# uart_rx_autobaud_flat

### Placed cells, one color a class, uart_rx_autobaud_flat

Scale bar: 50 um.
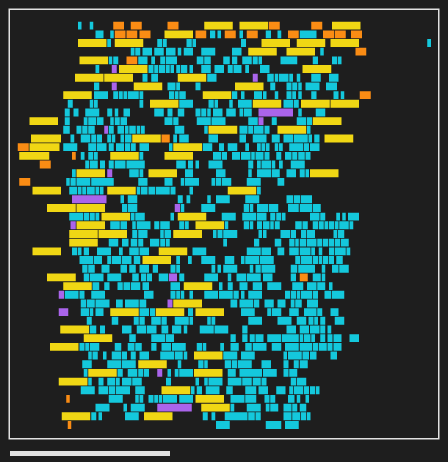
<file path="src/rtl/uart_rx_autobaud_if.sv">
`default_nettype none
// ============================================================================
// Module   : uart_rx_autobaud_if
// Purpose  : Serial line, control pulses and configuration outputs of the
//            UART RX auto-baud configurator.
// Revision : 1.0
// ============================================================================
interface uart_rx_autobaud_if #(
    parameter int CNT_W = 16
);
    logic             rx_in;
    logic             autobaud_start;
    logic             autobaud_abort;
    logic [CNT_W-1:0] div_ratio;
    logic             cfg_valid;
    logic             locked;
    logic             rx_enable;
    logic             busy;
    logic             baud_error;

    modport master (
        output rx_in, autobaud_start, autobaud_abort,
        input  div_ratio, cfg_valid, locked, rx_enable, busy, baud_error
    );

    modport slave (
        input  rx_in, autobaud_start, autobaud_abort,
        output div_ratio, cfg_valid, locked, rx_enable, busy, baud_error
    );
endinterface
`default_nettype wire

</file>
<file path="src/rtl/uart_rx_autobaud.sv">
`default_nettype none
// ============================================================================
// Module   : uart_rx_autobaud
// Purpose  : Times a 0x55 sync character on the RX pin and derives the
//            oversampling divide ratio; gates the RX datapath until locked.
// Revision : 1.0
// ============================================================================
module uart_rx_autobaud #(
    parameter int CNT_W    = 16,
    parameter int OVS_LOG2 = 3,
    parameter int MIN_LOW  = 4
) (
    input  wire logic         clk,
    input  wire logic         rst_n,
    uart_rx_autobaud_if.slave bus
);
    localparam int                 c_TOT_W   = CNT_W + 3;
    localparam logic [CNT_W-1:0]   c_CNT_MAX = {CNT_W{1'b1}};
    localparam logic [CNT_W-1:0]   c_ONE     = CNT_W'(1);
    localparam logic [CNT_W-1:0]   c_MIN_LOW = CNT_W'(MIN_LOW);
    localparam logic [c_TOT_W-1:0] c_ROUND   = c_TOT_W'(2 ** (2 + OVS_LOG2));

    localparam logic [2:0] c_ST_IDLE       = 3'd0;
    localparam logic [2:0] c_ST_WAIT_START = 3'd1;
    localparam logic [2:0] c_ST_CHECK_LOW  = 3'd2;
    localparam logic [2:0] c_ST_MEASURE    = 3'd3;
    localparam logic [2:0] c_ST_WAIT_STOP  = 3'd4;
    localparam logic [2:0] c_ST_DONE       = 3'd5;
    localparam logic [2:0] c_ST_ERROR      = 3'd6;

    logic [2:0]         r_state;
    logic [2:0]         w_state_nxt;
    logic [1:0]         r_sync;
    logic               r_prev;
    logic               w_line;
    logic               w_fall;
    logic               w_rise;
    logic [CNT_W-1:0]   r_cnt;
    logic [CNT_W-1:0]   r_ref;
    logic [c_TOT_W-1:0] r_total;
    logic [1:0]         r_idx;
    logic               r_stop_seen;
    logic [CNT_W-1:0]   w_ival;
    logic [CNT_W-1:0]   w_diff;
    logic [CNT_W-1:0]   w_ratio;
    logic               w_cnt_sat;
    logic               w_tol_bad;
    logic               w_abort;
    logic               w_busy;
    logic               w_load;
    logic               w_err;
    logic [CNT_W-1:0]   r_div_ratio;
    logic               r_cfg_valid;
    logic               r_locked;
    logic               r_baud_error;

    // Synchronizer and edge detector idle high so reset never produces an edge
    always_ff @(posedge clk or negedge rst_n) begin
        if (!rst_n) begin
            r_sync <= 2'b11;
            r_prev <= 1'b1;
        end else begin
            r_sync <= {r_sync[0], bus.rx_in};
            r_prev <= r_sync[1];
        end
    end

    assign w_line    = r_sync[1];
    assign w_fall    = r_prev & ~w_line;
    assign w_rise    = ~r_prev & w_line;
    assign w_cnt_sat = (r_cnt == c_CNT_MAX);
    assign w_ival    = r_cnt + c_ONE;
    assign w_diff    = (w_ival >= r_ref) ? (w_ival - r_ref) : (r_ref - w_ival);
    assign w_tol_bad = (w_diff > (r_ref >> 3));
    assign w_ratio   = CNT_W'((r_total + c_ROUND) >> (3 + OVS_LOG2));
    assign w_abort   = bus.autobaud_abort && (r_state != c_ST_IDLE);

    always_ff @(posedge clk or negedge rst_n) begin
        if (!rst_n) begin
            r_state <= c_ST_IDLE;
        end else begin
            r_state <= w_state_nxt;
        end
    end

    always_comb begin
        w_state_nxt = r_state;
        if (w_abort) begin
            w_state_nxt = c_ST_IDLE;
        end else begin
            case (r_state)
                c_ST_IDLE: begin
                    if (bus.autobaud_start) w_state_nxt = c_ST_WAIT_START;
                end
                c_ST_WAIT_START: begin
                    if (w_fall) w_state_nxt = c_ST_CHECK_LOW;
                end
                c_ST_CHECK_LOW: begin
                    if (w_rise && (r_cnt < c_MIN_LOW)) w_state_nxt = c_ST_WAIT_START;
                    else if (w_cnt_sat)                w_state_nxt = c_ST_ERROR;
                    else if (r_cnt >= c_MIN_LOW)       w_state_nxt = c_ST_MEASURE;
                end
                c_ST_MEASURE: begin
                    if (w_cnt_sat) begin
                        w_state_nxt = c_ST_ERROR;
                    end else if (w_fall) begin
                        if ((r_idx != 2'd0) && w_tol_bad) w_state_nxt = c_ST_ERROR;
                        else if (r_idx == 2'd3)           w_state_nxt = c_ST_WAIT_STOP;
                    end
                end
                c_ST_WAIT_STOP: begin
                    // Stop edge must arrive within one reference interval, then
                    // the line is checked half a bit later
                    if (w_cnt_sat)                            w_state_nxt = c_ST_ERROR;
                    else if (!r_stop_seen && (r_cnt > r_ref)) w_state_nxt = c_ST_ERROR;
                    else if (r_stop_seen && (r_cnt == (r_ref >> 2)))
                        w_state_nxt = w_line ? c_ST_DONE : c_ST_ERROR;
                end
                c_ST_DONE: begin
                    w_state_nxt = (w_ratio == '0) ? c_ST_ERROR : c_ST_IDLE;
                end
                c_ST_ERROR: begin
                    w_state_nxt = c_ST_IDLE;
                end
                default: begin
                    w_state_nxt = c_ST_IDLE;
                end
            endcase
        end
    end

    always_comb begin
        w_busy = (r_state != c_ST_IDLE);
        w_load = 1'b0;
        w_err  = 1'b0;
        if (!w_abort) begin
            w_load = (r_state == c_ST_DONE) && (w_ratio != '0);
            w_err  = (r_state == c_ST_ERROR);
        end
    end

    always_ff @(posedge clk or negedge rst_n) begin
        if (!rst_n) begin
            r_cnt       <= '0;
            r_ref       <= '0;
            r_total     <= '0;
            r_idx       <= 2'd0;
            r_stop_seen <= 1'b0;
        end else begin
            if (!w_cnt_sat) r_cnt <= w_ival;
            case (r_state)
                c_ST_WAIT_START: begin
                    if (w_fall) begin
                        r_cnt       <= '0;
                        r_total     <= '0;
                        r_idx       <= 2'd0;
                        r_stop_seen <= 1'b0;
                    end
                end
                c_ST_MEASURE: begin
                    if (w_fall) begin
                        r_cnt   <= '0;
                        r_total <= r_total + c_TOT_W'(w_ival);
                        r_idx   <= r_idx + 2'd1;
                        if (r_idx == 2'd0) r_ref <= w_ival;
                    end
                end
                c_ST_WAIT_STOP: begin
                    if (w_rise && !r_stop_seen) begin
                        r_cnt       <= '0;
                        r_stop_seen <= 1'b1;
                    end
                end
                default: begin
                end
            endcase
        end
    end

    always_ff @(posedge clk or negedge rst_n) begin
        if (!rst_n) begin
            r_div_ratio  <= '0;
            r_cfg_valid  <= 1'b0;
            r_locked     <= 1'b0;
            r_baud_error <= 1'b0;
        end else begin
            r_cfg_valid  <= w_load;
            r_baud_error <= w_err;
            if (w_load) begin
                r_div_ratio <= w_ratio;
                r_locked    <= 1'b1;
            end else if ((r_state == c_ST_IDLE) && bus.autobaud_start) begin
                r_locked    <= 1'b0;
            end
        end
    end

    assign bus.div_ratio  = r_div_ratio;
    assign bus.cfg_valid  = r_cfg_valid;
    assign bus.locked     = r_locked;
    assign bus.rx_enable  = r_locked;
    assign bus.busy       = w_busy;
    assign bus.baud_error = r_baud_error;

endmodule
`default_nettype wire

</file>
<file path="src/flat_wrapper.sv">
// flat-port wrapper written by rule: the top's interface ports become plain ports
module uart_rx_autobaud_flat 
#(
    parameter int CNT_W    = 16,
    parameter int OVS_LOG2 = 3,
    parameter int MIN_LOW  = 4
)
  (clk, rst_n, bus_rx_in, bus_autobaud_start, bus_autobaud_abort, bus_div_ratio, bus_cfg_valid, bus_locked, bus_rx_enable, bus_busy, bus_baud_error);
  uart_rx_autobaud_if #(.CNT_W(CNT_W)) bus_i ();
  input  wire logic clk;
  input  wire logic rst_n;
  input wire logic [$bits(bus_i.rx_in)-1:0] bus_rx_in;
  input wire logic [$bits(bus_i.autobaud_start)-1:0] bus_autobaud_start;
  input wire logic [$bits(bus_i.autobaud_abort)-1:0] bus_autobaud_abort;
  output wire logic [$bits(bus_i.div_ratio)-1:0] bus_div_ratio;
  output wire logic [$bits(bus_i.cfg_valid)-1:0] bus_cfg_valid;
  output wire logic [$bits(bus_i.locked)-1:0] bus_locked;
  output wire logic [$bits(bus_i.rx_enable)-1:0] bus_rx_enable;
  output wire logic [$bits(bus_i.busy)-1:0] bus_busy;
  output wire logic [$bits(bus_i.baud_error)-1:0] bus_baud_error;
  assign bus_i.rx_in = bus_rx_in;
  assign bus_i.autobaud_start = bus_autobaud_start;
  assign bus_i.autobaud_abort = bus_autobaud_abort;
  assign bus_div_ratio = bus_i.div_ratio;
  assign bus_cfg_valid = bus_i.cfg_valid;
  assign bus_locked = bus_i.locked;
  assign bus_rx_enable = bus_i.rx_enable;
  assign bus_busy = bus_i.busy;
  assign bus_baud_error = bus_i.baud_error;
  uart_rx_autobaud #(.CNT_W(CNT_W), .OVS_LOG2(OVS_LOG2), .MIN_LOW(MIN_LOW)) u_core (.clk(clk), .rst_n(rst_n), .bus(bus_i));
endmodule
</file>
<file path="config.mk">
export PLATFORM = sky130hd
export DESIGN_NAME = uart_rx_autobaud_flat
export DESIGN_NICKNAME = d
export VERILOG_FILES = /design/src/rtl/uart_rx_autobaud_if.sv /design/src/rtl/uart_rx_autobaud.sv /design/src/flat_wrapper.sv
export SDC_FILE = /design/constraint.sdc
export NUM_CORES = 1
export LEC_CHECK = 0
export CORE_MARGIN = 2
export CORE_UTILIZATION = 40
export CTS_BUF_LIST = sky130_fd_sc_hd__clkbuf_2
export CTS_CLUSTER_SIZE = 10
export DETAILED_ROUTE_END_ITERATION = 8
export PLACE_DENSITY = 0.65
export RECOVER_POWER = 25
export SLEW_MARGIN = 20
export SYNTH_ARGS = -nofsm -noshare
export SYNTH_HDL_FRONTEND = slang
export SYNTH_SLANG_ARGS = --single-unit
</file>
<file path="constraint.sdc">
create_clock -name clk -period 13.2 [get_ports clk]
set_input_delay 2.64 -clock clk [delete_from_list [all_inputs] [get_ports clk]]
set_output_delay 2.64 -clock clk [all_outputs]
set_load 0.02 [all_outputs]
</file>
==> reports/qor.yml <==
status:
  outcome: "complete, but fails checks"
  violations: "max-capacitance violations, max-slew violations"
sta:
  fmax_mhz: 148.2
  fin_skew_ps: 35.01
  slew_violations: 57
  tns_ps: 0
worst_setup_path:
  path_buffers: 2
  cp.arrival_ps: 7290
  critPathLaunchType: "flop"
  cp_max_fo: 13
  path_class: "reg2reg"
  crit_cells: 22
synthesis:
  edf_count: 0
  netlist_area_sq_mm: 0.006770
  avgSynthCellArea_sq_um: 8.431
  top_cells_by_count: "81 x ha_1, 79 x nand2_1, 78 x a21oi_1"
  ys_sh_adder_pct: 15.86
  yosysUniqueCellTypes: 79
cells_and_area:
  nClkBuffers: 9
  final-clk-cell-share_pct: 2.214
  n_fill_cell: 1668
  fin_util_pct: 43.62
  layout_top_cell: "ha_1"
  seq_share_pct: 26.34
flow_run:
  maxCapViolCount: 1
power_and_ir_drop:
  power.share.clock_pct: 11.0
  power_frac_comb_pct: 67.9
  sw_frac_of_total_pct: 48.61
  power_density_mw_per_mm2: 215.1
  pg_seq_w: 0.000329
grt:
  grt_pass1_wl_um: 28840
  gr-usage-met1_pct: 29.76
  met3_usage_pct: 2.759
  grt_use_total_pct: 20.34
  grt_pass1_vias: 5447
drt:
  dr.max_layer_used: "met4"
  route.met2.wl_um: 7864
clock_tree:
  cts_htree_levels: 3
  cts_buffers: 9
  cts_sinks: 76
  clockBufferDepth: 2
floorplanning:
  dieArea_sq_mm: 0.01798
  fp.dieW_um: 134.1
  core_area_sq_mm: 0.01658
place:
  postPlaceCellArea_sq_mm: 0.007076
worst_hold_path:
  hold_start: "u_core.r_sync[0]"
## Picture notes: 'Placed cells, one color a class' of uart_rx_autobaud_flat
purple -> clock drivers and dummy loads  # cells 16, share of their area 2.3%
yellow -> sequential cells  # cells 76, share of their area 27%
orange -> remaining buffers and delay cells  # cells 26, share of their area 3.4%
cyan -> combinational and other logic  # cells 689, share of their area 67%


# ili9341_spi_tx

--- src/rtl/ili9341_spi_tx.sv ---
// ILI9341 4-wire SPI byte serializer: mode 0, MSB first, one {dc, data} word per handshake.
module ili9341_spi_tx #(
  parameter int unsigned CLK_DIV = 4,
  parameter int unsigned CS_GAP  = 1
) (
  input  logic       clk,
  input  logic       rst_n,
  input  logic       in_valid,
  output logic       in_ready,
  input  logic       in_dc,
  input  logic [7:0] in_data,
  output logic       done,
  output logic       busy,
  output logic       lcd_cs,
  output logic       lcd_dc,
  output logic       lcd_sclk,
  output logic       lcd_mosi
);

  localparam int unsigned DivW = $clog2(CLK_DIV) + 1;
  localparam int unsigned GapW = $clog2(CS_GAP) + 1;
  localparam logic [DivW-1:0] DivLast = DivW'(CLK_DIV - 1);
  localparam logic [GapW-1:0] GapLast = GapW'(CS_GAP - 1);

  typedef enum logic [2:0] {StIdle, StSetup, StShiftHi, StShiftLo, StGap} state_e;

  state_e          state_q, state_d;
  logic [DivW-1:0] div_q, div_d;
  logic [GapW-1:0] gap_q, gap_d;
  logic [2:0]      bit_q, bit_d;
  logic [7:0]      shreg_q, shreg_d;
  logic            cs_q, cs_d;
  logic            dc_q, dc_d;
  logic            sclk_q, sclk_d;
  logic            mosi_q, mosi_d;
  logic            done_q, done_d;
  logic            busy_q, busy_d;
  logic            div_end;

  assign div_end = (div_q == DivLast);

  // Next-state and registered-output decode for the byte sequence.
  always_comb begin
    state_d = state_q;
    div_d   = div_q;
    gap_d   = gap_q;
    bit_d   = bit_q;
    shreg_d = shreg_q;
    cs_d    = cs_q;
    dc_d    = dc_q;
    sclk_d  = sclk_q;
    mosi_d  = mosi_q;
    done_d  = 1'b0;
    case (state_q)
      StIdle: begin
        if (in_valid) begin
          state_d = StSetup;
          shreg_d = in_data;
          dc_d    = in_dc;
          cs_d    = 1'b0;
          sclk_d  = 1'b0;
          mosi_d  = in_data[7];
          div_d   = '0;
          bit_d   = '0;
        end
      end
      StSetup: begin
        if (div_end) begin
          state_d = StShiftHi;
          sclk_d  = 1'b1;
          div_d   = '0;
        end else begin
          div_d = div_q + 1'b1;
        end
      end
      StShiftHi: begin
        if (div_end) begin
          state_d = StShiftLo;
          sclk_d  = 1'b0;
          div_d   = '0;
          // After the last bit mosi is left alone to give the panel hold time.
          if (bit_q != 3'd7) begin
            shreg_d = {shreg_q[6:0], 1'b0};
            mosi_d  = shreg_q[6];
          end
        end else begin
          div_d = div_q + 1'b1;
        end
      end
      StShiftLo: begin
        if (div_end) begin
          div_d = '0;
          if (bit_q == 3'd7) begin
            state_d = StGap;
            cs_d    = 1'b1;
            mosi_d  = 1'b0;
            done_d  = 1'b1;
            gap_d   = '0;
          end else begin
            state_d = StShiftHi;
            sclk_d  = 1'b1;
            bit_d   = bit_q + 1'b1;
          end
        end else begin
          div_d = div_q + 1'b1;
        end
      end
      StGap: begin
        if (gap_q == GapLast) begin
          state_d = StIdle;
        end else begin
          gap_d = gap_q + 1'b1;
        end
      end
      default: state_d = StIdle;
    endcase
    busy_d = (state_d != StIdle);
  end

  // State and output registers with synchronous active-low reset.
  always_ff @(posedge clk) begin
    if (!rst_n) begin
      state_q <= StIdle;
      div_q   <= '0;
      gap_q   <= '0;
      bit_q   <= '0;
      shreg_q <= '0;
      cs_q    <= 1'b1;
      dc_q    <= 1'b0;
      sclk_q  <= 1'b0;
      mosi_q  <= 1'b0;
      done_q  <= 1'b0;
      busy_q  <= 1'b0;
    end else begin
      state_q <= state_d;
      div_q   <= div_d;
      gap_q   <= gap_d;
      bit_q   <= bit_d;
      shreg_q <= shreg_d;
      cs_q    <= cs_d;
      dc_q    <= dc_d;
      sclk_q  <= sclk_d;
      mosi_q  <= mosi_d;
      done_q  <= done_d;
      busy_q  <= busy_d;
    end
  end

  assign in_ready = (state_q == StIdle);
  assign done     = done_q;
  assign busy     = busy_q;
  assign lcd_cs   = cs_q;
  assign lcd_dc   = dc_q;
  assign lcd_sclk = sclk_q;
  assign lcd_mosi = mosi_q;

endmodule

--- config.mk ---
export PLATFORM = sky130hd
export DESIGN_NAME = ili9341_spi_tx
export DESIGN_NICKNAME = d
export VERILOG_FILES = /design/src/rtl/ili9341_spi_tx.sv
export SDC_FILE = /design/constraint.sdc
export NUM_CORES = 1
export LEC_CHECK = 0
export CAP_MARGIN = 0
export CORE_MARGIN = 1.5
export CORE_UTILIZATION = 38
export DETAILED_ROUTE_END_ITERATION = 8
export GPL_ROUTABILITY_DRIVEN = 0
export PLACE_DENSITY_LB_ADDON = 0.2
export SETUP_SLACK_MARGIN = 0.2
export SLEW_MARGIN = 20
export SYNTH_ARGS = -nofsm -noshare
export SYNTH_HDL_FRONTEND = slang
export SYNTH_SLANG_ARGS = --single-unit
--- constraint.sdc ---
create_clock -name clk -period 2.42 [get_ports clk]
set_input_delay 0.484 -clock clk [delete_from_list [all_inputs] [get_ports clk]]
set_output_delay 0.484 -clock clk [all_outputs]
set_load 0.03 [all_outputs]
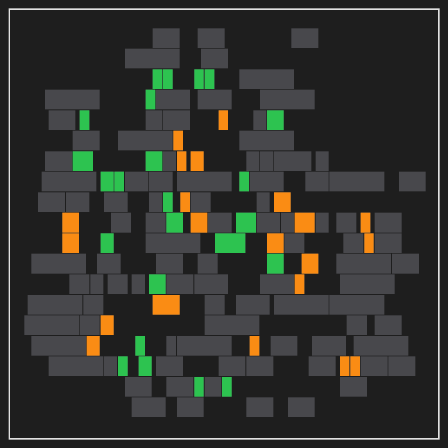
*Gate-type map, ili9341_spi_tx*
green -> nand cells  # cells 24
orange -> nor cells  # cells 21

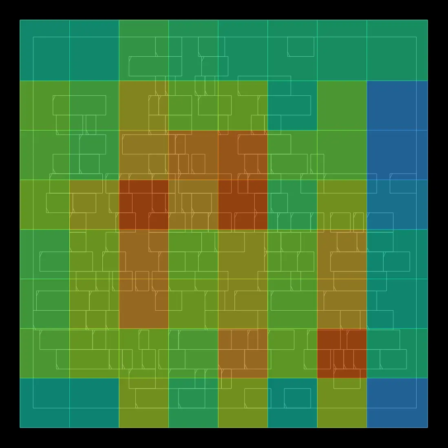
*Track usage over the die, ili9341_spi_tx*
met2 Usage GRT: 27.08%
met3 usage: 4.147%
gr usage total: 16.06%
most used routing layer: met2
M1 GR Usage: 20.82%

==> reports/qor.yml <==
status:
  outcome: "completed"
sta:
  tns_ps: 0
  hold_viol_final: 0
  rsz0062_at_grt: "no"
  fin_skew_ps: 3.726
  finalCritPeriodShare_pct: 75.67
  setup_ws_ps: 588.9
  holdWs_ps: 466.7
clock_tree:
  cts_buffers: 3
  cts_setup_buffers: 0
cells_and_area:
  fin_nets: 157
  syn_to_final_growth_pct: 23.46
  largest_register_ffs: 7
  nonClkBufAreaFrac_pct: 16.24
  antenna_cells: 0
  comb_share_pct: 45.48
  fin_area_sq_mm: 0.001356
  seq_cells: 22
  comb_area_sq_um: 616.8
  fin_util_pct: 49.18
  layout_top_cell: "dfxtp_1"
  inv_count: 1
place:
  place.port_buffers: 18
  detailed_place_hpwl_um: 1653
worst_setup_path:
  path_buffers: 1
  path_delay_family: "adder cells"
  crit_cells: 7
  crit_top_cell: "ha_1"
  crit_start: "bit_q[0]"
  worst_ep_required_time_ps: 2640
  cp-end-kind: "flop"
  r2r-start: "bit_q[0]"
synthesis:
  netlist_area_sq_mm: 0.001099
  yosys_cells: 121
  synth_cells: 121
  edf_count: 0
  avgSynthCellArea_sq_um: 9.079
  top_cells_by_count: "22 x dfxtp_1, 13 x nand2_1, 11 x mux2i_1"
  ys_warn_count: 0
  ys_sh_mux_pct: 10.02
  ys_sh_adder_pct: 3.417
power_and_ir_drop:
  p_total_w: 0.0007203
  p_sw_w: 0.0001858
  power_leader: "sequential cells"
  power_density_mw_per_mm2: 531.1
floorplanning:
  core_area_sq_mm: 0.002758
  io_pins: 19
  fp.dieW_um: 56.77
flow_run:
  openroad.warnings: 26
drt:
  drtAntennaViolNets: 0
  vias: 948
  drt-total-wl_um: 2268
grt:
  grt_pass1_vias: 932
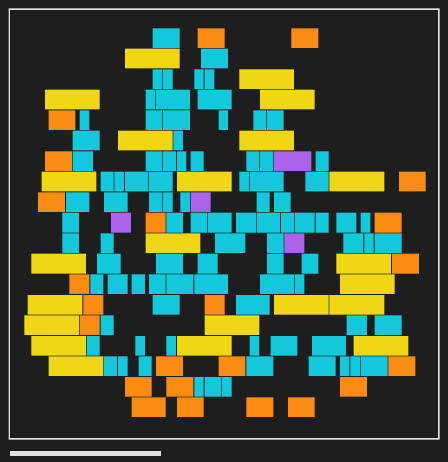
*Placed cells, one color a class, ili9341_spi_tx*
Scale bar: 20 um.
yellow -> sequential cells  # cells 22, share of their area 33%
purple -> clock drivers and dummy loads  # cells 4, share of their area 2.8%
orange -> remaining buffers and delay cells  # cells 23, share of their area 17%
cyan -> combinational and other logic  # cells 92, share of their area 47%


# subleq_ctrl

<file path="src/rtl/subleq_ctrl.sv">
// subleq_ctrl: SUBLEQ instruction sequencer that drives the PC register and owns the shared memory port.
// Optional feature: define SUBLEQ_HALT_EN to park in S_HALT after a taken branch to the all-ones address.
module subleq_ctrl #(
  parameter int unsigned AW = 8,
  parameter int unsigned DW = 8
) (
  input  logic          clk,
  input  logic          res,
  input  logic          run,
  input  logic [AW-1:0] pc_val,
  output logic [1:0]    pc_mod,
  output logic [AW-1:0] pc_tgt,
  output logic [AW-1:0] mem_addr,
  output logic          mem_rd,
  output logic          mem_wr,
  output logic [DW-1:0] mem_wdata,
  input  logic [DW-1:0] mem_rdata,
  input  logic          mem_rdy,
  output logic          instr_done,
  output logic          halted
);

  localparam logic [1:0] PC_HOLD = 2'd0;
  localparam logic [1:0] PC_INC  = 2'd1;
  localparam logic [1:0] PC_LOAD = 2'd2;

  typedef enum logic [2:0] {
    S_FA = 3'd0,
    S_FB = 3'd1,
    S_FC = 3'd2,
    S_LA = 3'd3,
    S_LB = 3'd4,
    S_WR = 3'd5,
    S_BR = 3'd6
`ifdef SUBLEQ_HALT_EN
    ,
    S_HALT = 3'd7
`endif
  } state_t;

  state_t        state;
  state_t        state_nx;
  logic [AW-1:0] a;
  logic [AW-1:0] b;
  logic [AW-1:0] c;
  logic [DW-1:0] opa;
  logic [DW-1:0] diff;
  logic          taken;
  logic          rd_done;

  // Branch when the stored result is negative or zero
  assign taken   = diff[DW-1] | (diff == '0);
  assign rd_done = mem_rd & mem_rdy;
  assign pc_tgt  = c;

  // State register and operand/result capture on completed reads
  always_ff @(posedge clk or posedge res) begin
    if (res) begin
      state <= S_FA;
      a     <= '0;
      b     <= '0;
      c     <= '0;
      opa   <= '0;
      diff  <= '0;
    end else begin
      state <= state_nx;
      if (rd_done) begin
        case (state)
          S_FA:    a    <= AW'(mem_rdata);
          S_FB:    b    <= AW'(mem_rdata);
          S_FC:    c    <= AW'(mem_rdata);
          S_LA:    opa  <= mem_rdata;
          S_LB:    diff <= DW'(mem_rdata - opa);
          default: ;
        endcase
      end
    end
  end

  // Next state and memory/PC commands; reset forces every request low at once
  always_comb begin
    state_nx   = state;
    pc_mod     = PC_HOLD;
    mem_addr   = '0;
    mem_rd     = 1'b0;
    mem_wr     = 1'b0;
    mem_wdata  = '0;
    instr_done = 1'b0;
    halted     = 1'b0;
    if (!res) begin
      case (state)
        S_FA: begin
          if (run) begin
            mem_rd   = 1'b1;
            mem_addr = pc_val;
            if (mem_rdy) begin
              pc_mod   = PC_INC;
              state_nx = S_FB;
            end
          end
        end
        S_FB: begin
          mem_rd   = 1'b1;
          mem_addr = pc_val;
          if (mem_rdy) begin
            pc_mod   = PC_INC;
            state_nx = S_FC;
          end
        end
        S_FC: begin
          mem_rd   = 1'b1;
          mem_addr = pc_val;
          if (mem_rdy) begin
            pc_mod   = PC_INC;
            state_nx = S_LA;
          end
        end
        S_LA: begin
          mem_rd   = 1'b1;
          mem_addr = a;
          if (mem_rdy) state_nx = S_LB;
        end
        S_LB: begin
          mem_rd   = 1'b1;
          mem_addr = b;
          if (mem_rdy) state_nx = S_WR;
        end
        S_WR: begin
          mem_wr    = 1'b1;
          mem_addr  = b;
          mem_wdata = diff;
          if (mem_rdy) state_nx = S_BR;
        end
        S_BR: begin
          // PC already sits past C, so not-taken simply holds
          instr_done = 1'b1;
          state_nx   = S_FA;
          if (taken) begin
            pc_mod = PC_LOAD;
`ifdef SUBLEQ_HALT_EN
            if (&c) state_nx = S_HALT;
`endif
          end
        end
`ifdef SUBLEQ_HALT_EN
        S_HALT: begin
          halted = 1'b1;
        end
`endif
        default: state_nx = S_FA;
      endcase
    end
  end

endmodule
</file>
<file path="config.mk">
export PLATFORM = sky130hd
export DESIGN_NAME = subleq_ctrl
export DESIGN_NICKNAME = d
export VERILOG_FILES = /design/src/rtl/subleq_ctrl.sv
export SDC_FILE = /design/constraint.sdc
export NUM_CORES = 1
export LEC_CHECK = 0
export CORE_UTILIZATION = 35
export CTS_BUF_LIST = sky130_fd_sc_hd__clkbuf_4 sky130_fd_sc_hd__clkbuf_8 sky130_fd_sc_hd__clkbuf_16
export DETAILED_ROUTE_END_ITERATION = 8
export GPL_TIMING_DRIVEN = 0
export SKIP_LAST_GASP = 1
export SYNTH_ARGS = -nofsm -noshare
export SYNTH_HDL_FRONTEND = slang
export SYNTH_SLANG_ARGS = --single-unit
</file>
<file path="constraint.sdc">
create_clock -name clk -period 2.6 [get_ports clk]
set_clock_uncertainty 0.1 [all_clocks]
set_input_delay 0.39 -clock clk [delete_from_list [all_inputs] [get_ports clk]]
set_output_delay 0.39 -clock clk [all_outputs]
set_load 0.01 [all_outputs]
</file>
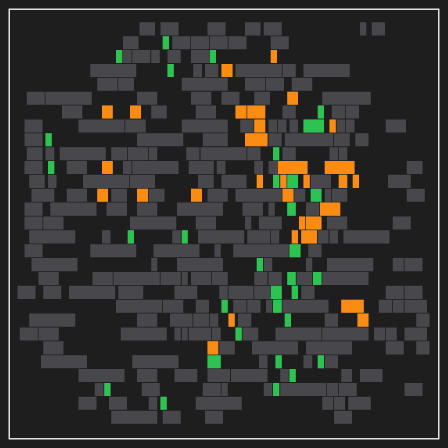
*Gate-type map, subleq_ctrl*
orange -> nor cells  # cells 31
green -> nand cells  # cells 32

==> reports/qor.yml <==
drt:
  drc: 7
power_and_ir_drop:
  power_leader: "combinational cells"
  p_sw_w: 0.001127
place:
  place_ws_ps: -553.1
  postPlaceCellArea_sq_mm: 0.002920
synthesis:
  ys.flops: 43
  synth_cells: 229
  synthesis.nets: 257
worst_setup_path:
  worst_ep_required_time_ps: 2110
  cp_cell_sequence: "buf_4 -> or3b_4 -> nor2_2 -> and2_1 -> clkdlybuf4s50_1"
  r2r-end: "diff[7]"
  path_buffers: 2
status:
  violations: "design-rule violations"
  outcome: "complete, but fails checks"
sta:
  setup_ws_ps: 57.41
  finalCritPeriodShare_pct: 97.79
floorplanning:
  row_count: 29
  core_area_sq_mm: 0.006422
cells_and_area:
  inv_count: 13
  n_all_buffers: 65
  nClkBuffers: 6
  seq_cells: 43
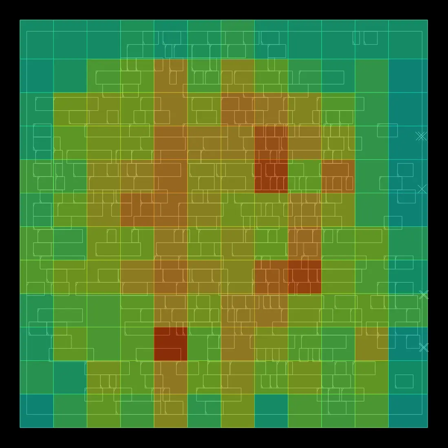
*Track usage over the die, subleq_ctrl*
met2 Usage GRT: 25.26%
met3 usage: 3.066%
gr usage total: 16.47%
M1 GR Usage: 23.54%


# exp_filter_sequencer

### src/rtl/exp_filter_pkg.sv
// Shared definitions for the exponential-filter frame sequencer:
// FSM state encoding and default geometry.
package exp_filter_pkg;

   typedef enum logic [2:0] {
      S_IDLE    = 3'd0,
      S_READ    = 3'd1,
      S_WRITE   = 3'd2,
      S_CAPTURE = 3'd3,
      S_SEND    = 3'd4
   } state_t;

   localparam int DEF_NUM_BINS = 40;
   localparam int DEF_DW       = 8;

endpackage : exp_filter_pkg

### src/rtl/exp_filter_sequencer.sv
// Frame-level controller: walks every spectrum bin through RAM read, filter
// update and a valid/ready output stream, four cycles per bin when unstalled.
module exp_filter_sequencer
   import exp_filter_pkg::*;
#(
   parameter int NUM_BINS = DEF_NUM_BINS,
   parameter int AW       = 8,
   parameter int DW       = DEF_DW
) (
   input  logic          clk,
   input  logic          rst_n,
   input  logic          frame_start,
   output logic [AW-1:0] rd_addr,
   input  logic [DW-1:0] rd_data,
   output logic [AW-1:0] flt_addr,
   output logic [DW-1:0] flt_in,
   output logic          flt_write,
   input  logic [DW-1:0] flt_out,
   output logic          out_valid,
   input  logic          out_ready,
   output logic [AW-1:0] out_bin,
   output logic [DW-1:0] out_data,
   output logic          out_last,
   output logic          busy,
   output logic          frame_done,
   output logic          overrun,
   input  logic          overrun_clr
);

   localparam logic [AW-1:0] LAST_BIN = AW'(NUM_BINS - 1);

   state_t        r_state;
   state_t        w_next;
   logic [AW-1:0] r_cnt;
   logic [DW-1:0] r_flt_in;
   logic          w_handshake;
   logic          w_is_last;

   // out_valid is always high in SEND, so the state alone qualifies the handshake.
   assign w_handshake = (r_state == S_SEND) && out_ready;
   assign w_is_last   = (r_cnt == LAST_BIN);

   // NOTE: sequential state uses non-blocking assignments so every register
   // samples pre-edge values regardless of process evaluation order.
   always_ff @(posedge clk or negedge rst_n) begin
      if (!rst_n) r_state <= S_IDLE;
      else        r_state <= w_next;
   end

   // NOTE: w_next gets its default before the case so no path leaves it
   // unassigned, which would otherwise infer a latch.
   always_comb begin
      w_next = r_state;
      unique case (r_state)
         S_IDLE:    if (frame_start) w_next = S_READ;
         S_READ:    w_next = S_WRITE;
         S_WRITE:   w_next = S_CAPTURE;
         S_CAPTURE: w_next = S_SEND;
         S_SEND:    if (w_handshake) w_next = w_is_last ? S_IDLE : S_READ;
         default:   w_next = S_IDLE;
      endcase
   end

   always_ff @(posedge clk or negedge rst_n) begin
      if (!rst_n) begin
         r_cnt      <= '0;
         r_flt_in   <= '0;
         out_valid  <= 1'b0;
         out_bin    <= '0;
         out_data   <= '0;
         out_last   <= 1'b0;
         frame_done <= 1'b0;
         overrun    <= 1'b0;
      end else begin
         frame_done <= w_handshake && w_is_last;

         if (r_state == S_IDLE && frame_start) r_cnt <= '0;
         else if (w_handshake && !w_is_last)   r_cnt <= r_cnt + 1'b1;

         if (r_state == S_WRITE) r_flt_in <= rd_data;

         if (r_state == S_CAPTURE) begin
            out_valid <= 1'b1;
            out_bin   <= r_cnt;
            out_data  <= flt_out;
            out_last  <= w_is_last;
         end else if (w_handshake) begin
            out_valid <= 1'b0;
            out_last  <= 1'b0;
         end

         // A start request while a frame is in flight is dropped but flagged.
         if (frame_start && r_state != S_IDLE) overrun <= 1'b1;
         else if (overrun_clr)                 overrun <= 1'b0;
      end
   end

   assign rd_addr   = r_cnt;
   assign flt_addr  = r_cnt;
   assign flt_write = (r_state == S_WRITE);
   assign flt_in    = flt_write ? rd_data : r_flt_in;
   assign busy      = (r_state != S_IDLE);

endmodule : exp_filter_sequencer

### config.mk
export PLATFORM = sky130hd
export DESIGN_NAME = exp_filter_sequencer
export DESIGN_NICKNAME = d
export VERILOG_FILES = /design/src/rtl/exp_filter_pkg.sv /design/src/rtl/exp_filter_sequencer.sv
export SDC_FILE = /design/constraint.sdc
export NUM_CORES = 1
export LEC_CHECK = 0
export ABC_AREA = 0
export CORE_AREA = 2 2 70 72
export CTS_CLUSTER_DIAMETER = 80
export DETAILED_ROUTE_END_ITERATION = 12
export DIE_AREA = 0 0 72 74
export PLACE_DENSITY_LB_ADDON = 0.3
export SLEW_MARGIN = 20
export SYNTH_ARGS = -nofsm -noshare
export SYNTH_HDL_FRONTEND = slang
export SYNTH_SLANG_ARGS = --single-unit
### constraint.sdc
create_clock -name clk -period 1.7 [get_ports clk]
set_clock_uncertainty 0.15 [all_clocks]
set_input_delay 0.34 -clock clk [delete_from_list [all_inputs] [get_ports clk]]
set_output_delay 0.34 -clock clk [all_outputs]
set_load 0.05 [all_outputs]
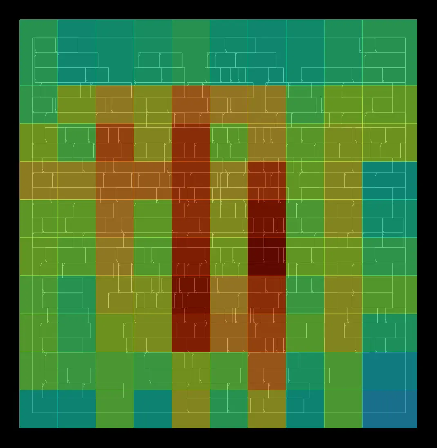
*Track usage over the die, exp_filter_sequencer*
routed len/inst: 17.22 um
Util after Layout: 73.61%
M1 GR Usage: 20.94%
met3 usage: 5.014%

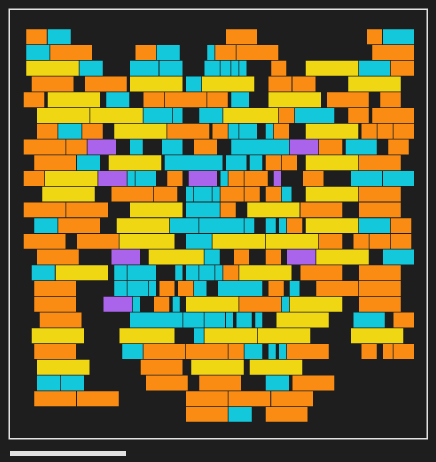
*Placed cells, one color a class, exp_filter_sequencer*
Scale bar: 20 um.
yellow -> sequential cells  # cells 39, share of their area 30%
cyan -> combinational and other logic  # cells 84, share of their area 24%
orange -> remaining buffers and delay cells  # cells 102, share of their area 43%
purple -> clock drivers and dummy loads  # cells 8, share of their area 3.0%

==> reports/qor.yml <==
status:
  outcome: "complete, but fails checks"
  violations: "negative setup slack"
cells_and_area:
  nClkBuffers: 8
  syn_to_final_growth_pct: 93.49
  seq_share_pct: 28.98
  seqCellArea_sq_um: 980.9
  n_fill_cell: 290
  fin_area_sq_mm: 0.003385
  layout-drive-gt1-share_pct: 57.51
  seq_cells: 39
  n_all_buffers: 102
  layoutNonFillerInstCount: 287
sta:
  setup_ws_ps: -404.5
  setup_viol: 32
  hold_viol_final: 0
  slew_headroom_pct: 69.84
worst_setup_path:
  worst-r2r-cell-count: 6
  cp_cell_sequence: "nor3b_4 -> buf_6 -> mux2_4 -> buf_12"
  r2r-start: "r_state[2]"
  crit_path_end: "flt_in[2]"
  cp.arrival_ps: 1610
  worst_ep_required_time_ps: 1210
clock_tree:
  clockBufferDepth: 2
  cts_tree: "done"
  root_buffer: "clkbuf_8"
  cts_buffers: 5
  cts_setup_buffers: 9
synthesis:
  aoi_share_pct: 5.866
  ys_top_cells_by_area: "dfrtp_1 56%, mux2_2 14%, mux2i_1 3.4%"
  synthXorXnorAreaFrac_pct: 0.5007
  simple_gate_share_pct: 12.30
drt:
  vias: 1478
grt:
  grt_use_total_pct: 17.99
  use_met2_pct: 32.61
power_and_ir_drop:
  p_leak_nw: 1.523
  power_frac_comb_pct: 66.4
floorplanning:
  dieArea_sq_mm: 0.005328
place:
  dp_cells: 261
  place_ws_ps: -300.9

# simpledev_bus_master

**src/rtl/simpledev_bus_master.sv**
```systemverilog
`default_nettype none
// ============================================================================
// Module      : simpledev_bus_master
// Description : Bus initiator for the simpledev register interface. Commands
//               are queued in a small FIFO and played out as
//               SETUP / STROBE / WAIT / GAP accesses on the device pins.
//               Read data and feedback are returned as one-cycle responses.
// Ports       : clk, rst_n (async, active-low)
//               cmd_valid/cmd_ready/cmd_write/cmd_addr/cmd_data : command in
//               bus_address/bus_data/bus_accessType/bus_ready    : device bus
//               dev_rdata/dev_feedback                           : device return
//               rsp_valid/rsp_data/rsp_feedback                  : response out
//               err_misalign, busy                               : status
// Options     : SIMPLEDEV_MASTER_FEEDBACK_EN - writes also respond and
//               rsp_feedback carries dev_feedback captured for every access.
// Revision    : 1.0 - initial release
// ============================================================================
module simpledev_bus_master #(
    parameter int DEPTH  = 4,
    parameter int GAP    = 1,
    parameter int RD_LAT = 2
) (
    input  logic        clk,
    input  logic        rst_n,
    input  logic        cmd_valid,
    output logic        cmd_ready,
    input  logic        cmd_write,
    input  logic [31:0] cmd_addr,
    input  logic [31:0] cmd_data,
    output logic [31:0] bus_address,
    output logic [31:0] bus_data,
    output logic        bus_accessType,
    output logic        bus_ready,
    input  logic [31:0] dev_rdata,
    input  logic [3:0]  dev_feedback,
    output logic        rsp_valid,
    output logic [31:0] rsp_data,
    output logic [3:0]  rsp_feedback,
    output logic        err_misalign,
    output logic        busy
);

    localparam int c_PTR_W = (DEPTH > 1) ? $clog2(DEPTH) : 1;
    localparam int c_CNT_W = 16;
    localparam int c_ENT_W = 65;
    localparam logic [c_CNT_W-1:0] c_RD_LAST  = c_CNT_W'(RD_LAT - 1);
    localparam logic [c_CNT_W-1:0] c_GAP_LAST = c_CNT_W'((GAP > 0) ? GAP - 1 : 0);
    localparam logic [c_PTR_W:0]   c_DEPTH    = (c_PTR_W + 1)'(DEPTH);

    typedef enum logic [2:0] {
        S_IDLE   = 3'd0,
        S_SETUP  = 3'd1,
        S_STROBE = 3'd2,
        S_WAIT   = 3'd3,
        S_GAP    = 3'd4
    } state_t;

    state_t r_state, w_state_nx;

    // FIFO entry layout: {write, addr[31:0], data[31:0]}
    logic [c_ENT_W-1:0] r_mem [DEPTH];
    logic [c_PTR_W-1:0] r_wr_ptr, r_rd_ptr;
    logic [c_PTR_W:0]   r_count, w_count_nx;
    logic               r_cmd_ready;
    logic               w_accept, w_push, w_pop, w_empty;
    logic [c_ENT_W-1:0] w_head;

    logic [c_CNT_W-1:0] r_cnt;
    logic               w_cnt_clr, w_capture;

    logic [31:0]        r_bus_address, r_bus_data;
    logic               r_bus_write;
    logic               r_rsp_valid, r_err_misalign;
    logic [31:0]        r_rsp_data;

    // ------------------------------------------------------------------
    // Command FIFO
    // ------------------------------------------------------------------
    assign w_accept   = cmd_valid && r_cmd_ready;
    assign w_push     = w_accept && (cmd_addr[1:0] == 2'b00);
    assign w_empty    = (r_count == '0);
    assign w_head     = r_mem[r_rd_ptr];
    assign w_count_nx = r_count + {{c_PTR_W{1'b0}}, w_push} - {{c_PTR_W{1'b0}}, w_pop};

    always_ff @(posedge clk) begin
        if (w_push) begin
            r_mem[r_wr_ptr] <= {cmd_write, cmd_addr, cmd_data};
        end
    end

    // cmd_ready is registered from the occupancy after this cycle's
    // push/pop, so a pop in the cycle the FIFO is full does not free a slot
    // until the following cycle.
    always_ff @(posedge clk or negedge rst_n) begin
        if (!rst_n) begin
            r_wr_ptr       <= '0;
            r_rd_ptr       <= '0;
            r_count        <= '0;
            r_cmd_ready    <= 1'b1;
            r_err_misalign <= 1'b0;
        end else begin
            if (w_push) r_wr_ptr <= r_wr_ptr + c_PTR_W'(1);
            if (w_pop)  r_rd_ptr <= r_rd_ptr + c_PTR_W'(1);
            r_count        <= w_count_nx;
            r_cmd_ready    <= (w_count_nx != c_DEPTH);
            r_err_misalign <= w_accept && (cmd_addr[1:0] != 2'b00);
        end
    end

    // ------------------------------------------------------------------
    // Access sequencer
    // ------------------------------------------------------------------
    always_ff @(posedge clk or negedge rst_n) begin
        if (!rst_n) r_state <= S_IDLE;
        else        r_state <= w_state_nx;
    end

    always_comb begin
        w_state_nx = r_state;
        w_pop      = 1'b0;
        w_cnt_clr  = 1'b0;
        w_capture  = 1'b0;
        case (r_state)
            S_IDLE: begin
                if (!w_empty) begin
                    w_pop      = 1'b1;
                    w_state_nx = S_SETUP;
                end
            end
            S_SETUP: begin
                w_state_nx = S_STROBE;
            end
            S_STROBE: begin
                w_cnt_clr  = 1'b1;
                w_state_nx = S_WAIT;
            end
            S_WAIT: begin
                // Writes wait a single cycle; reads wait RD_LAT cycles.
                if (r_bus_write ? (r_cnt == '0) : (r_cnt == c_RD_LAST)) begin
                    w_capture  = 1'b1;
                    w_cnt_clr  = 1'b1;
                    w_state_nx = (GAP == 0) ? S_IDLE : S_GAP;
                end
            end
            S_GAP: begin
                if (r_cnt == c_GAP_LAST) begin
                    w_state_nx = S_IDLE;
                end
            end
            default: begin
                w_state_nx = S_IDLE;
            end
        endcase
    end

    always_ff @(posedge clk or negedge rst_n) begin
        if (!rst_n) begin
            r_cnt         <= '0;
            r_bus_address <= '0;
            r_bus_data    <= '0;
            r_bus_write   <= 1'b0;
        end else begin
            r_cnt <= w_cnt_clr ? '0 : r_cnt + c_CNT_W'(1);
            if (w_pop) begin
                r_bus_write   <= w_head[64];
                r_bus_address <= w_head[63:32];
                r_bus_data    <= w_head[64] ? w_head[31:0] : 32'h0;
            end
        end
    end

    // ------------------------------------------------------------------
    // Response capture
    // ------------------------------------------------------------------
`ifdef SIMPLEDEV_MASTER_FEEDBACK_EN
    logic [3:0] r_rsp_feedback;

    always_ff @(posedge clk or negedge rst_n) begin
        if (!rst_n) begin
            r_rsp_valid    <= 1'b0;
            r_rsp_data     <= '0;
            r_rsp_feedback <= '0;
        end else begin
            r_rsp_valid <= w_capture;
            if (w_capture) begin
                r_rsp_data     <= r_bus_write ? 32'h0 : dev_rdata;
                r_rsp_feedback <= dev_feedback;
            end
        end
    end

    assign rsp_feedback = r_rsp_feedback;
`else
    logic w_unused_feedback;

    always_ff @(posedge clk or negedge rst_n) begin
        if (!rst_n) begin
            r_rsp_valid <= 1'b0;
            r_rsp_data  <= '0;
        end else begin
            r_rsp_valid <= w_capture && !r_bus_write;
            if (w_capture && !r_bus_write) begin
                r_rsp_data <= dev_rdata;
            end
        end
    end

    assign w_unused_feedback = ^dev_feedback;
    assign rsp_feedback      = 4'h0;
`endif

    assign cmd_ready      = r_cmd_ready;
    assign bus_address    = r_bus_address;
    assign bus_data       = r_bus_data;
    assign bus_accessType = r_bus_write;
    assign bus_ready      = (r_state == S_STROBE);
    assign rsp_valid      = r_rsp_valid;
    assign rsp_data       = r_rsp_data;
    assign err_misalign   = r_err_misalign;
    assign busy           = !w_empty || (r_state != S_IDLE);

endmodule
`default_nettype wire

```
**config.mk**
```make
export PLATFORM = sky130hd
export DESIGN_NAME = simpledev_bus_master
export DESIGN_NICKNAME = d
export VERILOG_FILES = /design/src/rtl/simpledev_bus_master.sv
export SDC_FILE = /design/constraint.sdc
export NUM_CORES = 1
export LEC_CHECK = 0
export CAP_MARGIN = 0
export CORE_UTILIZATION = 40
export CTS_BUF_LIST = sky130_fd_sc_hd__clkbuf_4 sky130_fd_sc_hd__clkbuf_8
export DETAILED_ROUTE_END_ITERATION = 12
export GPL_TIMING_DRIVEN = 0
export PLACE_DENSITY = 0.73
export SLEW_MARGIN = 20
export SYNTH_ARGS = -nofsm -noshare
export SYNTH_HDL_FRONTEND = slang
export SYNTH_SLANG_ARGS = --single-unit
export TNS_END_PERCENT = 10
```
**constraint.sdc**
```tcl
create_clock -name clk -period 3.5 [get_ports clk]
set_input_delay 0.7 -clock clk [delete_from_list [all_inputs] [get_ports clk]]
set_output_delay 0.7 -clock clk [all_outputs]
set_load 0.05 [all_outputs]
```
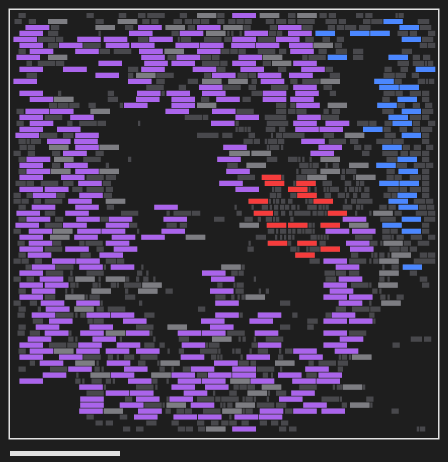
*Register map, names as in the netlist, simpledev_bus_master*
Scale bar: 50 um. Other sequential cells in the stronger gray, the rest of the logic in the fainter gray.
purple -> `r_mem`  # flops 260, where all over the die
red -> `r_cnt`  # flops 16
blue -> `rsp_data`  # flops 32
not colored = 78

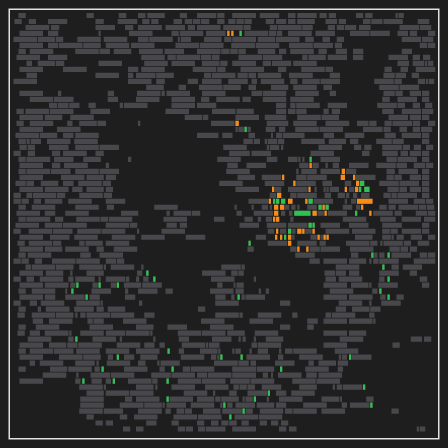
*Gate-type map, simpledev_bus_master*
orange -> nor cells  # cells 42
green -> nand cells  # cells 53

==> reports/qor.yml <==
synthesis:
  edf_count: 260
  synthXorXnorAreaFrac_pct: 1.066
  avgSynthCellArea_sq_um: 19.05
  simple_gate_share_pct: 3.461
  top_cells_by_count: "260 x edfxtp_1, 125 x dfrtp_1, 64 x mux4_2"
  synth_seq_share_pct: 74.15
  yosys_cells: 776
floorplanning:
  dieArea_sq_mm: 0.03773
  fp.dieW_um: 194.3
  die_h_um: 194.3
  fp_util_pct: 40.48
  core_area_sq_mm: 0.03652
grt:
  grt_antenna_before_repair: 1
  grt_use_total_pct: 16.65
  use_met2_pct: 27.06
  met3_usage_pct: 5.097
drt:
  drt-total-wl_um: 30410
  viasPerCell: 4.993
status:
  outcome: "completed"
sta:
  hold_viol_final: 0
  setup_ws_ps: 573.9
  fmax_mhz: 341.7
  slew_violations: 0
worst_hold_path:
  hold_start: "bus_data[14]"
  hold_path.class: "reg2reg"
cells_and_area:
  lay_top_cells: "260 x edfxtp_1, 200 x clkdlybuf4s50_1, 125 x dfrtp_1, 79 x clkbuf_8, 64 x mux4_2"
  regMostFlops: "r_mem"
  syn_to_final_growth_pct: 27.72
  fin_util_pct: 51.70
  n_fill_cell: 2986
  fin_area_sq_mm: 0.01888
  n_all_buffers: 244
  antenna_cells: 0
power_and_ir_drop:
  clock_power_w: 0.00403
  peakVddDrop_v: 0.0005537
  power_leader: "combinational cells"
flow_run:
  openroad.warnings: 35
worst_setup_path:
  r2r-start: "r_state[0]"
  cp.arrival_ps: 2230
clock_tree:
  cts-resized-gates: 0

# perf_counter_bank

### Register map, names as in the netlist, perf_counter_bank

Scale bar: 100 um. Other sequential cells in the stronger gray, the rest of the logic in the fainter gray.
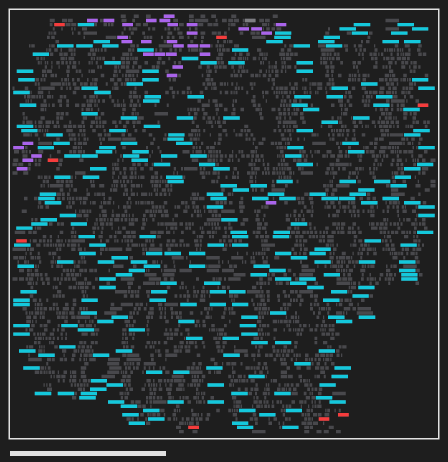
### Placed cells, one color a class, perf_counter_bank

Scale bar: 100 um.
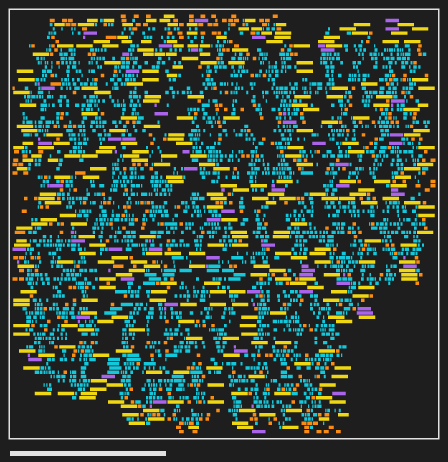
### Signal wires by layer, perf_counter_bank

Scale bar: 100 um. Two of the layers only.
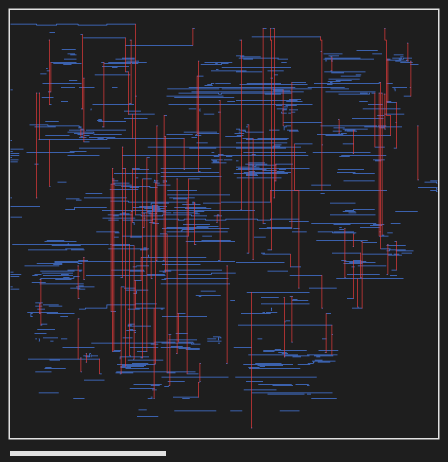
## src/rtl/perf_counter_bank.sv

```systemverilog
// Bank of NUM_CH independent up/down event counters with sticky overflow flags and a
// registered read port. Optional macro PERF_CNT_SNAPSHOT_EN adds atomic shadow capture.
module perf_counter_bank #(
    parameter int NUM_CH   = 8,
    parameter int WIDTH    = 32,
    parameter int SATURATE = 0,
    localparam int SEL_W   = (NUM_CH > 1) ? $clog2(NUM_CH) : 1
) (
    input  logic              clk,
    input  logic              reset,
    input  logic [NUM_CH-1:0] cnt_clear,
    input  logic [NUM_CH-1:0] cnt_inc,
    input  logic [NUM_CH-1:0] cnt_dec,
    input  logic [NUM_CH-1:0] ovf_clear,
    input  logic              rd_en,
    input  logic [SEL_W-1:0]  rd_sel,
    output logic [WIDTH-1:0]  rd_data,
    output logic              rd_valid,
    output logic [NUM_CH-1:0] ovf_flag
`ifdef PERF_CNT_SNAPSHOT_EN
    ,
    input  logic              snap_req
`endif
);

    localparam logic [WIDTH-1:0] ONE = {{(WIDTH-1){1'b0}}, 1'b1};

    logic [WIDTH-1:0] cnt     [NUM_CH];
    logic [WIDTH:0]   step_p0 [NUM_CH];
    logic [WIDTH-1:0] rd_mux_p0;

    // Returns {overflow_event, next_value}; inc and dec together cancel out.
    function automatic logic [WIDTH:0] step_cnt(input logic [WIDTH-1:0] cur,
                                                input logic up, input logic dn);
        logic [WIDTH-1:0] nxt;
        logic             ovf;
        nxt = cur;
        ovf = 1'b0;
        if (up && !dn) begin
            if (&cur) begin
                ovf = 1'b1;
                nxt = (SATURATE != 0) ? cur : '0;
            end else begin
                nxt = cur + ONE;
            end
        end else if (dn && !up) begin
            if (cur == '0) begin
                ovf = 1'b1;
                nxt = (SATURATE != 0) ? '0 : '1;
            end else begin
                nxt = cur - ONE;
            end
        end
        return {ovf, nxt};
    endfunction

    always_comb begin
        for (int i = 0; i < NUM_CH; i++) begin
            step_p0[i] = step_cnt(cnt[i], cnt_inc[i], cnt_dec[i]);
        end
    end

    // Counter and flag update: clear beats inc/dec, a new overflow beats ovf_clear.
    always_ff @(posedge clk) begin
        if (reset) begin
            for (int i = 0; i < NUM_CH; i++) begin
                cnt[i] <= '0;
            end
            ovf_flag <= '0;
        end else begin
            for (int i = 0; i < NUM_CH; i++) begin
                if (cnt_clear[i]) begin
                    cnt[i] <= '0;
                end else begin
                    cnt[i] <= step_p0[i][WIDTH-1:0];
                end
                if (!cnt_clear[i] && step_p0[i][WIDTH]) begin
                    ovf_flag[i] <= 1'b1;
                end else if (ovf_clear[i]) begin
                    ovf_flag[i] <= 1'b0;
                end
            end
        end
    end

`ifdef PERF_CNT_SNAPSHOT_EN
    logic [WIDTH-1:0] shadow [NUM_CH];

    always_ff @(posedge clk) begin
        if (reset) begin
            for (int i = 0; i < NUM_CH; i++) begin
                shadow[i] <= '0;
            end
        end else if (snap_req) begin
            for (int i = 0; i < NUM_CH; i++) begin
                shadow[i] <= cnt[i];
            end
        end
    end
`endif

    // Read select; out-of-range channels fall through to zero.
    always_comb begin
        rd_mux_p0 = '0;
        for (int i = 0; i < NUM_CH; i++) begin
            if (rd_sel == SEL_W'(i)) begin
`ifdef PERF_CNT_SNAPSHOT_EN
                rd_mux_p0 = shadow[i];
`else
                rd_mux_p0 = cnt[i];
`endif
            end
        end
    end

    // Read stage boundary: p0 select -> registered output.
    always_ff @(posedge clk) begin
        if (reset) begin
            rd_valid <= 1'b0;
            rd_data  <= '0;
        end else begin
            rd_valid <= rd_en;
            if (rd_en) begin
                rd_data <= rd_mux_p0;
            end
        end
    end

endmodule

```

## config.mk

```make
export PLATFORM = sky130hd
export DESIGN_NAME = perf_counter_bank
export DESIGN_NICKNAME = d
export VERILOG_FILES = /design/src/rtl/perf_counter_bank.sv
export SDC_FILE = /design/constraint.sdc
export NUM_CORES = 1
export LEC_CHECK = 0
export CORE_MARGIN = 1
export CORE_UTILIZATION = 35
export DETAILED_ROUTE_END_ITERATION = 8
export PLACE_DENSITY = 0.49
export SYNTH_ARGS = -nofsm -noshare
export SYNTH_HDL_FRONTEND = slang
export SYNTH_SLANG_ARGS = --single-unit
```

## constraint.sdc

```tcl
create_clock -name clk -period 3.2 [get_ports clk]
set_input_delay 0.32 -clock clk [delete_from_list [all_inputs] [get_ports clk]]
set_output_delay 0.32 -clock clk [all_outputs]
set_load 0.02 [all_outputs]
```

==> reports/qor.yml <==
cells_and_area:
  top_regs: "cnt (256), rd_data (32), ovf_flag (8)"
  final-clk-cell-share_pct: 4.675
  seq_share_pct: 27.76
  seq_cells: 297
  lay_top_cells: "315 x buf_4, 288 x nor2_1, 278 x nand2_1, 266 x o21ai_0, 256 x edfxtp_1"
  inv_count: 60
  n_all_buffers: 396
clock_tree:
  clockBufferDepth: 3
  clk_pin_slew_ps: 60
  cts_setup_buffers: 0
  root_buffer: "clkbuf_16"
grt:
  grt_max_degree: 47
  use_met2_pct: 44.98
  grt_pass1_vias: 26240
  grt_overflow: 0
  grt_use_total_pct: 28.43
drt:
  route.met2.wl_um: 49520
  drc: 2
  dr.max_layer_used: "met4"
  wl_met3_um: 8511
worst_setup_path:
  regToRegSetupSlack_ps: 220
  worst_path_max_delay_cell: "edfxtp_1"
  worst-r2r-cell-count: 6
  worst_ep_required_time_ps: 3510
  r2r-start: "cnt[1][70]"
synthesis:
  synth_cells: 3241
  post-synth-top-count-cell: "nor2_1"
  ys_async_sr_fraction_pct: 0
  synthXorXnorAreaFrac_pct: 5.422
  yosys_cells: 3241
  netlist_area_sq_mm: 0.02601
  synthesis.nets: 3305
  yosysTopAreaCellShare_pct: 29.56
  ys.flops: 297
sta:
  fmax_mhz: 335.6
  rsz0062_at_grt: "no"
  min_period_ps: 2979
  tns_ps: 0
  slew_headroom_pct: 16.85
  holdWs_ps: 344.3
status:
  outcome: "complete, but fails checks"
  violations: "design-rule violations"
floorplanning:
  io_pins: 79
  fp.dieW_um: 274.6
power_and_ir_drop:
  p_leak_nw: 10.91
  clock_power_w: 0.00491
  power_frac_comb_pct: 35.3
  internal_power_w: 0.01026
  seqPwrFrac_pct: 35.5
  peakVddDrop_v: 0.0003559
place:
  place.port_buffers: 78
  postPlaceCellArea_sq_mm: 0.02921
  place_ws_ps: 180.5
flow_run:
  openroad.warnings: 43
## Picture notes: 'Register map, names as in the netlist' of perf_counter_bank
red -> `ovf_flag`  # flops 8, where all over the die
cyan -> `cnt`  # flops 256, where all over the die
purple -> `rd_data`  # flops 32
not colored = 1

## Picture notes: 'Placed cells, one color a class' of perf_counter_bank
orange -> remaining buffers and delay cells  # cells 396, share of their area 11%
yellow -> sequential cells  # cells 297, share of their area 29%
purple -> clock drivers and dummy loads  # cells 80, share of their area 4.9%
cyan -> combinational and other logic  # cells 2,634, share of their area 55%

## Picture notes: 'Signal wires by layer' of perf_counter_bank
blue -> metal 3  # wire length 8,510 um
red -> metal 4  # wire length 4,930 um


# sram_rect_filler

### src/rtl/sram_rect_filler_pkg.sv
// Shared definitions for the SRAM rectangle test-image filler: FSM states,
// default image geometry and the pixel-pair word packing helper.
package sram_rect_filler_pkg;

  typedef enum logic [1:0] {
    S_IDLE             = 2'd0,
    S_FILL             = 2'd1,
    S_FINISH_FILL_SRAM = 2'd2
  } state_t;

  localparam int H_PIXELS    = 320;
  localparam int V_PIXELS    = 240;
  localparam int RECT_WIDTH  = 40;
  localparam int RECT_HEIGHT = 30;
  // Three 16-bit words carry one pixel pair (six 8-bit channels).
  localparam int FRAME_WORDS = H_PIXELS * V_PIXELS * 3 / 2;
  localparam int ADDR_W      = 18;

  // Packs one of the three words of a pixel pair. Rectangle width is even and
  // pairs start on even x, so both pixels of a pair share one colour.
  function automatic logic [15:0] pack_word(input logic [1:0] phase,
                                            input logic [2:0] colour);
    logic [7:0]  r;
    logic [7:0]  g;
    logic [7:0]  b;
    logic [15:0] w;
    r = {8{colour[2]}};
    g = {8{colour[1]}};
    b = {8{colour[0]}};
    case (phase)
      2'd0:    w = {r, g};
      2'd1:    w = {b, r};
      2'd2:    w = {g, b};
      default: w = 16'h0000;
    endcase
    return w;
  endfunction

endpackage

### src/rtl/sram_rect_filler_rect_colour_gen.sv
// Tracks the position inside the current 8x8 rectangle grid and produces the
// rectangle colour (rc + rr) mod 8 without any divider. colour_nxt is the
// colour that will apply after the advance requested this cycle.
module rect_colour_gen #(
  parameter int RECT_WIDTH  = sram_rect_filler_pkg::RECT_WIDTH,
  parameter int RECT_HEIGHT = sram_rect_filler_pkg::RECT_HEIGHT
) (
  input  logic       clk,
  input  logic       rst_n,
  input  logic       clear,
  input  logic       pair_adv,
  input  logic       line_wrap,
  output logic [2:0] colour,
  output logic [2:0] colour_nxt
);

  localparam logic [5:0] IN_X_LAST = 6'(RECT_WIDTH - 2);
  localparam logic [4:0] IN_Y_LAST = 5'(RECT_HEIGHT - 1);

  logic [5:0] in_x_r, in_x_nxt;
  logic [4:0] in_y_r, in_y_nxt;
  logic [2:0] rc_r, rc_nxt;
  logic [2:0] rr_r, rr_nxt;

  // Next in-rectangle position: clear wins, a line wrap restarts the column walk.
  always_comb begin
    in_x_nxt = in_x_r;
    in_y_nxt = in_y_r;
    rc_nxt   = rc_r;
    rr_nxt   = rr_r;
    if (clear) begin
      in_x_nxt = 6'd0;
      in_y_nxt = 5'd0;
      rc_nxt   = 3'd0;
      rr_nxt   = 3'd0;
    end else if (line_wrap) begin
      in_x_nxt = 6'd0;
      rc_nxt   = 3'd0;
      if (in_y_r == IN_Y_LAST) begin
        in_y_nxt = 5'd0;
        rr_nxt   = rr_r + 3'd1;
      end else begin
        in_y_nxt = in_y_r + 5'd1;
      end
    end else if (pair_adv) begin
      if (in_x_r == IN_X_LAST) begin
        in_x_nxt = 6'd0;
        rc_nxt   = rc_r + 3'd1;
      end else begin
        in_x_nxt = in_x_r + 6'd2;
      end
    end else begin
      in_x_nxt = in_x_r;
    end
  end

  // Position registers.
  always_ff @(posedge clk or negedge rst_n) begin
    if (!rst_n) begin
      in_x_r <= 6'd0;
      in_y_r <= 5'd0;
      rc_r   <= 3'd0;
      rr_r   <= 3'd0;
    end else begin
      in_x_r <= in_x_nxt;
      in_y_r <= in_y_nxt;
      rc_r   <= rc_nxt;
      rr_r   <= rr_nxt;
    end
  end

  assign colour     = rc_r + rr_r;
  assign colour_nxt = rc_nxt + rr_nxt;

endmodule

### src/rtl/sram_rect_filler.sv
// Writes a rectangle test image into the SRAM, one word per clock, addresses
// from an incrementing counter. All outputs come straight from registers.
module sram_rect_filler
  import sram_rect_filler_pkg::*;
#(
  parameter int H_PIXELS    = sram_rect_filler_pkg::H_PIXELS,
  parameter int V_PIXELS    = sram_rect_filler_pkg::V_PIXELS,
  parameter int RECT_WIDTH  = sram_rect_filler_pkg::RECT_WIDTH,
  parameter int RECT_HEIGHT = sram_rect_filler_pkg::RECT_HEIGHT
) (
  input  logic        Clock_50,
  input  logic        Resetn,
  input  logic        Start_i,
  output logic [17:0] SRAM_address_o,
  output logic [15:0] SRAM_write_data_o,
  output logic        SRAM_we_n_o,
  output logic        Busy_o,
  output logic        Done_o
);

  localparam logic [17:0] LAST_ADDR = 18'(H_PIXELS * V_PIXELS * 3 / 2 - 1);
  localparam logic [8:0]  X_LAST    = 9'(H_PIXELS - 2);

  state_t      state_r, state_nxt;
  logic [17:0] addr_r, addr_nxt;
  logic [15:0] data_r, data_nxt;
  logic [1:0]  phase_r, phase_nxt;
  logic [8:0]  x_r, x_nxt;
  logic        we_n_r, we_n_nxt;
  logic        busy_r, busy_nxt;
  logic        done_r, done_nxt;
  logic        clear, pair_adv, line_wrap;
  logic [2:0]  colour, colour_nxt;

  // Colour generator control: hold cleared while idle, step after each pair's last word.
  assign clear     = (state_r == S_IDLE);
  assign pair_adv  = (state_r == S_FILL) && (phase_r == 2'd2) && (addr_r != LAST_ADDR);
  assign line_wrap = pair_adv && (x_r == X_LAST);

  rect_colour_gen #(
    .RECT_WIDTH (RECT_WIDTH),
    .RECT_HEIGHT(RECT_HEIGHT)
  ) u_colour (
    .clk       (Clock_50),
    .rst_n     (Resetn),
    .clear     (clear),
    .pair_adv  (pair_adv),
    .line_wrap (line_wrap),
    .colour    (colour),
    .colour_nxt(colour_nxt)
  );

  // Next state and next values of every output register.
  always_comb begin
    state_nxt = state_r;
    addr_nxt  = addr_r;
    data_nxt  = data_r;
    phase_nxt = phase_r;
    x_nxt     = x_r;
    we_n_nxt  = 1'b1;
    busy_nxt  = 1'b0;
    done_nxt  = 1'b0;
    case (state_r)
      S_IDLE: begin
        phase_nxt = 2'd0;
        x_nxt     = 9'd0;
        if (Start_i) begin
          state_nxt = S_FILL;
          addr_nxt  = 18'd0;
          data_nxt  = pack_word(2'd0, 3'd0);
          we_n_nxt  = 1'b0;
          busy_nxt  = 1'b1;
        end else begin
          state_nxt = S_IDLE;
        end
      end
      S_FILL: begin
        if (addr_r == LAST_ADDR) begin
          state_nxt = S_FINISH_FILL_SRAM;
          done_nxt  = 1'b1;
        end else begin
          addr_nxt = addr_r + 18'd1;
          we_n_nxt = 1'b0;
          busy_nxt = 1'b1;
          if (phase_r == 2'd2) begin
            phase_nxt = 2'd0;
            x_nxt     = line_wrap ? 9'd0 : x_r + 9'd2;
            data_nxt  = pack_word(2'd0, colour_nxt);
          end else begin
            phase_nxt = phase_r + 2'd1;
            data_nxt  = pack_word(phase_r + 2'd1, colour);
          end
        end
      end
      S_FINISH_FILL_SRAM: begin
        state_nxt = S_IDLE;
      end
      default: begin
        state_nxt = S_IDLE;
      end
    endcase
  end

  // FSM state register.
  always_ff @(posedge Clock_50 or negedge Resetn) begin
    if (!Resetn) begin
      state_r <= S_IDLE;
    end else begin
      state_r <= state_nxt;
    end
  end

  // Datapath and output registers; address and data always move together.
  always_ff @(posedge Clock_50 or negedge Resetn) begin
    if (!Resetn) begin
      addr_r  <= 18'd0;
      data_r  <= 16'h0000;
      phase_r <= 2'd0;
      x_r     <= 9'd0;
      we_n_r  <= 1'b1;
      busy_r  <= 1'b0;
      done_r  <= 1'b0;
    end else begin
      addr_r  <= addr_nxt;
      data_r  <= data_nxt;
      phase_r <= phase_nxt;
      x_r     <= x_nxt;
      we_n_r  <= we_n_nxt;
      busy_r  <= busy_nxt;
      done_r  <= done_nxt;
    end
  end

  assign SRAM_address_o    = addr_r;
  assign SRAM_write_data_o = data_r;
  assign SRAM_we_n_o       = we_n_r;
  assign Busy_o            = busy_r;
  assign Done_o            = done_r;

endmodule
### config.mk
export PLATFORM = sky130hd
export DESIGN_NAME = sram_rect_filler
export DESIGN_NICKNAME = d
export VERILOG_FILES = /design/src/rtl/sram_rect_filler_pkg.sv /design/src/rtl/sram_rect_filler_rect_colour_gen.sv /design/src/rtl/sram_rect_filler.sv
export SDC_FILE = /design/constraint.sdc
export NUM_CORES = 1
export LEC_CHECK = 0
export CELL_PAD_IN_SITES_DETAIL_PLACEMENT = 0
export CELL_PAD_IN_SITES_GLOBAL_PLACEMENT = 1
export CORE_MARGIN = 2
export CORE_UTILIZATION = 47
export CTS_BUF_LIST = sky130_fd_sc_hd__clkbuf_2 sky130_fd_sc_hd__clkbuf_4 sky130_fd_sc_hd__clkbuf_8
export DETAILED_ROUTE_END_ITERATION = 16
export PLACE_DENSITY_LB_ADDON = 0.3
export SYNTH_ARGS = -nofsm -noshare
export SYNTH_HDL_FRONTEND = slang
export SYNTH_SLANG_ARGS = --single-unit
### constraint.sdc
create_clock -name Clock_50 -period 6.56 [get_ports Clock_50]
set_input_delay 1.64 -clock Clock_50 [delete_from_list [all_inputs] [get_ports Clock_50]]
set_output_delay 1.64 -clock Clock_50 [all_outputs]
set_load 0.03 [all_outputs]
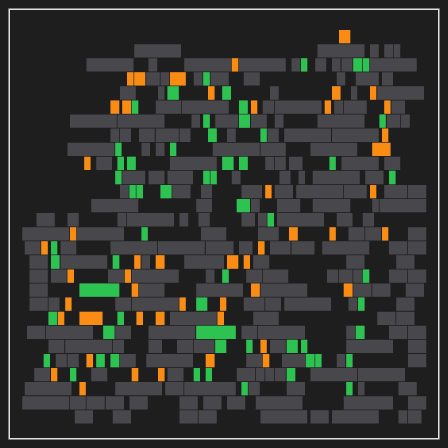
*Gate-type map, sram_rect_filler*
orange -> nor cells  # cells 49, where all over the die
green -> nand cells  # cells 59, where all over the die

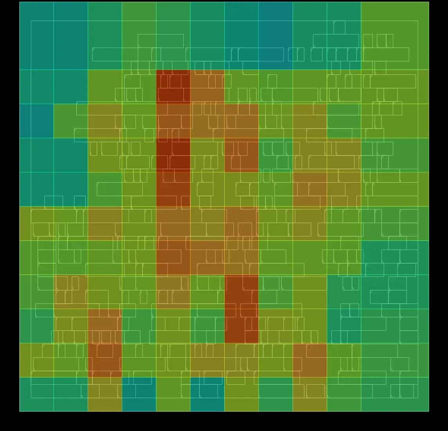
*Track usage over the die, sram_rect_filler*
met2 Usage GRT: 32.10%
met3 usage: 4.348%
routed len/inst: 14.28 um

==> reports/qor.yml <==
status:
  outcome: "completed"
drt:
  drt_iter0_markers: 102
  wl_met1_um: 2743
  drc: 0
  dr.max_layer_used: "met4"
  drtAntennaViolNets: 0
  drt-total-wl_um: 5754
cells_and_area:
  n_fill_cell: 562
  lay_top_cells: "50 x dfrtp_1, 38 x clkdlybuf4s50_1, 35 x nand2_1, 34 x nor2_1"
  seq_share_pct: 38.07
  seqCellArea_sq_mm: 0.001277
  inv_count: 6
  nClkBuffers: 8
clock_tree:
  cts_tree: "done"
  clockBufferDepth: 2
synthesis:
  synth_seq_share_pct: 43.91
  post-synth-top-count-cell: "dfrtp_1"
  ys.flops: 51
  synthXorXnorAreaFrac_pct: 6.624
  simple_gate_share_pct: 24.56
  synthesis.nets: 316
  yosys_cells: 303
  ys_top_cells_by_area: "dfrtp_1 43%, xor2_1 4.8%, nand2_1 4.5%"
  ys_warn_count: 0
  edf_count: 0
power_and_ir_drop:
  p_total_w: 0.0005219
  p_sw_w: 0.0001061
  power.share.clock_pct: 38.4
  powerComb_w: 0.00000726
  power_leader: "sequential cells"
  sw_frac_of_total_pct: 20.34
floorplanning:
  core_area_sq_mm: 0.005956
  dieArea_sq_mm: 0.006835
worst_setup_path:
  critPathLaunchType: "flop"
  cp_cell_sequence: "nor4_2 -> nand4_4 -> o2111ai_2 -> nand2_1 -> or2_2 -> fa_1 -> and3_4 -> o221a_1 -> a211oi_2"
  crit_cells: 9
sta:
  hold_viol_final: 0
  finalCritPeriodShare_pct: 51.69
  tns_ps: 0
  setup_ws_ps: 3169
place:
  place_congestion: 0.7463
flow_run:
  maxCapViolCount: 0
grt:
  grt_use_total_pct: 18.60
  grt_pass1_wl_um: 9660
  grt_overflow: 0
  grt_busiest_layer: "met2"

# matmul_job_sched_flat

### Signal wires by layer, matmul_job_sched_flat

Scale bar: 50 um. Two of the layers only.
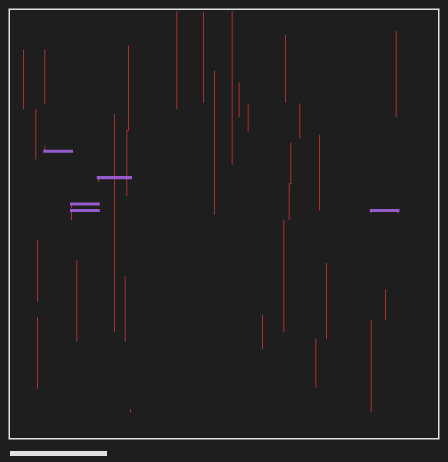
### Placed cells, one color a class, matmul_job_sched_flat

Scale bar: 50 um.
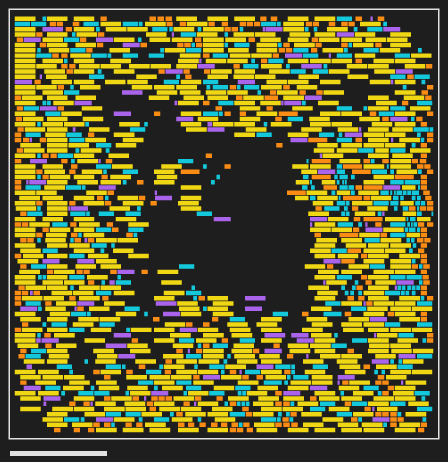
--- config.mk ---
export PLATFORM = sky130hd
export DESIGN_NAME = matmul_job_sched_flat
export DESIGN_NICKNAME = d
export VERILOG_FILES = /design/src/rtl/matmul_job_sched_if.sv /design/src/rtl/matmul_job_sched.sv /design/src/flat_wrapper.sv
export SDC_FILE = /design/constraint.sdc
export NUM_CORES = 1
export LEC_CHECK = 0
export CAP_MARGIN = 20
export CORE_MARGIN = 2
export CORE_UTILIZATION = 49
export CTS_CLUSTER_DIAMETER = 80
export DETAILED_ROUTE_END_ITERATION = 8
export GPL_TIMING_DRIVEN = 0
export PLACE_DENSITY = 0.79
export RECOVER_POWER = 50
export REMOVE_ABC_BUFFERS = 1
export SYNTH_ARGS = -nofsm -noshare
export SYNTH_HDL_FRONTEND = slang
export SYNTH_SLANG_ARGS = --single-unit
--- constraint.sdc ---
create_clock -name clk -period 5.9 [get_ports clk]
set_input_delay 1.475 -clock clk [delete_from_list [all_inputs] [get_ports clk]]
set_output_delay 1.475 -clock clk [all_outputs]
set_load 0.02 [all_outputs]
--- src/rtl/matmul_job_sched_if.sv ---
// Host / engine / status bundle for matmul_job_sched.
//  slave  : scheduler side (accepts descriptors, drives the engine, reports status)
//  master : host + engine side (pushes descriptors, returns mm_ret, sets enable)
//  s_*     : descriptor push (valid/ready), tag, three bases, three strides, three dimensions
//  enable  : 0 holds off new launches
//  mm_*    : engine go/ret handshake and the head descriptor held toward the engine
//  done_*  : per-job completion pulse, tag and skip flag
//  busy/q_level/tmo_err : status
interface matmul_job_sched_if #(
    parameter int unsigned MEM_AW   = 16,
    parameter int unsigned DIM_BITS = 16,
    parameter int unsigned DEPTH    = 4,
    parameter int unsigned TAG_W    = 4
);
    localparam int unsigned QL_W = $clog2(DEPTH) + 1;

    logic                s_valid;
    logic                s_ready;
    logic [TAG_W-1:0]    s_tag;
    logic [MEM_AW-1:0]   s_abase, s_bbase, s_cbase;
    logic [DIM_BITS-1:0] s_astride, s_bstride, s_cstride;
    logic [DIM_BITS-1:0] s_arows, s_acols, s_bcols;

    logic                enable;

    logic                mm_go;
    logic                mm_ret;
    logic [MEM_AW-1:0]   mm_abase, mm_bbase, mm_cbase;
    logic [DIM_BITS-1:0] mm_astride, mm_bstride, mm_cstride;
    logic [DIM_BITS-1:0] mm_arows, mm_acols, mm_bcols;

    logic                done_vld;
    logic [TAG_W-1:0]    done_tag;
    logic                done_err;
    logic                busy;
    logic [QL_W-1:0]     q_level;
    logic                tmo_err;

    modport slave (
        input  s_valid, s_tag, s_abase, s_bbase, s_cbase,
               s_astride, s_bstride, s_cstride, s_arows, s_acols, s_bcols,
               enable, mm_ret,
        output s_ready, mm_go,
               mm_abase, mm_bbase, mm_cbase, mm_astride, mm_bstride, mm_cstride,
               mm_arows, mm_acols, mm_bcols,
               done_vld, done_tag, done_err, busy, q_level, tmo_err
    );

    modport master (
        output s_valid, s_tag, s_abase, s_bbase, s_cbase,
               s_astride, s_bstride, s_cstride, s_arows, s_acols, s_bcols,
               enable, mm_ret,
        input  s_ready, mm_go,
               mm_abase, mm_bbase, mm_cbase, mm_astride, mm_bstride, mm_cstride,
               mm_arows, mm_acols, mm_bcols,
               done_vld, done_tag, done_err, busy, q_level, tmo_err
    );
endinterface

--- src/rtl/matmul_job_sched.sv ---
// Job scheduler in front of one matmul engine: queues descriptors in a DEPTH-entry FIFO,
// launches them in order with a one-cycle mm_go, waits for mm_ret, reports completion.
// Zero-dimension jobs are skipped with done_err=1. A per-job watchdog sets sticky tmo_err.
// Ports:
//  clk   : clock
//  rst_n : synchronous active-low reset (drops all queued work)
//  bus   : matmul_job_sched_if.slave (descriptor push, engine handshake, status)
module matmul_job_sched #(
    parameter int unsigned MEM_AW   = 16,
    parameter int unsigned DIM_BITS = 16,
    parameter int unsigned DEPTH    = 4,
    parameter int unsigned TAG_W    = 4,
    parameter int unsigned TMO_CYC  = 0
) (
    input  logic                 clk,
    input  logic                 rst_n,
    matmul_job_sched_if.slave    bus
);
    localparam int unsigned PTR_W = $clog2(DEPTH);
    localparam int unsigned CNT_W = PTR_W + 1;
    localparam int unsigned WD_W  = $clog2(TMO_CYC + 2);

    typedef struct packed {
        logic [TAG_W-1:0]    tag;
        logic [MEM_AW-1:0]   abase;
        logic [MEM_AW-1:0]   bbase;
        logic [MEM_AW-1:0]   cbase;
        logic [DIM_BITS-1:0] astride;
        logic [DIM_BITS-1:0] bstride;
        logic [DIM_BITS-1:0] cstride;
        logic [DIM_BITS-1:0] arows;
        logic [DIM_BITS-1:0] acols;
        logic [DIM_BITS-1:0] bcols;
    } desc_t;

    typedef enum logic [2:0] {
        S_IDLE   = 3'd0,
        S_LAUNCH = 3'd1,
        S_BUSY   = 3'd2,
        S_DONE   = 3'd3,
        S_SKIP   = 3'd4
    } state_e;

    state_e           state_q, state_d;
    desc_t            mem_q [DEPTH];
    desc_t            in_desc, head;
    logic [PTR_W-1:0] wr_ptr_q, wr_ptr_d, rd_ptr_q, rd_ptr_d;
    logic [CNT_W-1:0] count_q, count_d;
    logic [WD_W-1:0]  wdog_q, wdog_d;
    logic             tmo_q, tmo_d;
    logic             push, pop, zero_dim;

    // Incoming descriptor packing
    always_comb begin
        in_desc.tag     = bus.s_tag;
        in_desc.abase   = bus.s_abase;
        in_desc.bbase   = bus.s_bbase;
        in_desc.cbase   = bus.s_cbase;
        in_desc.astride = bus.s_astride;
        in_desc.bstride = bus.s_bstride;
        in_desc.cstride = bus.s_cstride;
        in_desc.arows   = bus.s_arows;
        in_desc.acols   = bus.s_acols;
        in_desc.bcols   = bus.s_bcols;
    end

    // Head is forced to zero while empty so reset leaves mm_* at 0 without clearing storage
    assign head     = (count_q != '0) ? mem_q[rd_ptr_q] : '0;
    assign zero_dim = (head.arows == '0) || (head.acols == '0) || (head.bcols == '0);

    assign bus.s_ready = (count_q < CNT_W'(DEPTH));
    assign push        = bus.s_valid && bus.s_ready;
    assign pop         = (state_q == S_DONE) || (state_q == S_SKIP);

    // Descriptor storage; pushes only touch the tail so the head stays stable during a job
    always_ff @(posedge clk) begin
        if (push) begin
            mem_q[wr_ptr_q] <= in_desc;
        end
    end

    // FIFO pointers, occupancy and watchdog next-state
    always_comb begin
        wr_ptr_d = push ? wr_ptr_q + PTR_W'(1) : wr_ptr_q;
        rd_ptr_d = pop  ? rd_ptr_q + PTR_W'(1) : rd_ptr_q;
        count_d  = count_q + CNT_W'(push) - CNT_W'(pop);
        wdog_d   = wdog_q;
        if (state_q == S_LAUNCH) begin
            wdog_d = '0;
        end else if ((state_q == S_BUSY) && (wdog_q != '1)) begin
            wdog_d = wdog_q + WD_W'(1);
        end
        tmo_d = tmo_q || ((TMO_CYC != 0) && (state_q == S_BUSY) && (wdog_d == WD_W'(TMO_CYC)));
    end

    // Datapath registers
    always_ff @(posedge clk) begin
        if (!rst_n) begin
            wr_ptr_q <= '0;
            rd_ptr_q <= '0;
            count_q  <= '0;
            wdog_q   <= '0;
            tmo_q    <= 1'b0;
        end else begin
            wr_ptr_q <= wr_ptr_d;
            rd_ptr_q <= rd_ptr_d;
            count_q  <= count_d;
            wdog_q   <= wdog_d;
            tmo_q    <= tmo_d;
        end
    end

    // FSM state register
    always_ff @(posedge clk) begin
        if (!rst_n) begin
            state_q <= S_IDLE;
        end else begin
            state_q <= state_d;
        end
    end

    // FSM next state
    always_comb begin
        state_d = state_q;
        case (state_q)
            S_IDLE: begin
                if ((count_q != '0) && bus.enable) begin
                    state_d = zero_dim ? S_SKIP : S_LAUNCH;
                end
            end
            S_LAUNCH: state_d = S_BUSY;
            S_BUSY:   if (bus.mm_ret) state_d = S_DONE;
            S_DONE:   state_d = S_IDLE;
            S_SKIP:   state_d = S_IDLE;
            default:  state_d = S_IDLE;
        endcase
    end

    // FSM outputs decoded from the state register
    always_comb begin
        bus.mm_go    = 1'b0;
        bus.done_vld = 1'b0;
        bus.done_err = 1'b0;
        bus.done_tag = '0;
        bus.busy     = (state_q != S_IDLE);
        case (state_q)
            S_LAUNCH: bus.mm_go = 1'b1;
            S_DONE: begin
                bus.done_vld = 1'b1;
                bus.done_tag = head.tag;
            end
            S_SKIP: begin
                bus.done_vld = 1'b1;
                bus.done_err = 1'b1;
                bus.done_tag = head.tag;
            end
            default: ;
        endcase
    end

    assign bus.mm_abase   = head.abase;
    assign bus.mm_bbase   = head.bbase;
    assign bus.mm_cbase   = head.cbase;
    assign bus.mm_astride = head.astride;
    assign bus.mm_bstride = head.bstride;
    assign bus.mm_cstride = head.cstride;
    assign bus.mm_arows   = head.arows;
    assign bus.mm_acols   = head.acols;
    assign bus.mm_bcols   = head.bcols;
    assign bus.q_level    = count_q;
    assign bus.tmo_err    = tmo_q;

endmodule

--- src/flat_wrapper.sv ---
// flat-port wrapper written by rule: the top's interface ports become plain ports
module matmul_job_sched_flat 
#(
    parameter int unsigned MEM_AW   = 16,
    parameter int unsigned DIM_BITS = 16,
    parameter int unsigned DEPTH    = 4,
    parameter int unsigned TAG_W    = 4,
    parameter int unsigned TMO_CYC  = 0
)
  (clk, rst_n, bus_s_valid, bus_s_tag, bus_s_abase, bus_s_bbase, bus_s_cbase, bus_s_astride, bus_s_bstride, bus_s_cstride, bus_s_arows, bus_s_acols, bus_s_bcols, bus_enable, bus_mm_ret, bus_s_ready, bus_mm_go, bus_mm_abase, bus_mm_bbase, bus_mm_cbase, bus_mm_astride, bus_mm_bstride, bus_mm_cstride, bus_mm_arows, bus_mm_acols, bus_mm_bcols, bus_done_vld, bus_done_tag, bus_done_err, bus_busy, bus_q_level, bus_tmo_err);
  matmul_job_sched_if #(.MEM_AW(MEM_AW), .DIM_BITS(DIM_BITS), .DEPTH(DEPTH), .TAG_W(TAG_W)) bus_i ();
  input  logic clk;
  input  logic rst_n;
  input wire logic [$bits(bus_i.s_valid)-1:0] bus_s_valid;
  input wire logic [$bits(bus_i.s_tag)-1:0] bus_s_tag;
  input wire logic [$bits(bus_i.s_abase)-1:0] bus_s_abase;
  input wire logic [$bits(bus_i.s_bbase)-1:0] bus_s_bbase;
  input wire logic [$bits(bus_i.s_cbase)-1:0] bus_s_cbase;
  input wire logic [$bits(bus_i.s_astride)-1:0] bus_s_astride;
  input wire logic [$bits(bus_i.s_bstride)-1:0] bus_s_bstride;
  input wire logic [$bits(bus_i.s_cstride)-1:0] bus_s_cstride;
  input wire logic [$bits(bus_i.s_arows)-1:0] bus_s_arows;
  input wire logic [$bits(bus_i.s_acols)-1:0] bus_s_acols;
  input wire logic [$bits(bus_i.s_bcols)-1:0] bus_s_bcols;
  input wire logic [$bits(bus_i.enable)-1:0] bus_enable;
  input wire logic [$bits(bus_i.mm_ret)-1:0] bus_mm_ret;
  output wire logic [$bits(bus_i.s_ready)-1:0] bus_s_ready;
  output wire logic [$bits(bus_i.mm_go)-1:0] bus_mm_go;
  output wire logic [$bits(bus_i.mm_abase)-1:0] bus_mm_abase;
  output wire logic [$bits(bus_i.mm_bbase)-1:0] bus_mm_bbase;
  output wire logic [$bits(bus_i.mm_cbase)-1:0] bus_mm_cbase;
  output wire logic [$bits(bus_i.mm_astride)-1:0] bus_mm_astride;
  output wire logic [$bits(bus_i.mm_bstride)-1:0] bus_mm_bstride;
  output wire logic [$bits(bus_i.mm_cstride)-1:0] bus_mm_cstride;
  output wire logic [$bits(bus_i.mm_arows)-1:0] bus_mm_arows;
  output wire logic [$bits(bus_i.mm_acols)-1:0] bus_mm_acols;
  output wire logic [$bits(bus_i.mm_bcols)-1:0] bus_mm_bcols;
  output wire logic [$bits(bus_i.done_vld)-1:0] bus_done_vld;
  output wire logic [$bits(bus_i.done_tag)-1:0] bus_done_tag;
  output wire logic [$bits(bus_i.done_err)-1:0] bus_done_err;
  output wire logic [$bits(bus_i.busy)-1:0] bus_busy;
  output wire logic [$bits(bus_i.q_level)-1:0] bus_q_level;
  output wire logic [$bits(bus_i.tmo_err)-1:0] bus_tmo_err;
  assign bus_i.s_valid = bus_s_valid;
  assign bus_i.s_tag = bus_s_tag;
  assign bus_i.s_abase = bus_s_abase;
  assign bus_i.s_bbase = bus_s_bbase;
  assign bus_i.s_cbase = bus_s_cbase;
  assign bus_i.s_astride = bus_s_astride;
  assign bus_i.s_bstride = bus_s_bstride;
  assign bus_i.s_cstride = bus_s_cstride;
  assign bus_i.s_arows = bus_s_arows;
  assign bus_i.s_acols = bus_s_acols;
  assign bus_i.s_bcols = bus_s_bcols;
  assign bus_i.enable = bus_enable;
  assign bus_i.mm_ret = bus_mm_ret;
  assign bus_s_ready = bus_i.s_ready;
  assign bus_mm_go = bus_i.mm_go;
  assign bus_mm_abase = bus_i.mm_abase;
  assign bus_mm_bbase = bus_i.mm_bbase;
  assign bus_mm_cbase = bus_i.mm_cbase;
  assign bus_mm_astride = bus_i.mm_astride;
  assign bus_mm_bstride = bus_i.mm_bstride;
  assign bus_mm_cstride = bus_i.mm_cstride;
  assign bus_mm_arows = bus_i.mm_arows;
  assign bus_mm_acols = bus_i.mm_acols;
  assign bus_mm_bcols = bus_i.mm_bcols;
  assign bus_done_vld = bus_i.done_vld;
  assign bus_done_tag = bus_i.done_tag;
  assign bus_done_err = bus_i.done_err;
  assign bus_busy = bus_i.busy;
  assign bus_q_level = bus_i.q_level;
  assign bus_tmo_err = bus_i.tmo_err;
  matmul_job_sched #(.MEM_AW(MEM_AW), .DIM_BITS(DIM_BITS), .DEPTH(DEPTH), .TAG_W(TAG_W), .TMO_CYC(TMO_CYC)) u_core (.clk(clk), .rst_n(rst_n), .bus(bus_i));
endmodule
==> reports/qor.yml <==
status:
  violations: "max-capacitance violations, max-slew violations"
  outcome: "complete, but fails checks"
flow_run:
  maxCapViolCount: 3
  openroad.warnings: 28
power_and_ir_drop:
  pg_seq_w: 0.00536
  clock_power_w: 0.00371
  seqPwrFrac_pct: 41.3
  peakVddDrop_v: 0.0006550
  power_frac_comb_pct: 30.2
cells_and_area:
  nClkBuffers: 82
  layout_top_cell: "edfxtp_1"
  comb_share_pct: 16.23
  seqCellArea_sq_mm: 0.01802
  regMostFlops: "u_core.mem_q"
sta:
  slew_violations: 91
  fmax_mhz: 200.5
  rsz0062_at_grt: "no"
  hold_viol_final: 0
drt:
  viasPerCell: 5.476
  dr.max_layer_used: "met5"
  firstDrtPassIters: 5
worst_hold_path:
  holdPathStages: 1
worst_setup_path:
  worst-r2r-cell-count: 4
  r2r-start: "u_core.bus.q_level[2]"
  worst_path_max_delay_cell: "and2_0"
  max_stage_delay_ps: 2070
  worst_ep_required_time_ps: 6160
  cp-end-kind: "flop"
floorplanning:
  core_area_sq_mm: 0.04646
  fp.dieW_um: 220.7
synthesis:
  ys_top_logic_family: "multiplexers"
  simple_gate_share_pct: 5.148
  aoi_share_pct: 0.1196
place:
  dp_cells: 1898
grt:
  gr-usage-met1_pct: 24.64
clock_tree:
  cts_setup_buffers: 0
## Picture notes: 'Signal wires by layer' of matmul_job_sched_flat
purple -> metal 5  # wire length 71.8 um
red -> metal 4  # wire length 1,090 um

## Picture notes: 'Placed cells, one color a class' of matmul_job_sched_flat
yellow -> sequential cells  # cells 604, share of their area 64%
cyan -> combinational and other logic  # cells 362, share of their area 17%
purple -> clock drivers and dummy loads  # cells 110, share of their area 6.8%
orange -> remaining buffers and delay cells  # cells 325, share of their area 12%


# sipo_deserializer

**src/rtl/sipo_deserializer.sv**
```systemverilog
`default_nettype none
// +----------------------------------------------------------------------------+
// | sipo_deserializer: framed serial-in, parallel-out receiver, valid/ready out |
// | Rev 1.0                                                                     |
// +----------------------------------------------------------------------------+
module sipo_deserializer #(
   parameter int W         = 4,
   parameter bit MSB_FIRST = 1'b1,
   parameter int CW        = $clog2(W)
) (
   input  logic          c,
   input  logic          rst,
   input  logic          sin,
   input  logic          sin_en,
   input  logic          sof,
   output logic [W-1:0]  q,
   output logic          q_valid,
   input  logic          q_ready,
   output logic          overrun,
   output logic          frame_err,
   output logic [CW-1:0] bit_cnt
);

   typedef enum logic [0:0] {
      IDLE  = 1'b0,
      SHIFT = 1'b1
   } state_t;

   state_t          state, state_nxt;
   logic [W-1:0]    sr, sr_nxt;
   logic [CW-1:0]   cnt_nxt;
   logic [W-1:0]    q_nxt;
   logic            q_valid_nxt;
   logic            overrun_nxt;
   logic            frame_err_nxt;
   logic [W-1:0]    shifted;
   logic [W-1:0]    first_bit;
   logic            complete;

   // first_bit is the shift result of a cleared register, used when sof restarts a word
   if (MSB_FIRST) begin : g_msb
      assign shifted   = {sr[W-2:0], sin};
      assign first_bit = {{(W-1){1'b0}}, sin};
   end else begin : g_lsb
      assign shifted   = {sin, sr[W-1:1]};
      assign first_bit = {sin, {(W-1){1'b0}}};
   end

   always_ff @(posedge c) begin
      if (rst) begin
         state     <= IDLE;
         sr        <= '0;
         bit_cnt   <= '0;
         q         <= '0;
         q_valid   <= 1'b0;
         overrun   <= 1'b0;
         frame_err <= 1'b0;
      end else begin
         state     <= state_nxt;
         sr        <= sr_nxt;
         bit_cnt   <= cnt_nxt;
         q         <= q_nxt;
         q_valid   <= q_valid_nxt;
         overrun   <= overrun_nxt;
         frame_err <= frame_err_nxt;
      end
   end

   always_comb begin
      state_nxt     = state;
      sr_nxt        = sr;
      cnt_nxt       = bit_cnt;
      frame_err_nxt = 1'b0;
      complete      = 1'b0;

      if (sin_en) begin
         case (state)
            IDLE: begin
               if (sof) begin
                  sr_nxt    = first_bit;
                  cnt_nxt   = CW'(1);
                  state_nxt = SHIFT;
               end
            end
            SHIFT: begin
               if (sof) begin
                  sr_nxt        = first_bit;
                  cnt_nxt       = CW'(1);
                  frame_err_nxt = (bit_cnt != '0);
               end else begin
                  sr_nxt = shifted;
                  if (bit_cnt == CW'(W - 1)) begin
                     cnt_nxt  = '0;
                     complete = 1'b1;
                  end else begin
                     cnt_nxt = bit_cnt + CW'(1);
                  end
               end
            end
            default: begin
               state_nxt = IDLE;
               cnt_nxt   = '0;
            end
         endcase
      end
   end

   // A completed word may replace q only if q is empty or being consumed this cycle
   always_comb begin
      q_nxt       = q;
      q_valid_nxt = q_valid;
      overrun_nxt = overrun;
      if (complete) begin
         if (!q_valid || q_ready) begin
            q_nxt       = shifted;
            q_valid_nxt = 1'b1;
         end else begin
            overrun_nxt = 1'b1;
         end
      end else if (q_valid && q_ready) begin
         q_valid_nxt = 1'b0;
      end
   end

endmodule
`default_nettype wire

```
**config.mk**
```make
export PLATFORM = sky130hd
export DESIGN_NAME = sipo_deserializer
export DESIGN_NICKNAME = d
export VERILOG_FILES = /design/src/rtl/sipo_deserializer.sv
export SDC_FILE = /design/constraint.sdc
export NUM_CORES = 1
export LEC_CHECK = 0
export CORE_MARGIN = 2
export CORE_UTILIZATION = 40
export CTS_BUF_LIST = sky130_fd_sc_hd__clkbuf_16
export CTS_CLUSTER_DIAMETER = 60
export CTS_CLUSTER_SIZE = 14
export DETAILED_ROUTE_END_ITERATION = 8
export PLACE_DENSITY = 0.71
export SLEW_MARGIN = 20
export SYNTH_ARGS = -nofsm -noshare
export SYNTH_HDL_FRONTEND = slang
export SYNTH_SLANG_ARGS = --single-unit
```
**constraint.sdc**
```tcl
create_clock -name c -period 1.29 [get_ports c]
set_clock_uncertainty 0.1 [all_clocks]
set_input_delay 0.258 -clock c [delete_from_list [all_inputs] [get_ports c]]
set_output_delay 0.258 -clock c [all_outputs]
set_load 0.05 [all_outputs]
```
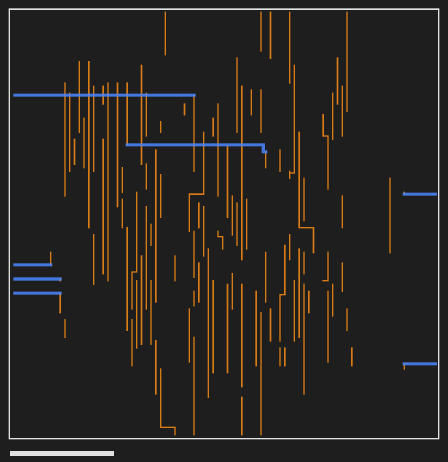
*Signal wires by layer, sipo_deserializer*
Scale bar: 10 um. Two of the layers only.
orange -> metal 2  # wire length 577 um
blue -> metal 3  # wire length 49.4 um

==> reports/qor.yml <==
status:
  outcome: "completed"
synthesis:
  ys.flops: 13
drt:
  firstDrtPassIters: 3
  dr.max_layer_used: "met3"
  vias: 469
sta:
  min_period_ps: 1230
  holdWs_ps: 366.8
  rsz0062_at_grt: "no"
power_and_ir_drop:
  sw_frac_of_total_pct: 19.78
  power_density_mw_per_mm2: 1145
cells_and_area:
  inv_count: 2
  regMostFlops: "q"
  final-clk-cell-share_pct: 8.333
grt:
  met3_usage_pct: 8.152
  grt_pass1_wl_um: 1918
worst_hold_path:
  hold_start: "sin_en"
  holdPathStages: 3
floorplanning:
  io_pins: 15

# mem_arbiter

**src/rtl/mem_arbiter_pkg.sv**
```systemverilog
// Shared types, widths and command decode for the two-port RAM arbiter.
package mem_arbiter_pkg;

    localparam int unsigned DATA_W     = 16;
    localparam int unsigned ADDR_W     = 9;
    localparam int unsigned RAM_ADDR_W = ADDR_W - 1;
    localparam int unsigned PERF_W     = 16;
    localparam int unsigned PERF_SUM_W = PERF_W + 1;

    typedef enum logic [1:0] {
        MNONE  = 2'b00,
        MREAD  = 2'b01,
        MWRITE = 2'b10
    } cmd_e;

    typedef enum logic [1:0] {
        S_IDLE  = 2'd0,
        S_ISSUE = 2'd1,
        S_RESP  = 2'd2
    } state_e;

    // Transaction attributes still needed after the RAM has been addressed.
    typedef struct packed {
        cmd_e cmd;
        logic off_ram;
        logic id;
    } txn_t;

    // The reserved encoding 2'b11 behaves as MNONE.
    function automatic cmd_e decode_cmd(input logic [1:0] raw);
        case (raw)
            2'b01:   return MREAD;
            2'b10:   return MWRITE;
            default: return MNONE;
        endcase
    endfunction

endpackage

```
**src/rtl/mem_arbiter_rr_arbiter2.sv**
```systemverilog
// Two-way round-robin grant: combinational, the previous winner loses a tie.
module rr_arbiter2 (
    input  logic [1:0] req_i,
    input  logic       rr_last_i,
    output logic       gnt_id_o,
    output logic       gnt_valid_o
);

    always_comb begin
        gnt_valid_o = |req_i;
        gnt_id_o    = 1'b0;
        case (req_i)
            2'b10:   gnt_id_o = 1'b1;
            2'b11:   gnt_id_o = ~rr_last_i;
            default: gnt_id_o = 1'b0;
        endcase
    end

endmodule

```
**src/rtl/mem_arbiter.sv**
```systemverilog
// Shares one registered-read 256x16 RAM between two requesters, one transaction at a time.
// Optional MEM_ARB_PERF_EN adds a saturating perf_wait counter of requester wait cycles.
module mem_arbiter
    import mem_arbiter_pkg::*;
(
    input  logic                  clk,
    input  logic                  reset,
    input  logic                  req0,
    input  logic                  req1,
    input  logic [1:0]            cmd0,
    input  logic [1:0]            cmd1,
    input  logic [ADDR_W-1:0]     addr0,
    input  logic [ADDR_W-1:0]     addr1,
    input  logic [DATA_W-1:0]     wdata0,
    input  logic [DATA_W-1:0]     wdata1,
    output logic                  ack0,
    output logic                  ack1,
    output logic [DATA_W-1:0]     rdata,
    output logic                  err,
    output logic [RAM_ADDR_W-1:0] ram_addr,
    output logic                  ram_write,
    output logic [DATA_W-1:0]     ram_din,
    input  logic [DATA_W-1:0]     ram_dout
`ifdef MEM_ARB_PERF_EN
    ,
    output logic [PERF_W-1:0]     perf_wait
`endif
);

    state_e                  state_q, state_d;
    txn_t                    txn_q, txn_d;
    logic                    rr_last_q, rr_last_d;
    logic                    ack0_q, ack0_d, ack1_q, ack1_d, err_q, err_d, ram_write_q, ram_write_d;
    logic [DATA_W-1:0]       rdata_q, rdata_d, ram_din_q, ram_din_d;
    logic [RAM_ADDR_W-1:0]   ram_addr_q, ram_addr_d;
    logic                    gnt_id, gnt_valid;
    cmd_e                    sel_cmd;
    logic [ADDR_W-1:0]       sel_addr;

    rr_arbiter2 u_rr (
        .req_i       ({req1, req0}),
        .rr_last_i   (rr_last_q),
        .gnt_id_o    (gnt_id),
        .gnt_valid_o (gnt_valid)
    );

    assign sel_cmd  = decode_cmd(gnt_id ? cmd1 : cmd0);
    assign sel_addr = gnt_id ? addr1 : addr0;

    // RAM controls are registered on capture so they are stable for the whole ISSUE cycle.
    always_comb begin
        state_d     = state_q;
        txn_d       = txn_q;
        rr_last_d   = rr_last_q;
        ack0_d      = 1'b0;
        ack1_d      = 1'b0;
        err_d       = 1'b0;
        rdata_d     = '0;
        ram_write_d = 1'b0;
        ram_addr_d  = ram_addr_q;
        ram_din_d   = ram_din_q;
        case (state_q)
            S_IDLE: begin
                if (gnt_valid) begin
                    txn_d.cmd     = sel_cmd;
                    txn_d.off_ram = sel_addr[ADDR_W-1];
                    txn_d.id      = gnt_id;
                    rr_last_d     = gnt_id;
                    ram_addr_d    = sel_addr[RAM_ADDR_W-1:0];
                    ram_din_d     = gnt_id ? wdata1 : wdata0;
                    ram_write_d   = (sel_cmd == MWRITE) && !sel_addr[ADDR_W-1];
                    state_d       = S_ISSUE;
                end
            end
            S_ISSUE: state_d = S_RESP;
            S_RESP: begin
                ack0_d  = (txn_q.id == 1'b0);
                ack1_d  = (txn_q.id == 1'b1);
                err_d   = txn_q.off_ram;
                rdata_d = (txn_q.cmd == MREAD && !txn_q.off_ram) ? ram_dout : '0;
                state_d = S_IDLE;
            end
            default: state_d = S_IDLE;
        endcase
    end

    always_ff @(posedge clk or posedge reset) begin
        if (reset) begin
            state_q     <= S_IDLE;
            txn_q       <= '0;
            rr_last_q   <= 1'b1;
            ack0_q      <= 1'b0;
            ack1_q      <= 1'b0;
            err_q       <= 1'b0;
            rdata_q     <= '0;
            ram_write_q <= 1'b0;
            ram_addr_q  <= '0;
            ram_din_q   <= '0;
        end else begin
            state_q     <= state_d;
            txn_q       <= txn_d;
            rr_last_q   <= rr_last_d;
            ack0_q      <= ack0_d;
            ack1_q      <= ack1_d;
            err_q       <= err_d;
            rdata_q     <= rdata_d;
            ram_write_q <= ram_write_d;
            ram_addr_q  <= ram_addr_d;
            ram_din_q   <= ram_din_d;
        end
    end

    assign ack0      = ack0_q;
    assign ack1      = ack1_q;
    assign err       = err_q;
    assign rdata     = rdata_q;
    assign ram_write = ram_write_q;
    assign ram_addr  = ram_addr_q;
    assign ram_din   = ram_din_q;

`ifdef MEM_ARB_PERF_EN
    logic [PERF_W-1:0]     perf_q, perf_d;
    logic [1:0]            wait_inc;
    logic                  busy;
    logic [PERF_SUM_W-1:0] perf_sum;

    // A requester is in service only while its own transaction occupies ISSUE/RESP.
    always_comb begin
        busy     = (state_q != S_IDLE);
        wait_inc = 2'd0;
        if (req0 && !(busy && txn_q.id == 1'b0)) wait_inc = wait_inc + 2'd1;
        if (req1 && !(busy && txn_q.id == 1'b1)) wait_inc = wait_inc + 2'd1;
        perf_sum = {1'b0, perf_q} + PERF_SUM_W'(wait_inc);
        perf_d   = perf_sum[PERF_W] ? '1 : perf_sum[PERF_W-1:0];
    end

    always_ff @(posedge clk or posedge reset) begin
        if (reset) perf_q <= '0;
        else       perf_q <= perf_d;
    end

    assign perf_wait = perf_q;
`endif

endmodule

```
**config.mk**
```make
export PLATFORM = sky130hd
export DESIGN_NAME = mem_arbiter
export DESIGN_NICKNAME = d
export VERILOG_FILES = /design/src/rtl/mem_arbiter_pkg.sv /design/src/rtl/mem_arbiter_rr_arbiter2.sv /design/src/rtl/mem_arbiter.sv
export SDC_FILE = /design/constraint.sdc
export NUM_CORES = 1
export LEC_CHECK = 0
export ABC_AREA = 0
export CELL_PAD_IN_SITES_DETAIL_PLACEMENT = 1
export CELL_PAD_IN_SITES_GLOBAL_PLACEMENT = 1
export CORE_UTILIZATION = 28
export DETAILED_ROUTE_END_ITERATION = 16
export PLACE_DENSITY = 0.77
export SLEW_MARGIN = 20
export SYNTH_ARGS = -nofsm -noshare
export SYNTH_HDL_FRONTEND = slang
export SYNTH_HIERARCHICAL = 1
export SYNTH_SLANG_ARGS = --single-unit
```
**constraint.sdc**
```tcl
create_clock -name clk -period 2 [get_ports clk]
set_input_delay 0.4 -clock clk [delete_from_list [all_inputs] [get_ports clk]]
set_output_delay 0.4 -clock clk [all_outputs]
set_load 0.01 [all_outputs]
```
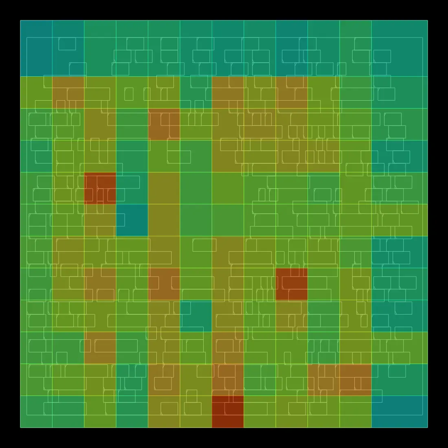
*Track usage over the die, mem_arbiter*
M1 GR Usage: 16.28%
Util after Layout: 50.34%
routed len/inst: 13.33 um
met3 usage: 4.524%
gr usage total: 14.14%

==> reports/qor.yml <==
power_and_ir_drop:
  internal_power_w: 0.002640
  p_sw_w: 0.001265
  powerComb_w: 0.00167
  p_total_w: 0.003905
  pg_seq_w: 0.00159
  power_leader: "combinational cells"
worst_setup_path:
  path_class: "reg2out"
  path_buffers: 1
  crit_start: "ram_addr[5]"
floorplanning:
  core_area_sq_mm: 0.006982
  fp.dieW_um: 88.02
  row_count: 30
clock_tree:
  cts_setup_buffers: 0
  cts_htree_levels: 2
  cts-resized-gates: 0
  clk_pin_slew_ps: 90
  hold_buffers: 0
  clockBufferDepth: 2
cells_and_area:
  n_fill_cell: 781
  lay_top_cells: "117 x clkdlybuf4s50_1, 50 x dfrtp_1, 31 x nor2_1, 26 x a21oi_1, 25 x mux2i_1"
  n_all_buffers: 122
  num-multi-input-gates: 112
  layoutNonFillerInstCount: 395
  seq_share_pct: 36.35
  nClkBuffers: 7
  comb_share_pct: 20.83
synthesis:
  synth_cells: 180
  ys_sh_mux_pct: 12.08
  ys_top_logic_family: "simple AND/OR/NAND/NOR gates"
  synth_seq_share_pct: 61.65
  yosysTopAreaCell: "dfrtp_1"
  ys_async_sr_fraction_pct: 100.0
drt:
  drt-total-wl_um: 5264
  drtAntennaViolNets: 0
  firstDrtPassIters: 4
  vias: 1700
  viasPerCell: 4.304
flow_run:
  maxCapViolCount: 0
worst_hold_path:
  hold_end: "ack0"
place:
  detailed_place_hpwl_um: 4068
sta:
  fin_skew_ps: 7.294
  tns_ps: 0
  setup_viol: 0
  hold_viol_final: 0
  min_period_ps: 1616
grt:
  grt_max_degree: 52
status:
  outcome: "completed"
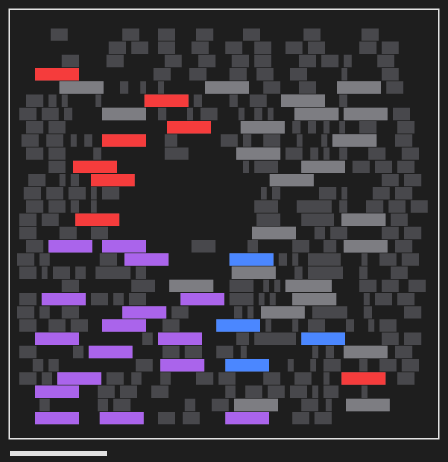
*Register map, names as in the netlist, mem_arbiter*
Scale bar: 20 um. Other sequential cells in the stronger gray, the rest of the logic in the fainter gray.
red -> `ram_addr`  # flops 8
purple -> `rdata`  # flops 16
blue -> `txn_q`  # flops 4, where south
not colored = 23


# armleocpu_plic_target_scheduler

$ cat config.mk
export PLATFORM = sky130hd
export DESIGN_NAME = armleocpu_plic_target_scheduler
export DESIGN_NICKNAME = d
export VERILOG_FILES = /design/src/rtl/armleocpu_plic_target_scheduler.sv
export SDC_FILE = /design/constraint.sdc
export NUM_CORES = 1
export LEC_CHECK = 0
export CAP_MARGIN = 20
export CORE_ASPECT_RATIO = 0.8
export CORE_MARGIN = 4
export CORE_UTILIZATION = 46
export DETAILED_ROUTE_END_ITERATION = 12
export GPL_TIMING_DRIVEN = 0
export PLACE_DENSITY = 0.9
export SKIP_CTS_REPAIR_TIMING = 1
export SLEW_MARGIN = 5
export SYNTH_ARGS = -nofsm -noshare
export SYNTH_HDL_FRONTEND = slang
export SYNTH_SLANG_ARGS = --single-unit
$ cat constraint.sdc
create_clock -name clk -period 5.6 [get_ports clk]
set_input_delay 0.56 -clock clk [delete_from_list [all_inputs] [get_ports clk]]
set_output_delay 0.56 -clock clk [all_outputs]
set_load 0.1 [all_outputs]
$ cat src/rtl/armleocpu_plic_target_scheduler.sv
// Per-target PLIC scheduler: walks the sources one per cycle to find the best eligible
// interrupt, drives the hart's external interrupt line and tracks claim/complete state.
module armleocpu_plic_target_scheduler #(
  parameter int SOURCE_COUNT   = 31,
  parameter int PRIORITY_WIDTH = 3,
  parameter int ID_WIDTH       = 5
) (
  input  logic                               clk,
  input  logic                               rst_n,
  input  logic [SOURCE_COUNT-1:0]            pending,
  input  logic [SOURCE_COUNT-1:0]            enable,
  input  logic [SOURCE_COUNT*PRIORITY_WIDTH-1:0] priorities,
  input  logic [PRIORITY_WIDTH-1:0]          threshold,
  input  logic                               claim_req,
  output logic                               claim_ack,
  output logic [ID_WIDTH-1:0]                claim_id,
  input  logic                               complete_req,
  input  logic [ID_WIDTH-1:0]                complete_id,
  output logic                               eip,
  output logic [SOURCE_COUNT-1:0]            in_service
);

  logic [ID_WIDTH-1:0]       idx_q, idx_d;
  logic [ID_WIDTH-1:0]       run_id_q, run_id_d;
  logic [PRIORITY_WIDTH-1:0] run_max_q, run_max_d;
  logic [ID_WIDTH-1:0]       best_id_q, best_id_d;
  logic [PRIORITY_WIDTH-1:0] best_prio_q, best_prio_d;
  logic                      eip_q, eip_d;
  logic                      claim_ack_q, claim_ack_d;
  logic [ID_WIDTH-1:0]       claim_id_q, claim_id_d;
  logic [SOURCE_COUNT-1:0]   in_service_q, in_service_d;

  logic [SOURCE_COUNT-1:0]   elig;
  logic                      cur_elig;
  logic [PRIORITY_WIDTH-1:0] cur_prio;
  logic                      best_elig;
  logic                      step_take;
  logic [PRIORITY_WIDTH-1:0] step_max;
  logic [ID_WIDTH-1:0]       step_id;
  logic                      scan_end;
  logic                      claim_hit;

  assign elig = pending & enable & ~in_service_q;

  // Select the source under the scan pointer and re-check the latched winner.
  always_comb begin
    cur_elig  = 1'b0;
    cur_prio  = '0;
    best_elig = 1'b0;
    for (int i = 0; i < SOURCE_COUNT; i++) begin
      if (idx_q == ID_WIDTH'(i + 1)) begin
        cur_elig = elig[i];
        cur_prio = priorities[i*PRIORITY_WIDTH +: PRIORITY_WIDTH];
      end
      if (best_id_q == ID_WIDTH'(i + 1)) begin
        best_elig = elig[i];
      end
    end
  end

  // Strict compare keeps the lower ID on ties and never lets priority 0 win.
  assign step_take = cur_elig && (cur_prio > run_max_q);
  assign step_max  = step_take ? cur_prio : run_max_q;
  assign step_id   = step_take ? idx_q : run_id_q;
  assign scan_end  = (idx_q == ID_WIDTH'(SOURCE_COUNT));
  assign claim_hit = (best_id_q != '0) && best_elig && (best_prio_q > threshold);

  always_comb begin
    idx_d       = idx_q + ID_WIDTH'(1);
    run_max_d   = step_max;
    run_id_d    = step_id;
    best_id_d   = best_id_q;
    best_prio_d = best_prio_q;
    eip_d       = eip_q;
    claim_ack_d = 1'b0;
    claim_id_d  = '0;
    if (claim_req) begin
      idx_d       = ID_WIDTH'(1);
      run_max_d   = '0;
      run_id_d    = '0;
      best_id_d   = '0;
      best_prio_d = '0;
      eip_d       = 1'b0;
      claim_ack_d = 1'b1;
      claim_id_d  = claim_hit ? best_id_q : '0;
    end else if (scan_end) begin
      best_id_d   = step_id;
      best_prio_d = step_max;
      eip_d       = (step_max > threshold);
      idx_d       = ID_WIDTH'(1);
      run_max_d   = '0;
      run_id_d    = '0;
    end
  end

  // Complete is applied first so a same-ID claim in the same cycle leaves the bit set.
  always_comb begin
    in_service_d = in_service_q;
    for (int i = 0; i < SOURCE_COUNT; i++) begin
      if (complete_req && (complete_id == ID_WIDTH'(i + 1))) begin
        in_service_d[i] = 1'b0;
      end
      if (claim_req && claim_hit && (best_id_q == ID_WIDTH'(i + 1))) begin
        in_service_d[i] = 1'b1;
      end
    end
  end

  always_ff @(posedge clk or negedge rst_n) begin
    if (!rst_n) begin
      idx_q        <= ID_WIDTH'(1);
      run_max_q    <= '0;
      run_id_q     <= '0;
      best_id_q    <= '0;
      best_prio_q  <= '0;
      eip_q        <= 1'b0;
      claim_ack_q  <= 1'b0;
      claim_id_q   <= '0;
      in_service_q <= '0;
    end else begin
      idx_q        <= idx_d;
      run_max_q    <= run_max_d;
      run_id_q     <= run_id_d;
      best_id_q    <= best_id_d;
      best_prio_q  <= best_prio_d;
      eip_q        <= eip_d;
      claim_ack_q  <= claim_ack_d;
      claim_id_q   <= claim_id_d;
      in_service_q <= in_service_d;
    end
  end

  assign eip        = eip_q;
  assign claim_ack  = claim_ack_q;
  assign claim_id   = claim_id_q;
  assign in_service = in_service_q;

endmodule

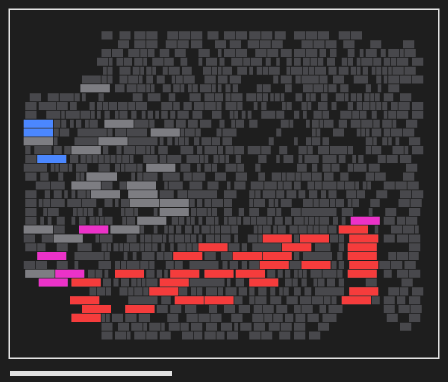
*Register map, names as in the netlist, armleocpu_plic_target_scheduler*
Scale bar: 50 um. Other sequential cells in the stronger gray, the rest of the logic in the fainter gray.
magenta -> `claim_id`  # flops 5
blue -> `run_max_q`  # flops 3
red -> `in_service`  # flops 31, where a band across the bottom

==> reports/qor.yml <==
status:
  outcome: "completed"
clock_tree:
  root_buffer: "clkbuf_16"
synthesis:
  netlist_area_sq_mm: 0.005647
  ys_top_cells_by_area: "dfrtp_1 26%, o21ai_0 6.3%, a21oi_1 4.2%"
  synth_cells: 719
  avgSynthCellArea_sq_um: 7.853
  simple_gate_share_pct: 29.74
  yosysTopAreaCell: "dfrtp_1"
cells_and_area:
  dominant_cells: "combinational gates"
  seq_cells: 59
  n_fill_cell: 943
  seq_share_pct: 17.87
worst_setup_path:
  crit_start: "idx_q[0]"
  max_stage_delay_ps: 590
power_and_ir_drop:
  sw_frac_of_total_pct: 32.01
  pg_seq_w: 0.000450
  clock_power_w: 0.000594
sta:
  min_period_ps: 5449
  finalCritPeriodShare_pct: 97.30
drt:
  drtAntennaViolNets: 0
  wl_met3_um: 2922
  route.met2.wl_um: 10400
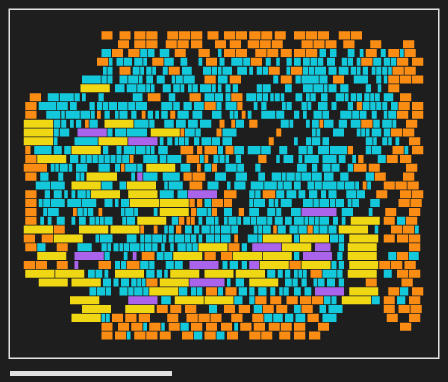
*Placed cells, one color a class, armleocpu_plic_target_scheduler*
Scale bar: 50 um.
orange -> remaining buffers and delay cells  # cells 261, share of their area 30%
yellow -> sequential cells  # cells 59, share of their area 18%
cyan -> combinational and other logic  # cells 604, share of their area 48%
purple -> clock drivers and dummy loads  # cells 16, share of their area 4.0%


# seg_scan_display

**src/rtl/seg_scan_display.sv**
```systemverilog
// Time-multiplexed seven-segment display controller.
// Scans NUM_DIGITS hex digits over one shared segment bus with one-hot digit select.
// Loaded values wait in a shadow register and are committed only at a frame boundary.
// Optional feature macro: SEG_BLANK_LZ_EN (leading-zero blanking).
module seg_scan_display #(
  parameter int unsigned NUM_DIGITS     = 8,
  parameter int unsigned SCAN_DIV       = 50000,
  parameter bit          SEG_ACTIVE_LOW = 1'b1
) (
  input  logic                    clk,
  input  logic                    reset,
  input  logic                    load,
  input  logic [4*NUM_DIGITS-1:0] data_in,
  input  logic [NUM_DIGITS-1:0]   dp_in,
  output logic [7:0]              seg_out,
  output logic [NUM_DIGITS-1:0]   dig_sel,
  output logic                    frame_done,
  output logic                    pending
);

  localparam int unsigned DW     = 4 * NUM_DIGITS;
  localparam int unsigned IDX_W  = (NUM_DIGITS > 1) ? $clog2(NUM_DIGITS) : 1;
  localparam int unsigned PC_W   = $clog2(SCAN_DIV);
  localparam logic [PC_W-1:0]  PC_LAST  = PC_W'(SCAN_DIV - 1);
  localparam logic [IDX_W-1:0] IDX_LAST = IDX_W'(NUM_DIGITS - 1);
  localparam logic [7:0]       SEG_OFF  = SEG_ACTIVE_LOW ? 8'hFF : 8'h00;

  logic [PC_W-1:0]       pcnt_q, pcnt_d;
  logic [IDX_W-1:0]      idx_q, idx_d;
  logic [DW-1:0]         shd_data_q, shd_data_d;
  logic [NUM_DIGITS-1:0] shd_dp_q, shd_dp_d;
  logic [DW-1:0]         dsp_data_q, dsp_data_d;
  logic [NUM_DIGITS-1:0] dsp_dp_q, dsp_dp_d;
  logic                  pend_q, pend_d;
  logic [7:0]            seg_q, seg_d;
  logic [NUM_DIGITS-1:0] dig_q, dig_d;
  logic                  fd_q, fd_d;
  logic                  boundary_c;
  logic [3:0]            nib_c;
  logic [7:0]            raw_c;

  // Hex nibble to active-high {g,f,e,d,c,b,a}
  function automatic logic [6:0] hex_to_seg(input logic [3:0] n);
    case (n)
      4'h0: hex_to_seg = 7'h3F;
      4'h1: hex_to_seg = 7'h06;
      4'h2: hex_to_seg = 7'h5B;
      4'h3: hex_to_seg = 7'h4F;
      4'h4: hex_to_seg = 7'h66;
      4'h5: hex_to_seg = 7'h6D;
      4'h6: hex_to_seg = 7'h7D;
      4'h7: hex_to_seg = 7'h07;
      4'h8: hex_to_seg = 7'h7F;
      4'h9: hex_to_seg = 7'h6F;
      4'hA: hex_to_seg = 7'h77;
      4'hB: hex_to_seg = 7'h7C;
      4'hC: hex_to_seg = 7'h39;
      4'hD: hex_to_seg = 7'h5E;
      4'hE: hex_to_seg = 7'h79;
      default: hex_to_seg = 7'h71;
    endcase
  endfunction

`ifdef SEG_BLANK_LZ_EN
  logic [NUM_DIGITS-1:0] blank_c;
  logic                  seen_c;

  // Mark digits above the most significant nonzero nibble; digit 0 never blanks
  always_comb begin
    blank_c = '0;
    seen_c  = 1'b0;
    for (int i = NUM_DIGITS - 1; i > 0; i--) begin
      if (dsp_data_q[4*i +: 4] != 4'h0) seen_c = 1'b1;
      blank_c[i] = ~seen_c;
    end
  end
`endif

  // Scan counters, shadow/display commit and registered output decode
  always_comb begin
    pcnt_d     = pcnt_q + PC_W'(1);
    idx_d      = idx_q;
    shd_data_d = shd_data_q;
    shd_dp_d   = shd_dp_q;
    dsp_data_d = dsp_data_q;
    dsp_dp_d   = dsp_dp_q;
    pend_d     = pend_q;
    boundary_c = (pcnt_q == PC_LAST) && (idx_q == IDX_LAST);

    if (pcnt_q == PC_LAST) begin
      pcnt_d = '0;
      idx_d  = (idx_q == IDX_LAST) ? '0 : idx_q + IDX_W'(1);
    end

    if (load) begin
      shd_data_d = data_in;
      shd_dp_d   = dp_in;
    end

    // A load on the boundary bypasses the shadow so it never shows as pending
    if (boundary_c) begin
      pend_d = 1'b0;
      if (load) begin
        dsp_data_d = data_in;
        dsp_dp_d   = dp_in;
      end else if (pend_q) begin
        dsp_data_d = shd_data_q;
        dsp_dp_d   = shd_dp_q;
      end
    end else if (load) begin
      pend_d = 1'b1;
    end

    fd_d  = (pcnt_d == PC_LAST) && (idx_d == IDX_LAST);
    nib_c = 4'(dsp_data_q >> {idx_q, 2'b00});
    raw_c = {dsp_dp_q[idx_q], hex_to_seg(nib_c)};
`ifdef SEG_BLANK_LZ_EN
    if (blank_c[idx_q]) raw_c[6:0] = 7'h00;
`endif
    seg_d = SEG_ACTIVE_LOW ? ~raw_c : raw_c;
    dig_d = NUM_DIGITS'(1) << idx_q;
  end

  // State and output registers
  always_ff @(posedge clk or negedge reset) begin
    if (!reset) begin
      pcnt_q     <= '0;
      idx_q      <= '0;
      shd_data_q <= '0;
      shd_dp_q   <= '0;
      dsp_data_q <= '0;
      dsp_dp_q   <= '0;
      pend_q     <= 1'b0;
      seg_q      <= SEG_OFF;
      dig_q      <= '0;
      fd_q       <= 1'b0;
    end else begin
      pcnt_q     <= pcnt_d;
      idx_q      <= idx_d;
      shd_data_q <= shd_data_d;
      shd_dp_q   <= shd_dp_d;
      dsp_data_q <= dsp_data_d;
      dsp_dp_q   <= dsp_dp_d;
      pend_q     <= pend_d;
      seg_q      <= seg_d;
      dig_q      <= dig_d;
      fd_q       <= fd_d;
    end
  end

  assign seg_out    = seg_q;
  assign dig_sel    = dig_q;
  assign frame_done = fd_q;
  assign pending    = pend_q;

endmodule

```
**config.mk**
```make
export PLATFORM = sky130hd
export DESIGN_NAME = seg_scan_display
export DESIGN_NICKNAME = d
export VERILOG_FILES = /design/src/rtl/seg_scan_display.sv
export SDC_FILE = /design/constraint.sdc
export NUM_CORES = 1
export LEC_CHECK = 0
export ABC_CLOCK_PERIOD_IN_PS = 6700
export CAP_MARGIN = 0
export CORE_MARGIN = 2
export CORE_UTILIZATION = 60
export CTS_CLUSTER_SIZE = 30
export DETAILED_ROUTE_END_ITERATION = 7
export PLACE_DENSITY = 0.85
export SETUP_SLACK_MARGIN = 0.4
export SYNTH_ARGS = -nofsm -noshare
export SYNTH_HDL_FRONTEND = slang
export SYNTH_SLANG_ARGS = --single-unit
```
**constraint.sdc**
```tcl
create_clock -name clk -period 6.7 [get_ports clk]
set_clock_uncertainty 0.1 [all_clocks]
set_input_delay 0.67 -clock clk [delete_from_list [all_inputs] [get_ports clk]]
set_output_delay 0.67 -clock clk [all_outputs]
set_load 0.02 [all_outputs]
```
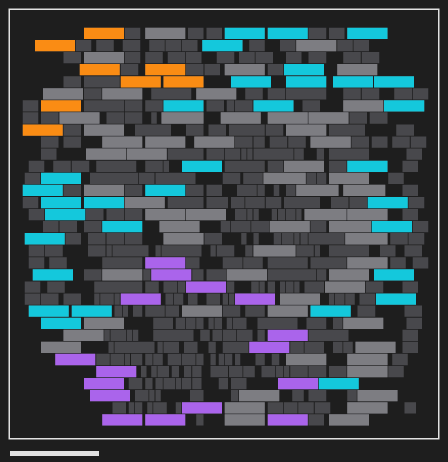
*Register map, names as in the netlist, seg_scan_display*
Scale bar: 20 um. Other sequential cells in the stronger gray, the rest of the logic in the fainter gray.
orange -> `shd_dp_q`  # flops 8, where north-west
purple -> `pcnt_q`  # flops 16
cyan -> `shd_data_q`  # flops 32, where all over the die

==> reports/qor.yml <==
floorplanning:
  die_h_um: 96.41
  io_pins: 61
  core_area_sq_mm: 0.008258
  dieArea_sq_mm: 0.009295
  taps: 105
place:
  place_ws_ps: 3749
  postPlaceCellArea_sq_mm: 0.005777
  dp_cells: 520
worst_setup_path:
  r2r-end: "seg_out[3]"
  regToRegSetupSlack_ps: 3650
  cp_cell_sequence: "mux4_2 -> mux2i_1 -> mux2_2 -> nand2_1 -> o21ai_0"
  cp.arrival_ps: 3350
  worst_ep_required_time_ps: 7000
  path_delay_family: "multiplexers"
  max_stage_delay_ps: 870
  critPathLaunchType: "flop"
  crit_path_end: "seg_out[3]"
  worst-r2r-cell-count: 5
  crit_cells: 5
  path_class: "reg2reg"
  crit_start: "idx_q[1]"
drt:
  firstDrtPassIters: 5
  vias: 3204
  drtAntennaViolNets: 0
  drc: 0
synthesis:
  ys.flops: 117
  top_cells_by_count: "109 x dfrtp_1, 82 x mux2_2, 18 x nor2_1"
  synthesis.nets: 428
  ys_top_logic_family: "multiplexers"
  simple_gate_share_pct: 8.034
  post-synth-top-count-cell: "dfrtp_1"
  ys_warn_count: 0
  yosysTopAreaCellShare_pct: 53.24
cells_and_area:
  syn_to_final_growth_pct: 23.66
  dominant_cells: "registers"
  num-multi-input-gates: 226
  final-clk-cell-share_pct: 8.827
  fin_nets: 490
  inv_count: 10
  n_all_buffers: 62
  comb_area_sq_mm: 0.002062
status:
  outcome: "completed"
sta:
  tns_ps: 0
  rsz0062_at_grt: "no"
  holdWs_ps: 77.73
  setup_ws_ps: 3646
power_and_ir_drop:
  peakVddDrop_v: 0.0002146
  internal_power_w: 0.001334
  power.share.clock_pct: 51.3
  powerComb_w: 0.0000784
  pg_seq_w: 0.000738
  seqPwrFrac_pct: 44.0
flow_run:
  openroad.warnings: 35
grt:
  grt_pass1_vias: 3299
  grt_max_degree: 67
clock_tree:
  cts_tree: "done"
  hold_buffers: 0
  cts-resized-gates: 0
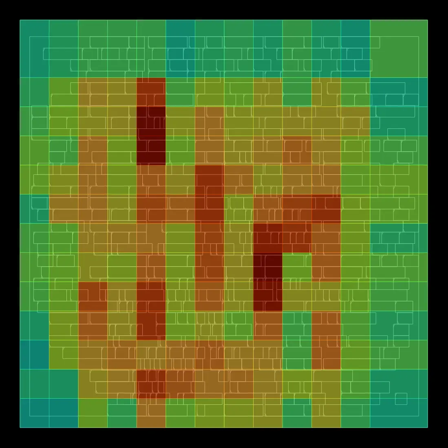
*Track usage over the die, seg_scan_display*
Util after Layout: 76.73%
met3 usage: 5.974%



==> layout pictures side by side <==
Gate-type map.
(a)
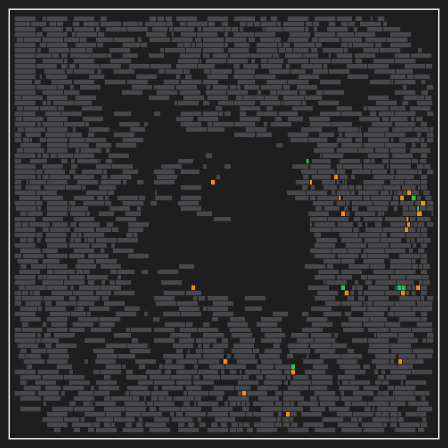
(b)
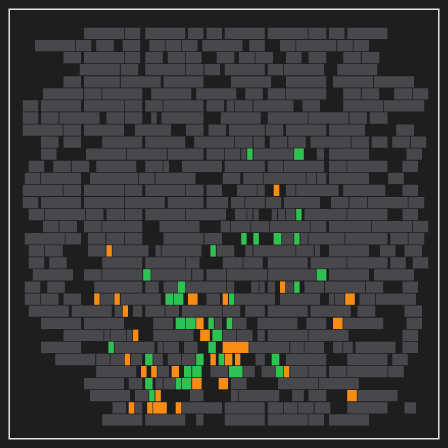
(c)
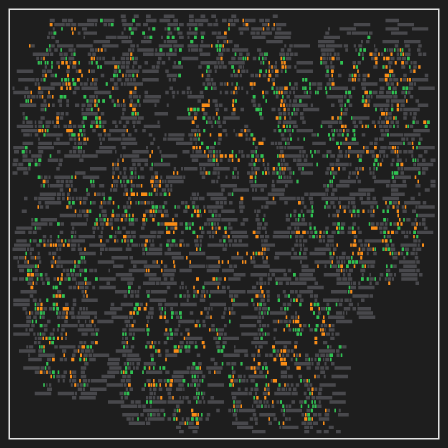
(d)
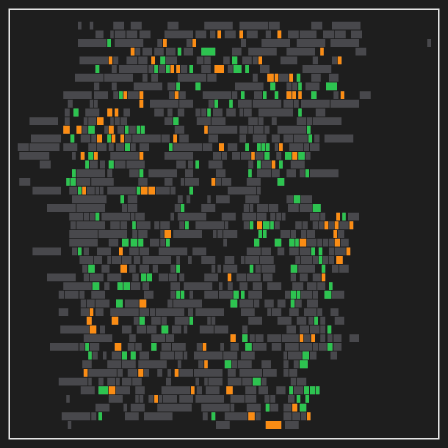
(e)
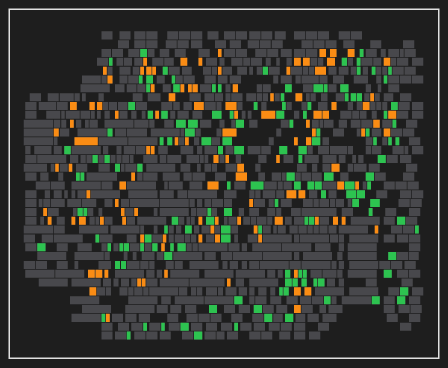
(f)
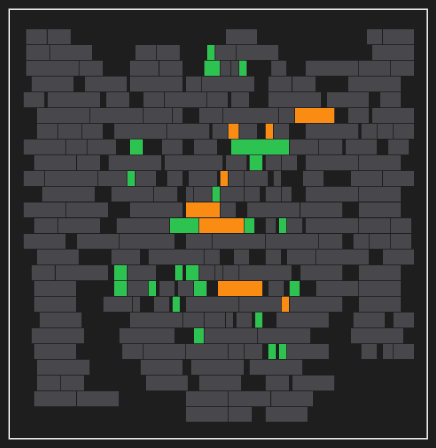
- seg_scan_display = (b)
- perf_counter_bank = (c)
- uart_rx_autobaud_flat = (d)
- matmul_job_sched_flat = (a)
- exp_filter_sequencer = (f)
- armleocpu_plic_target_scheduler = (e)
- fewest cells: (f)
- most cells: (c)


==> screenshots <==
Placed cells, one color a class.
panel A
Scale bar: 20 um.
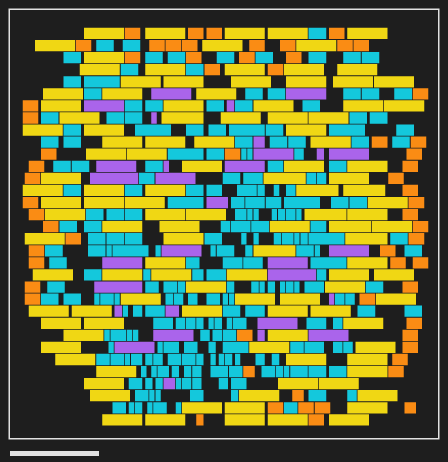
panel B
Scale bar: 20 um.
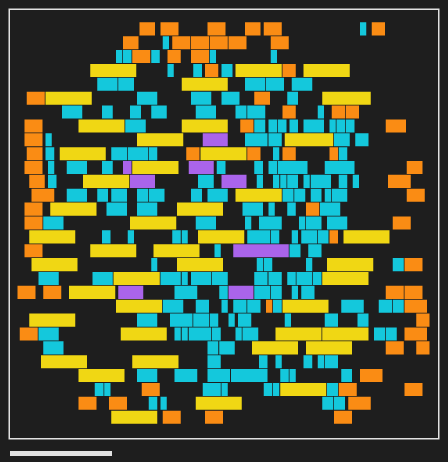
panel C
Scale bar: 20 um.
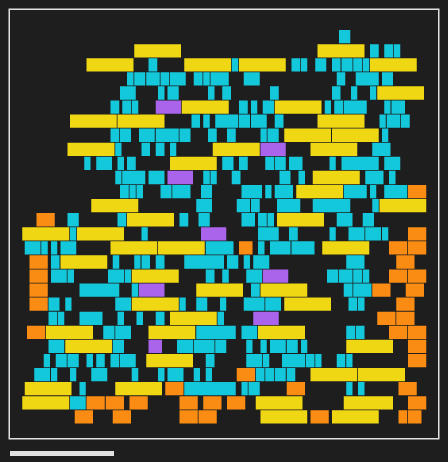
panel D
Scale bar: 20 um.
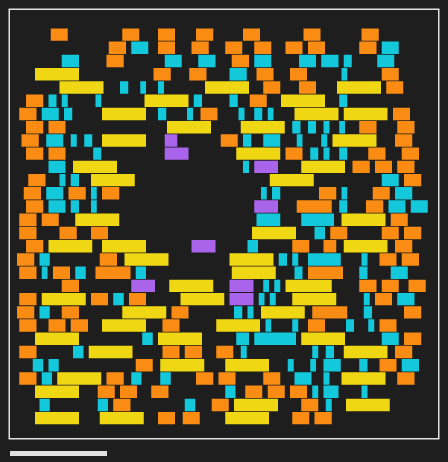
panel E
Scale bar: 10 um.
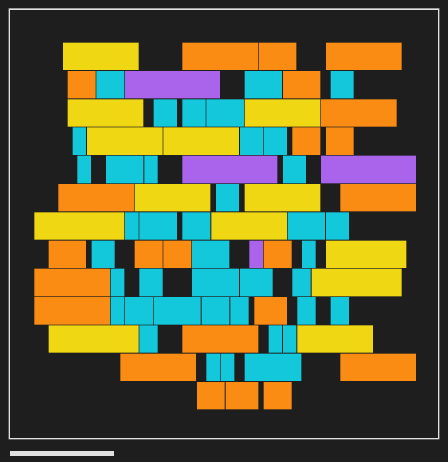
panel F
Scale bar: 50 um.
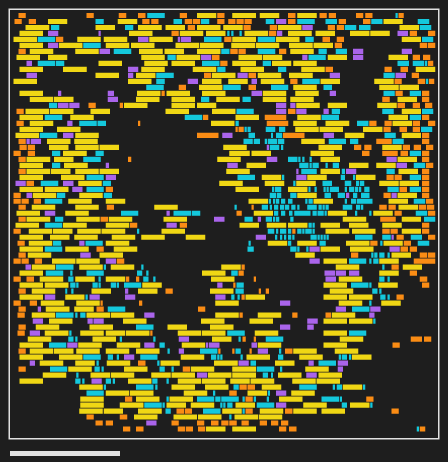
- sram_rect_filler = panel C
- simpledev_bus_master = panel F
- subleq_ctrl = panel B
- seg_scan_display = panel A
- sipo_deserializer = panel E
- mem_arbiter = panel D

Key to panel E:
orange -> remaining buffers and delay cells  # cells 23, share of their area 33%
purple -> clock drivers and dummy loads  # cells 4, share of their area 8.5%
yellow -> sequential cells  # cells 13, share of their area 29%
cyan -> combinational and other logic  # cells 40, share of their area 29%

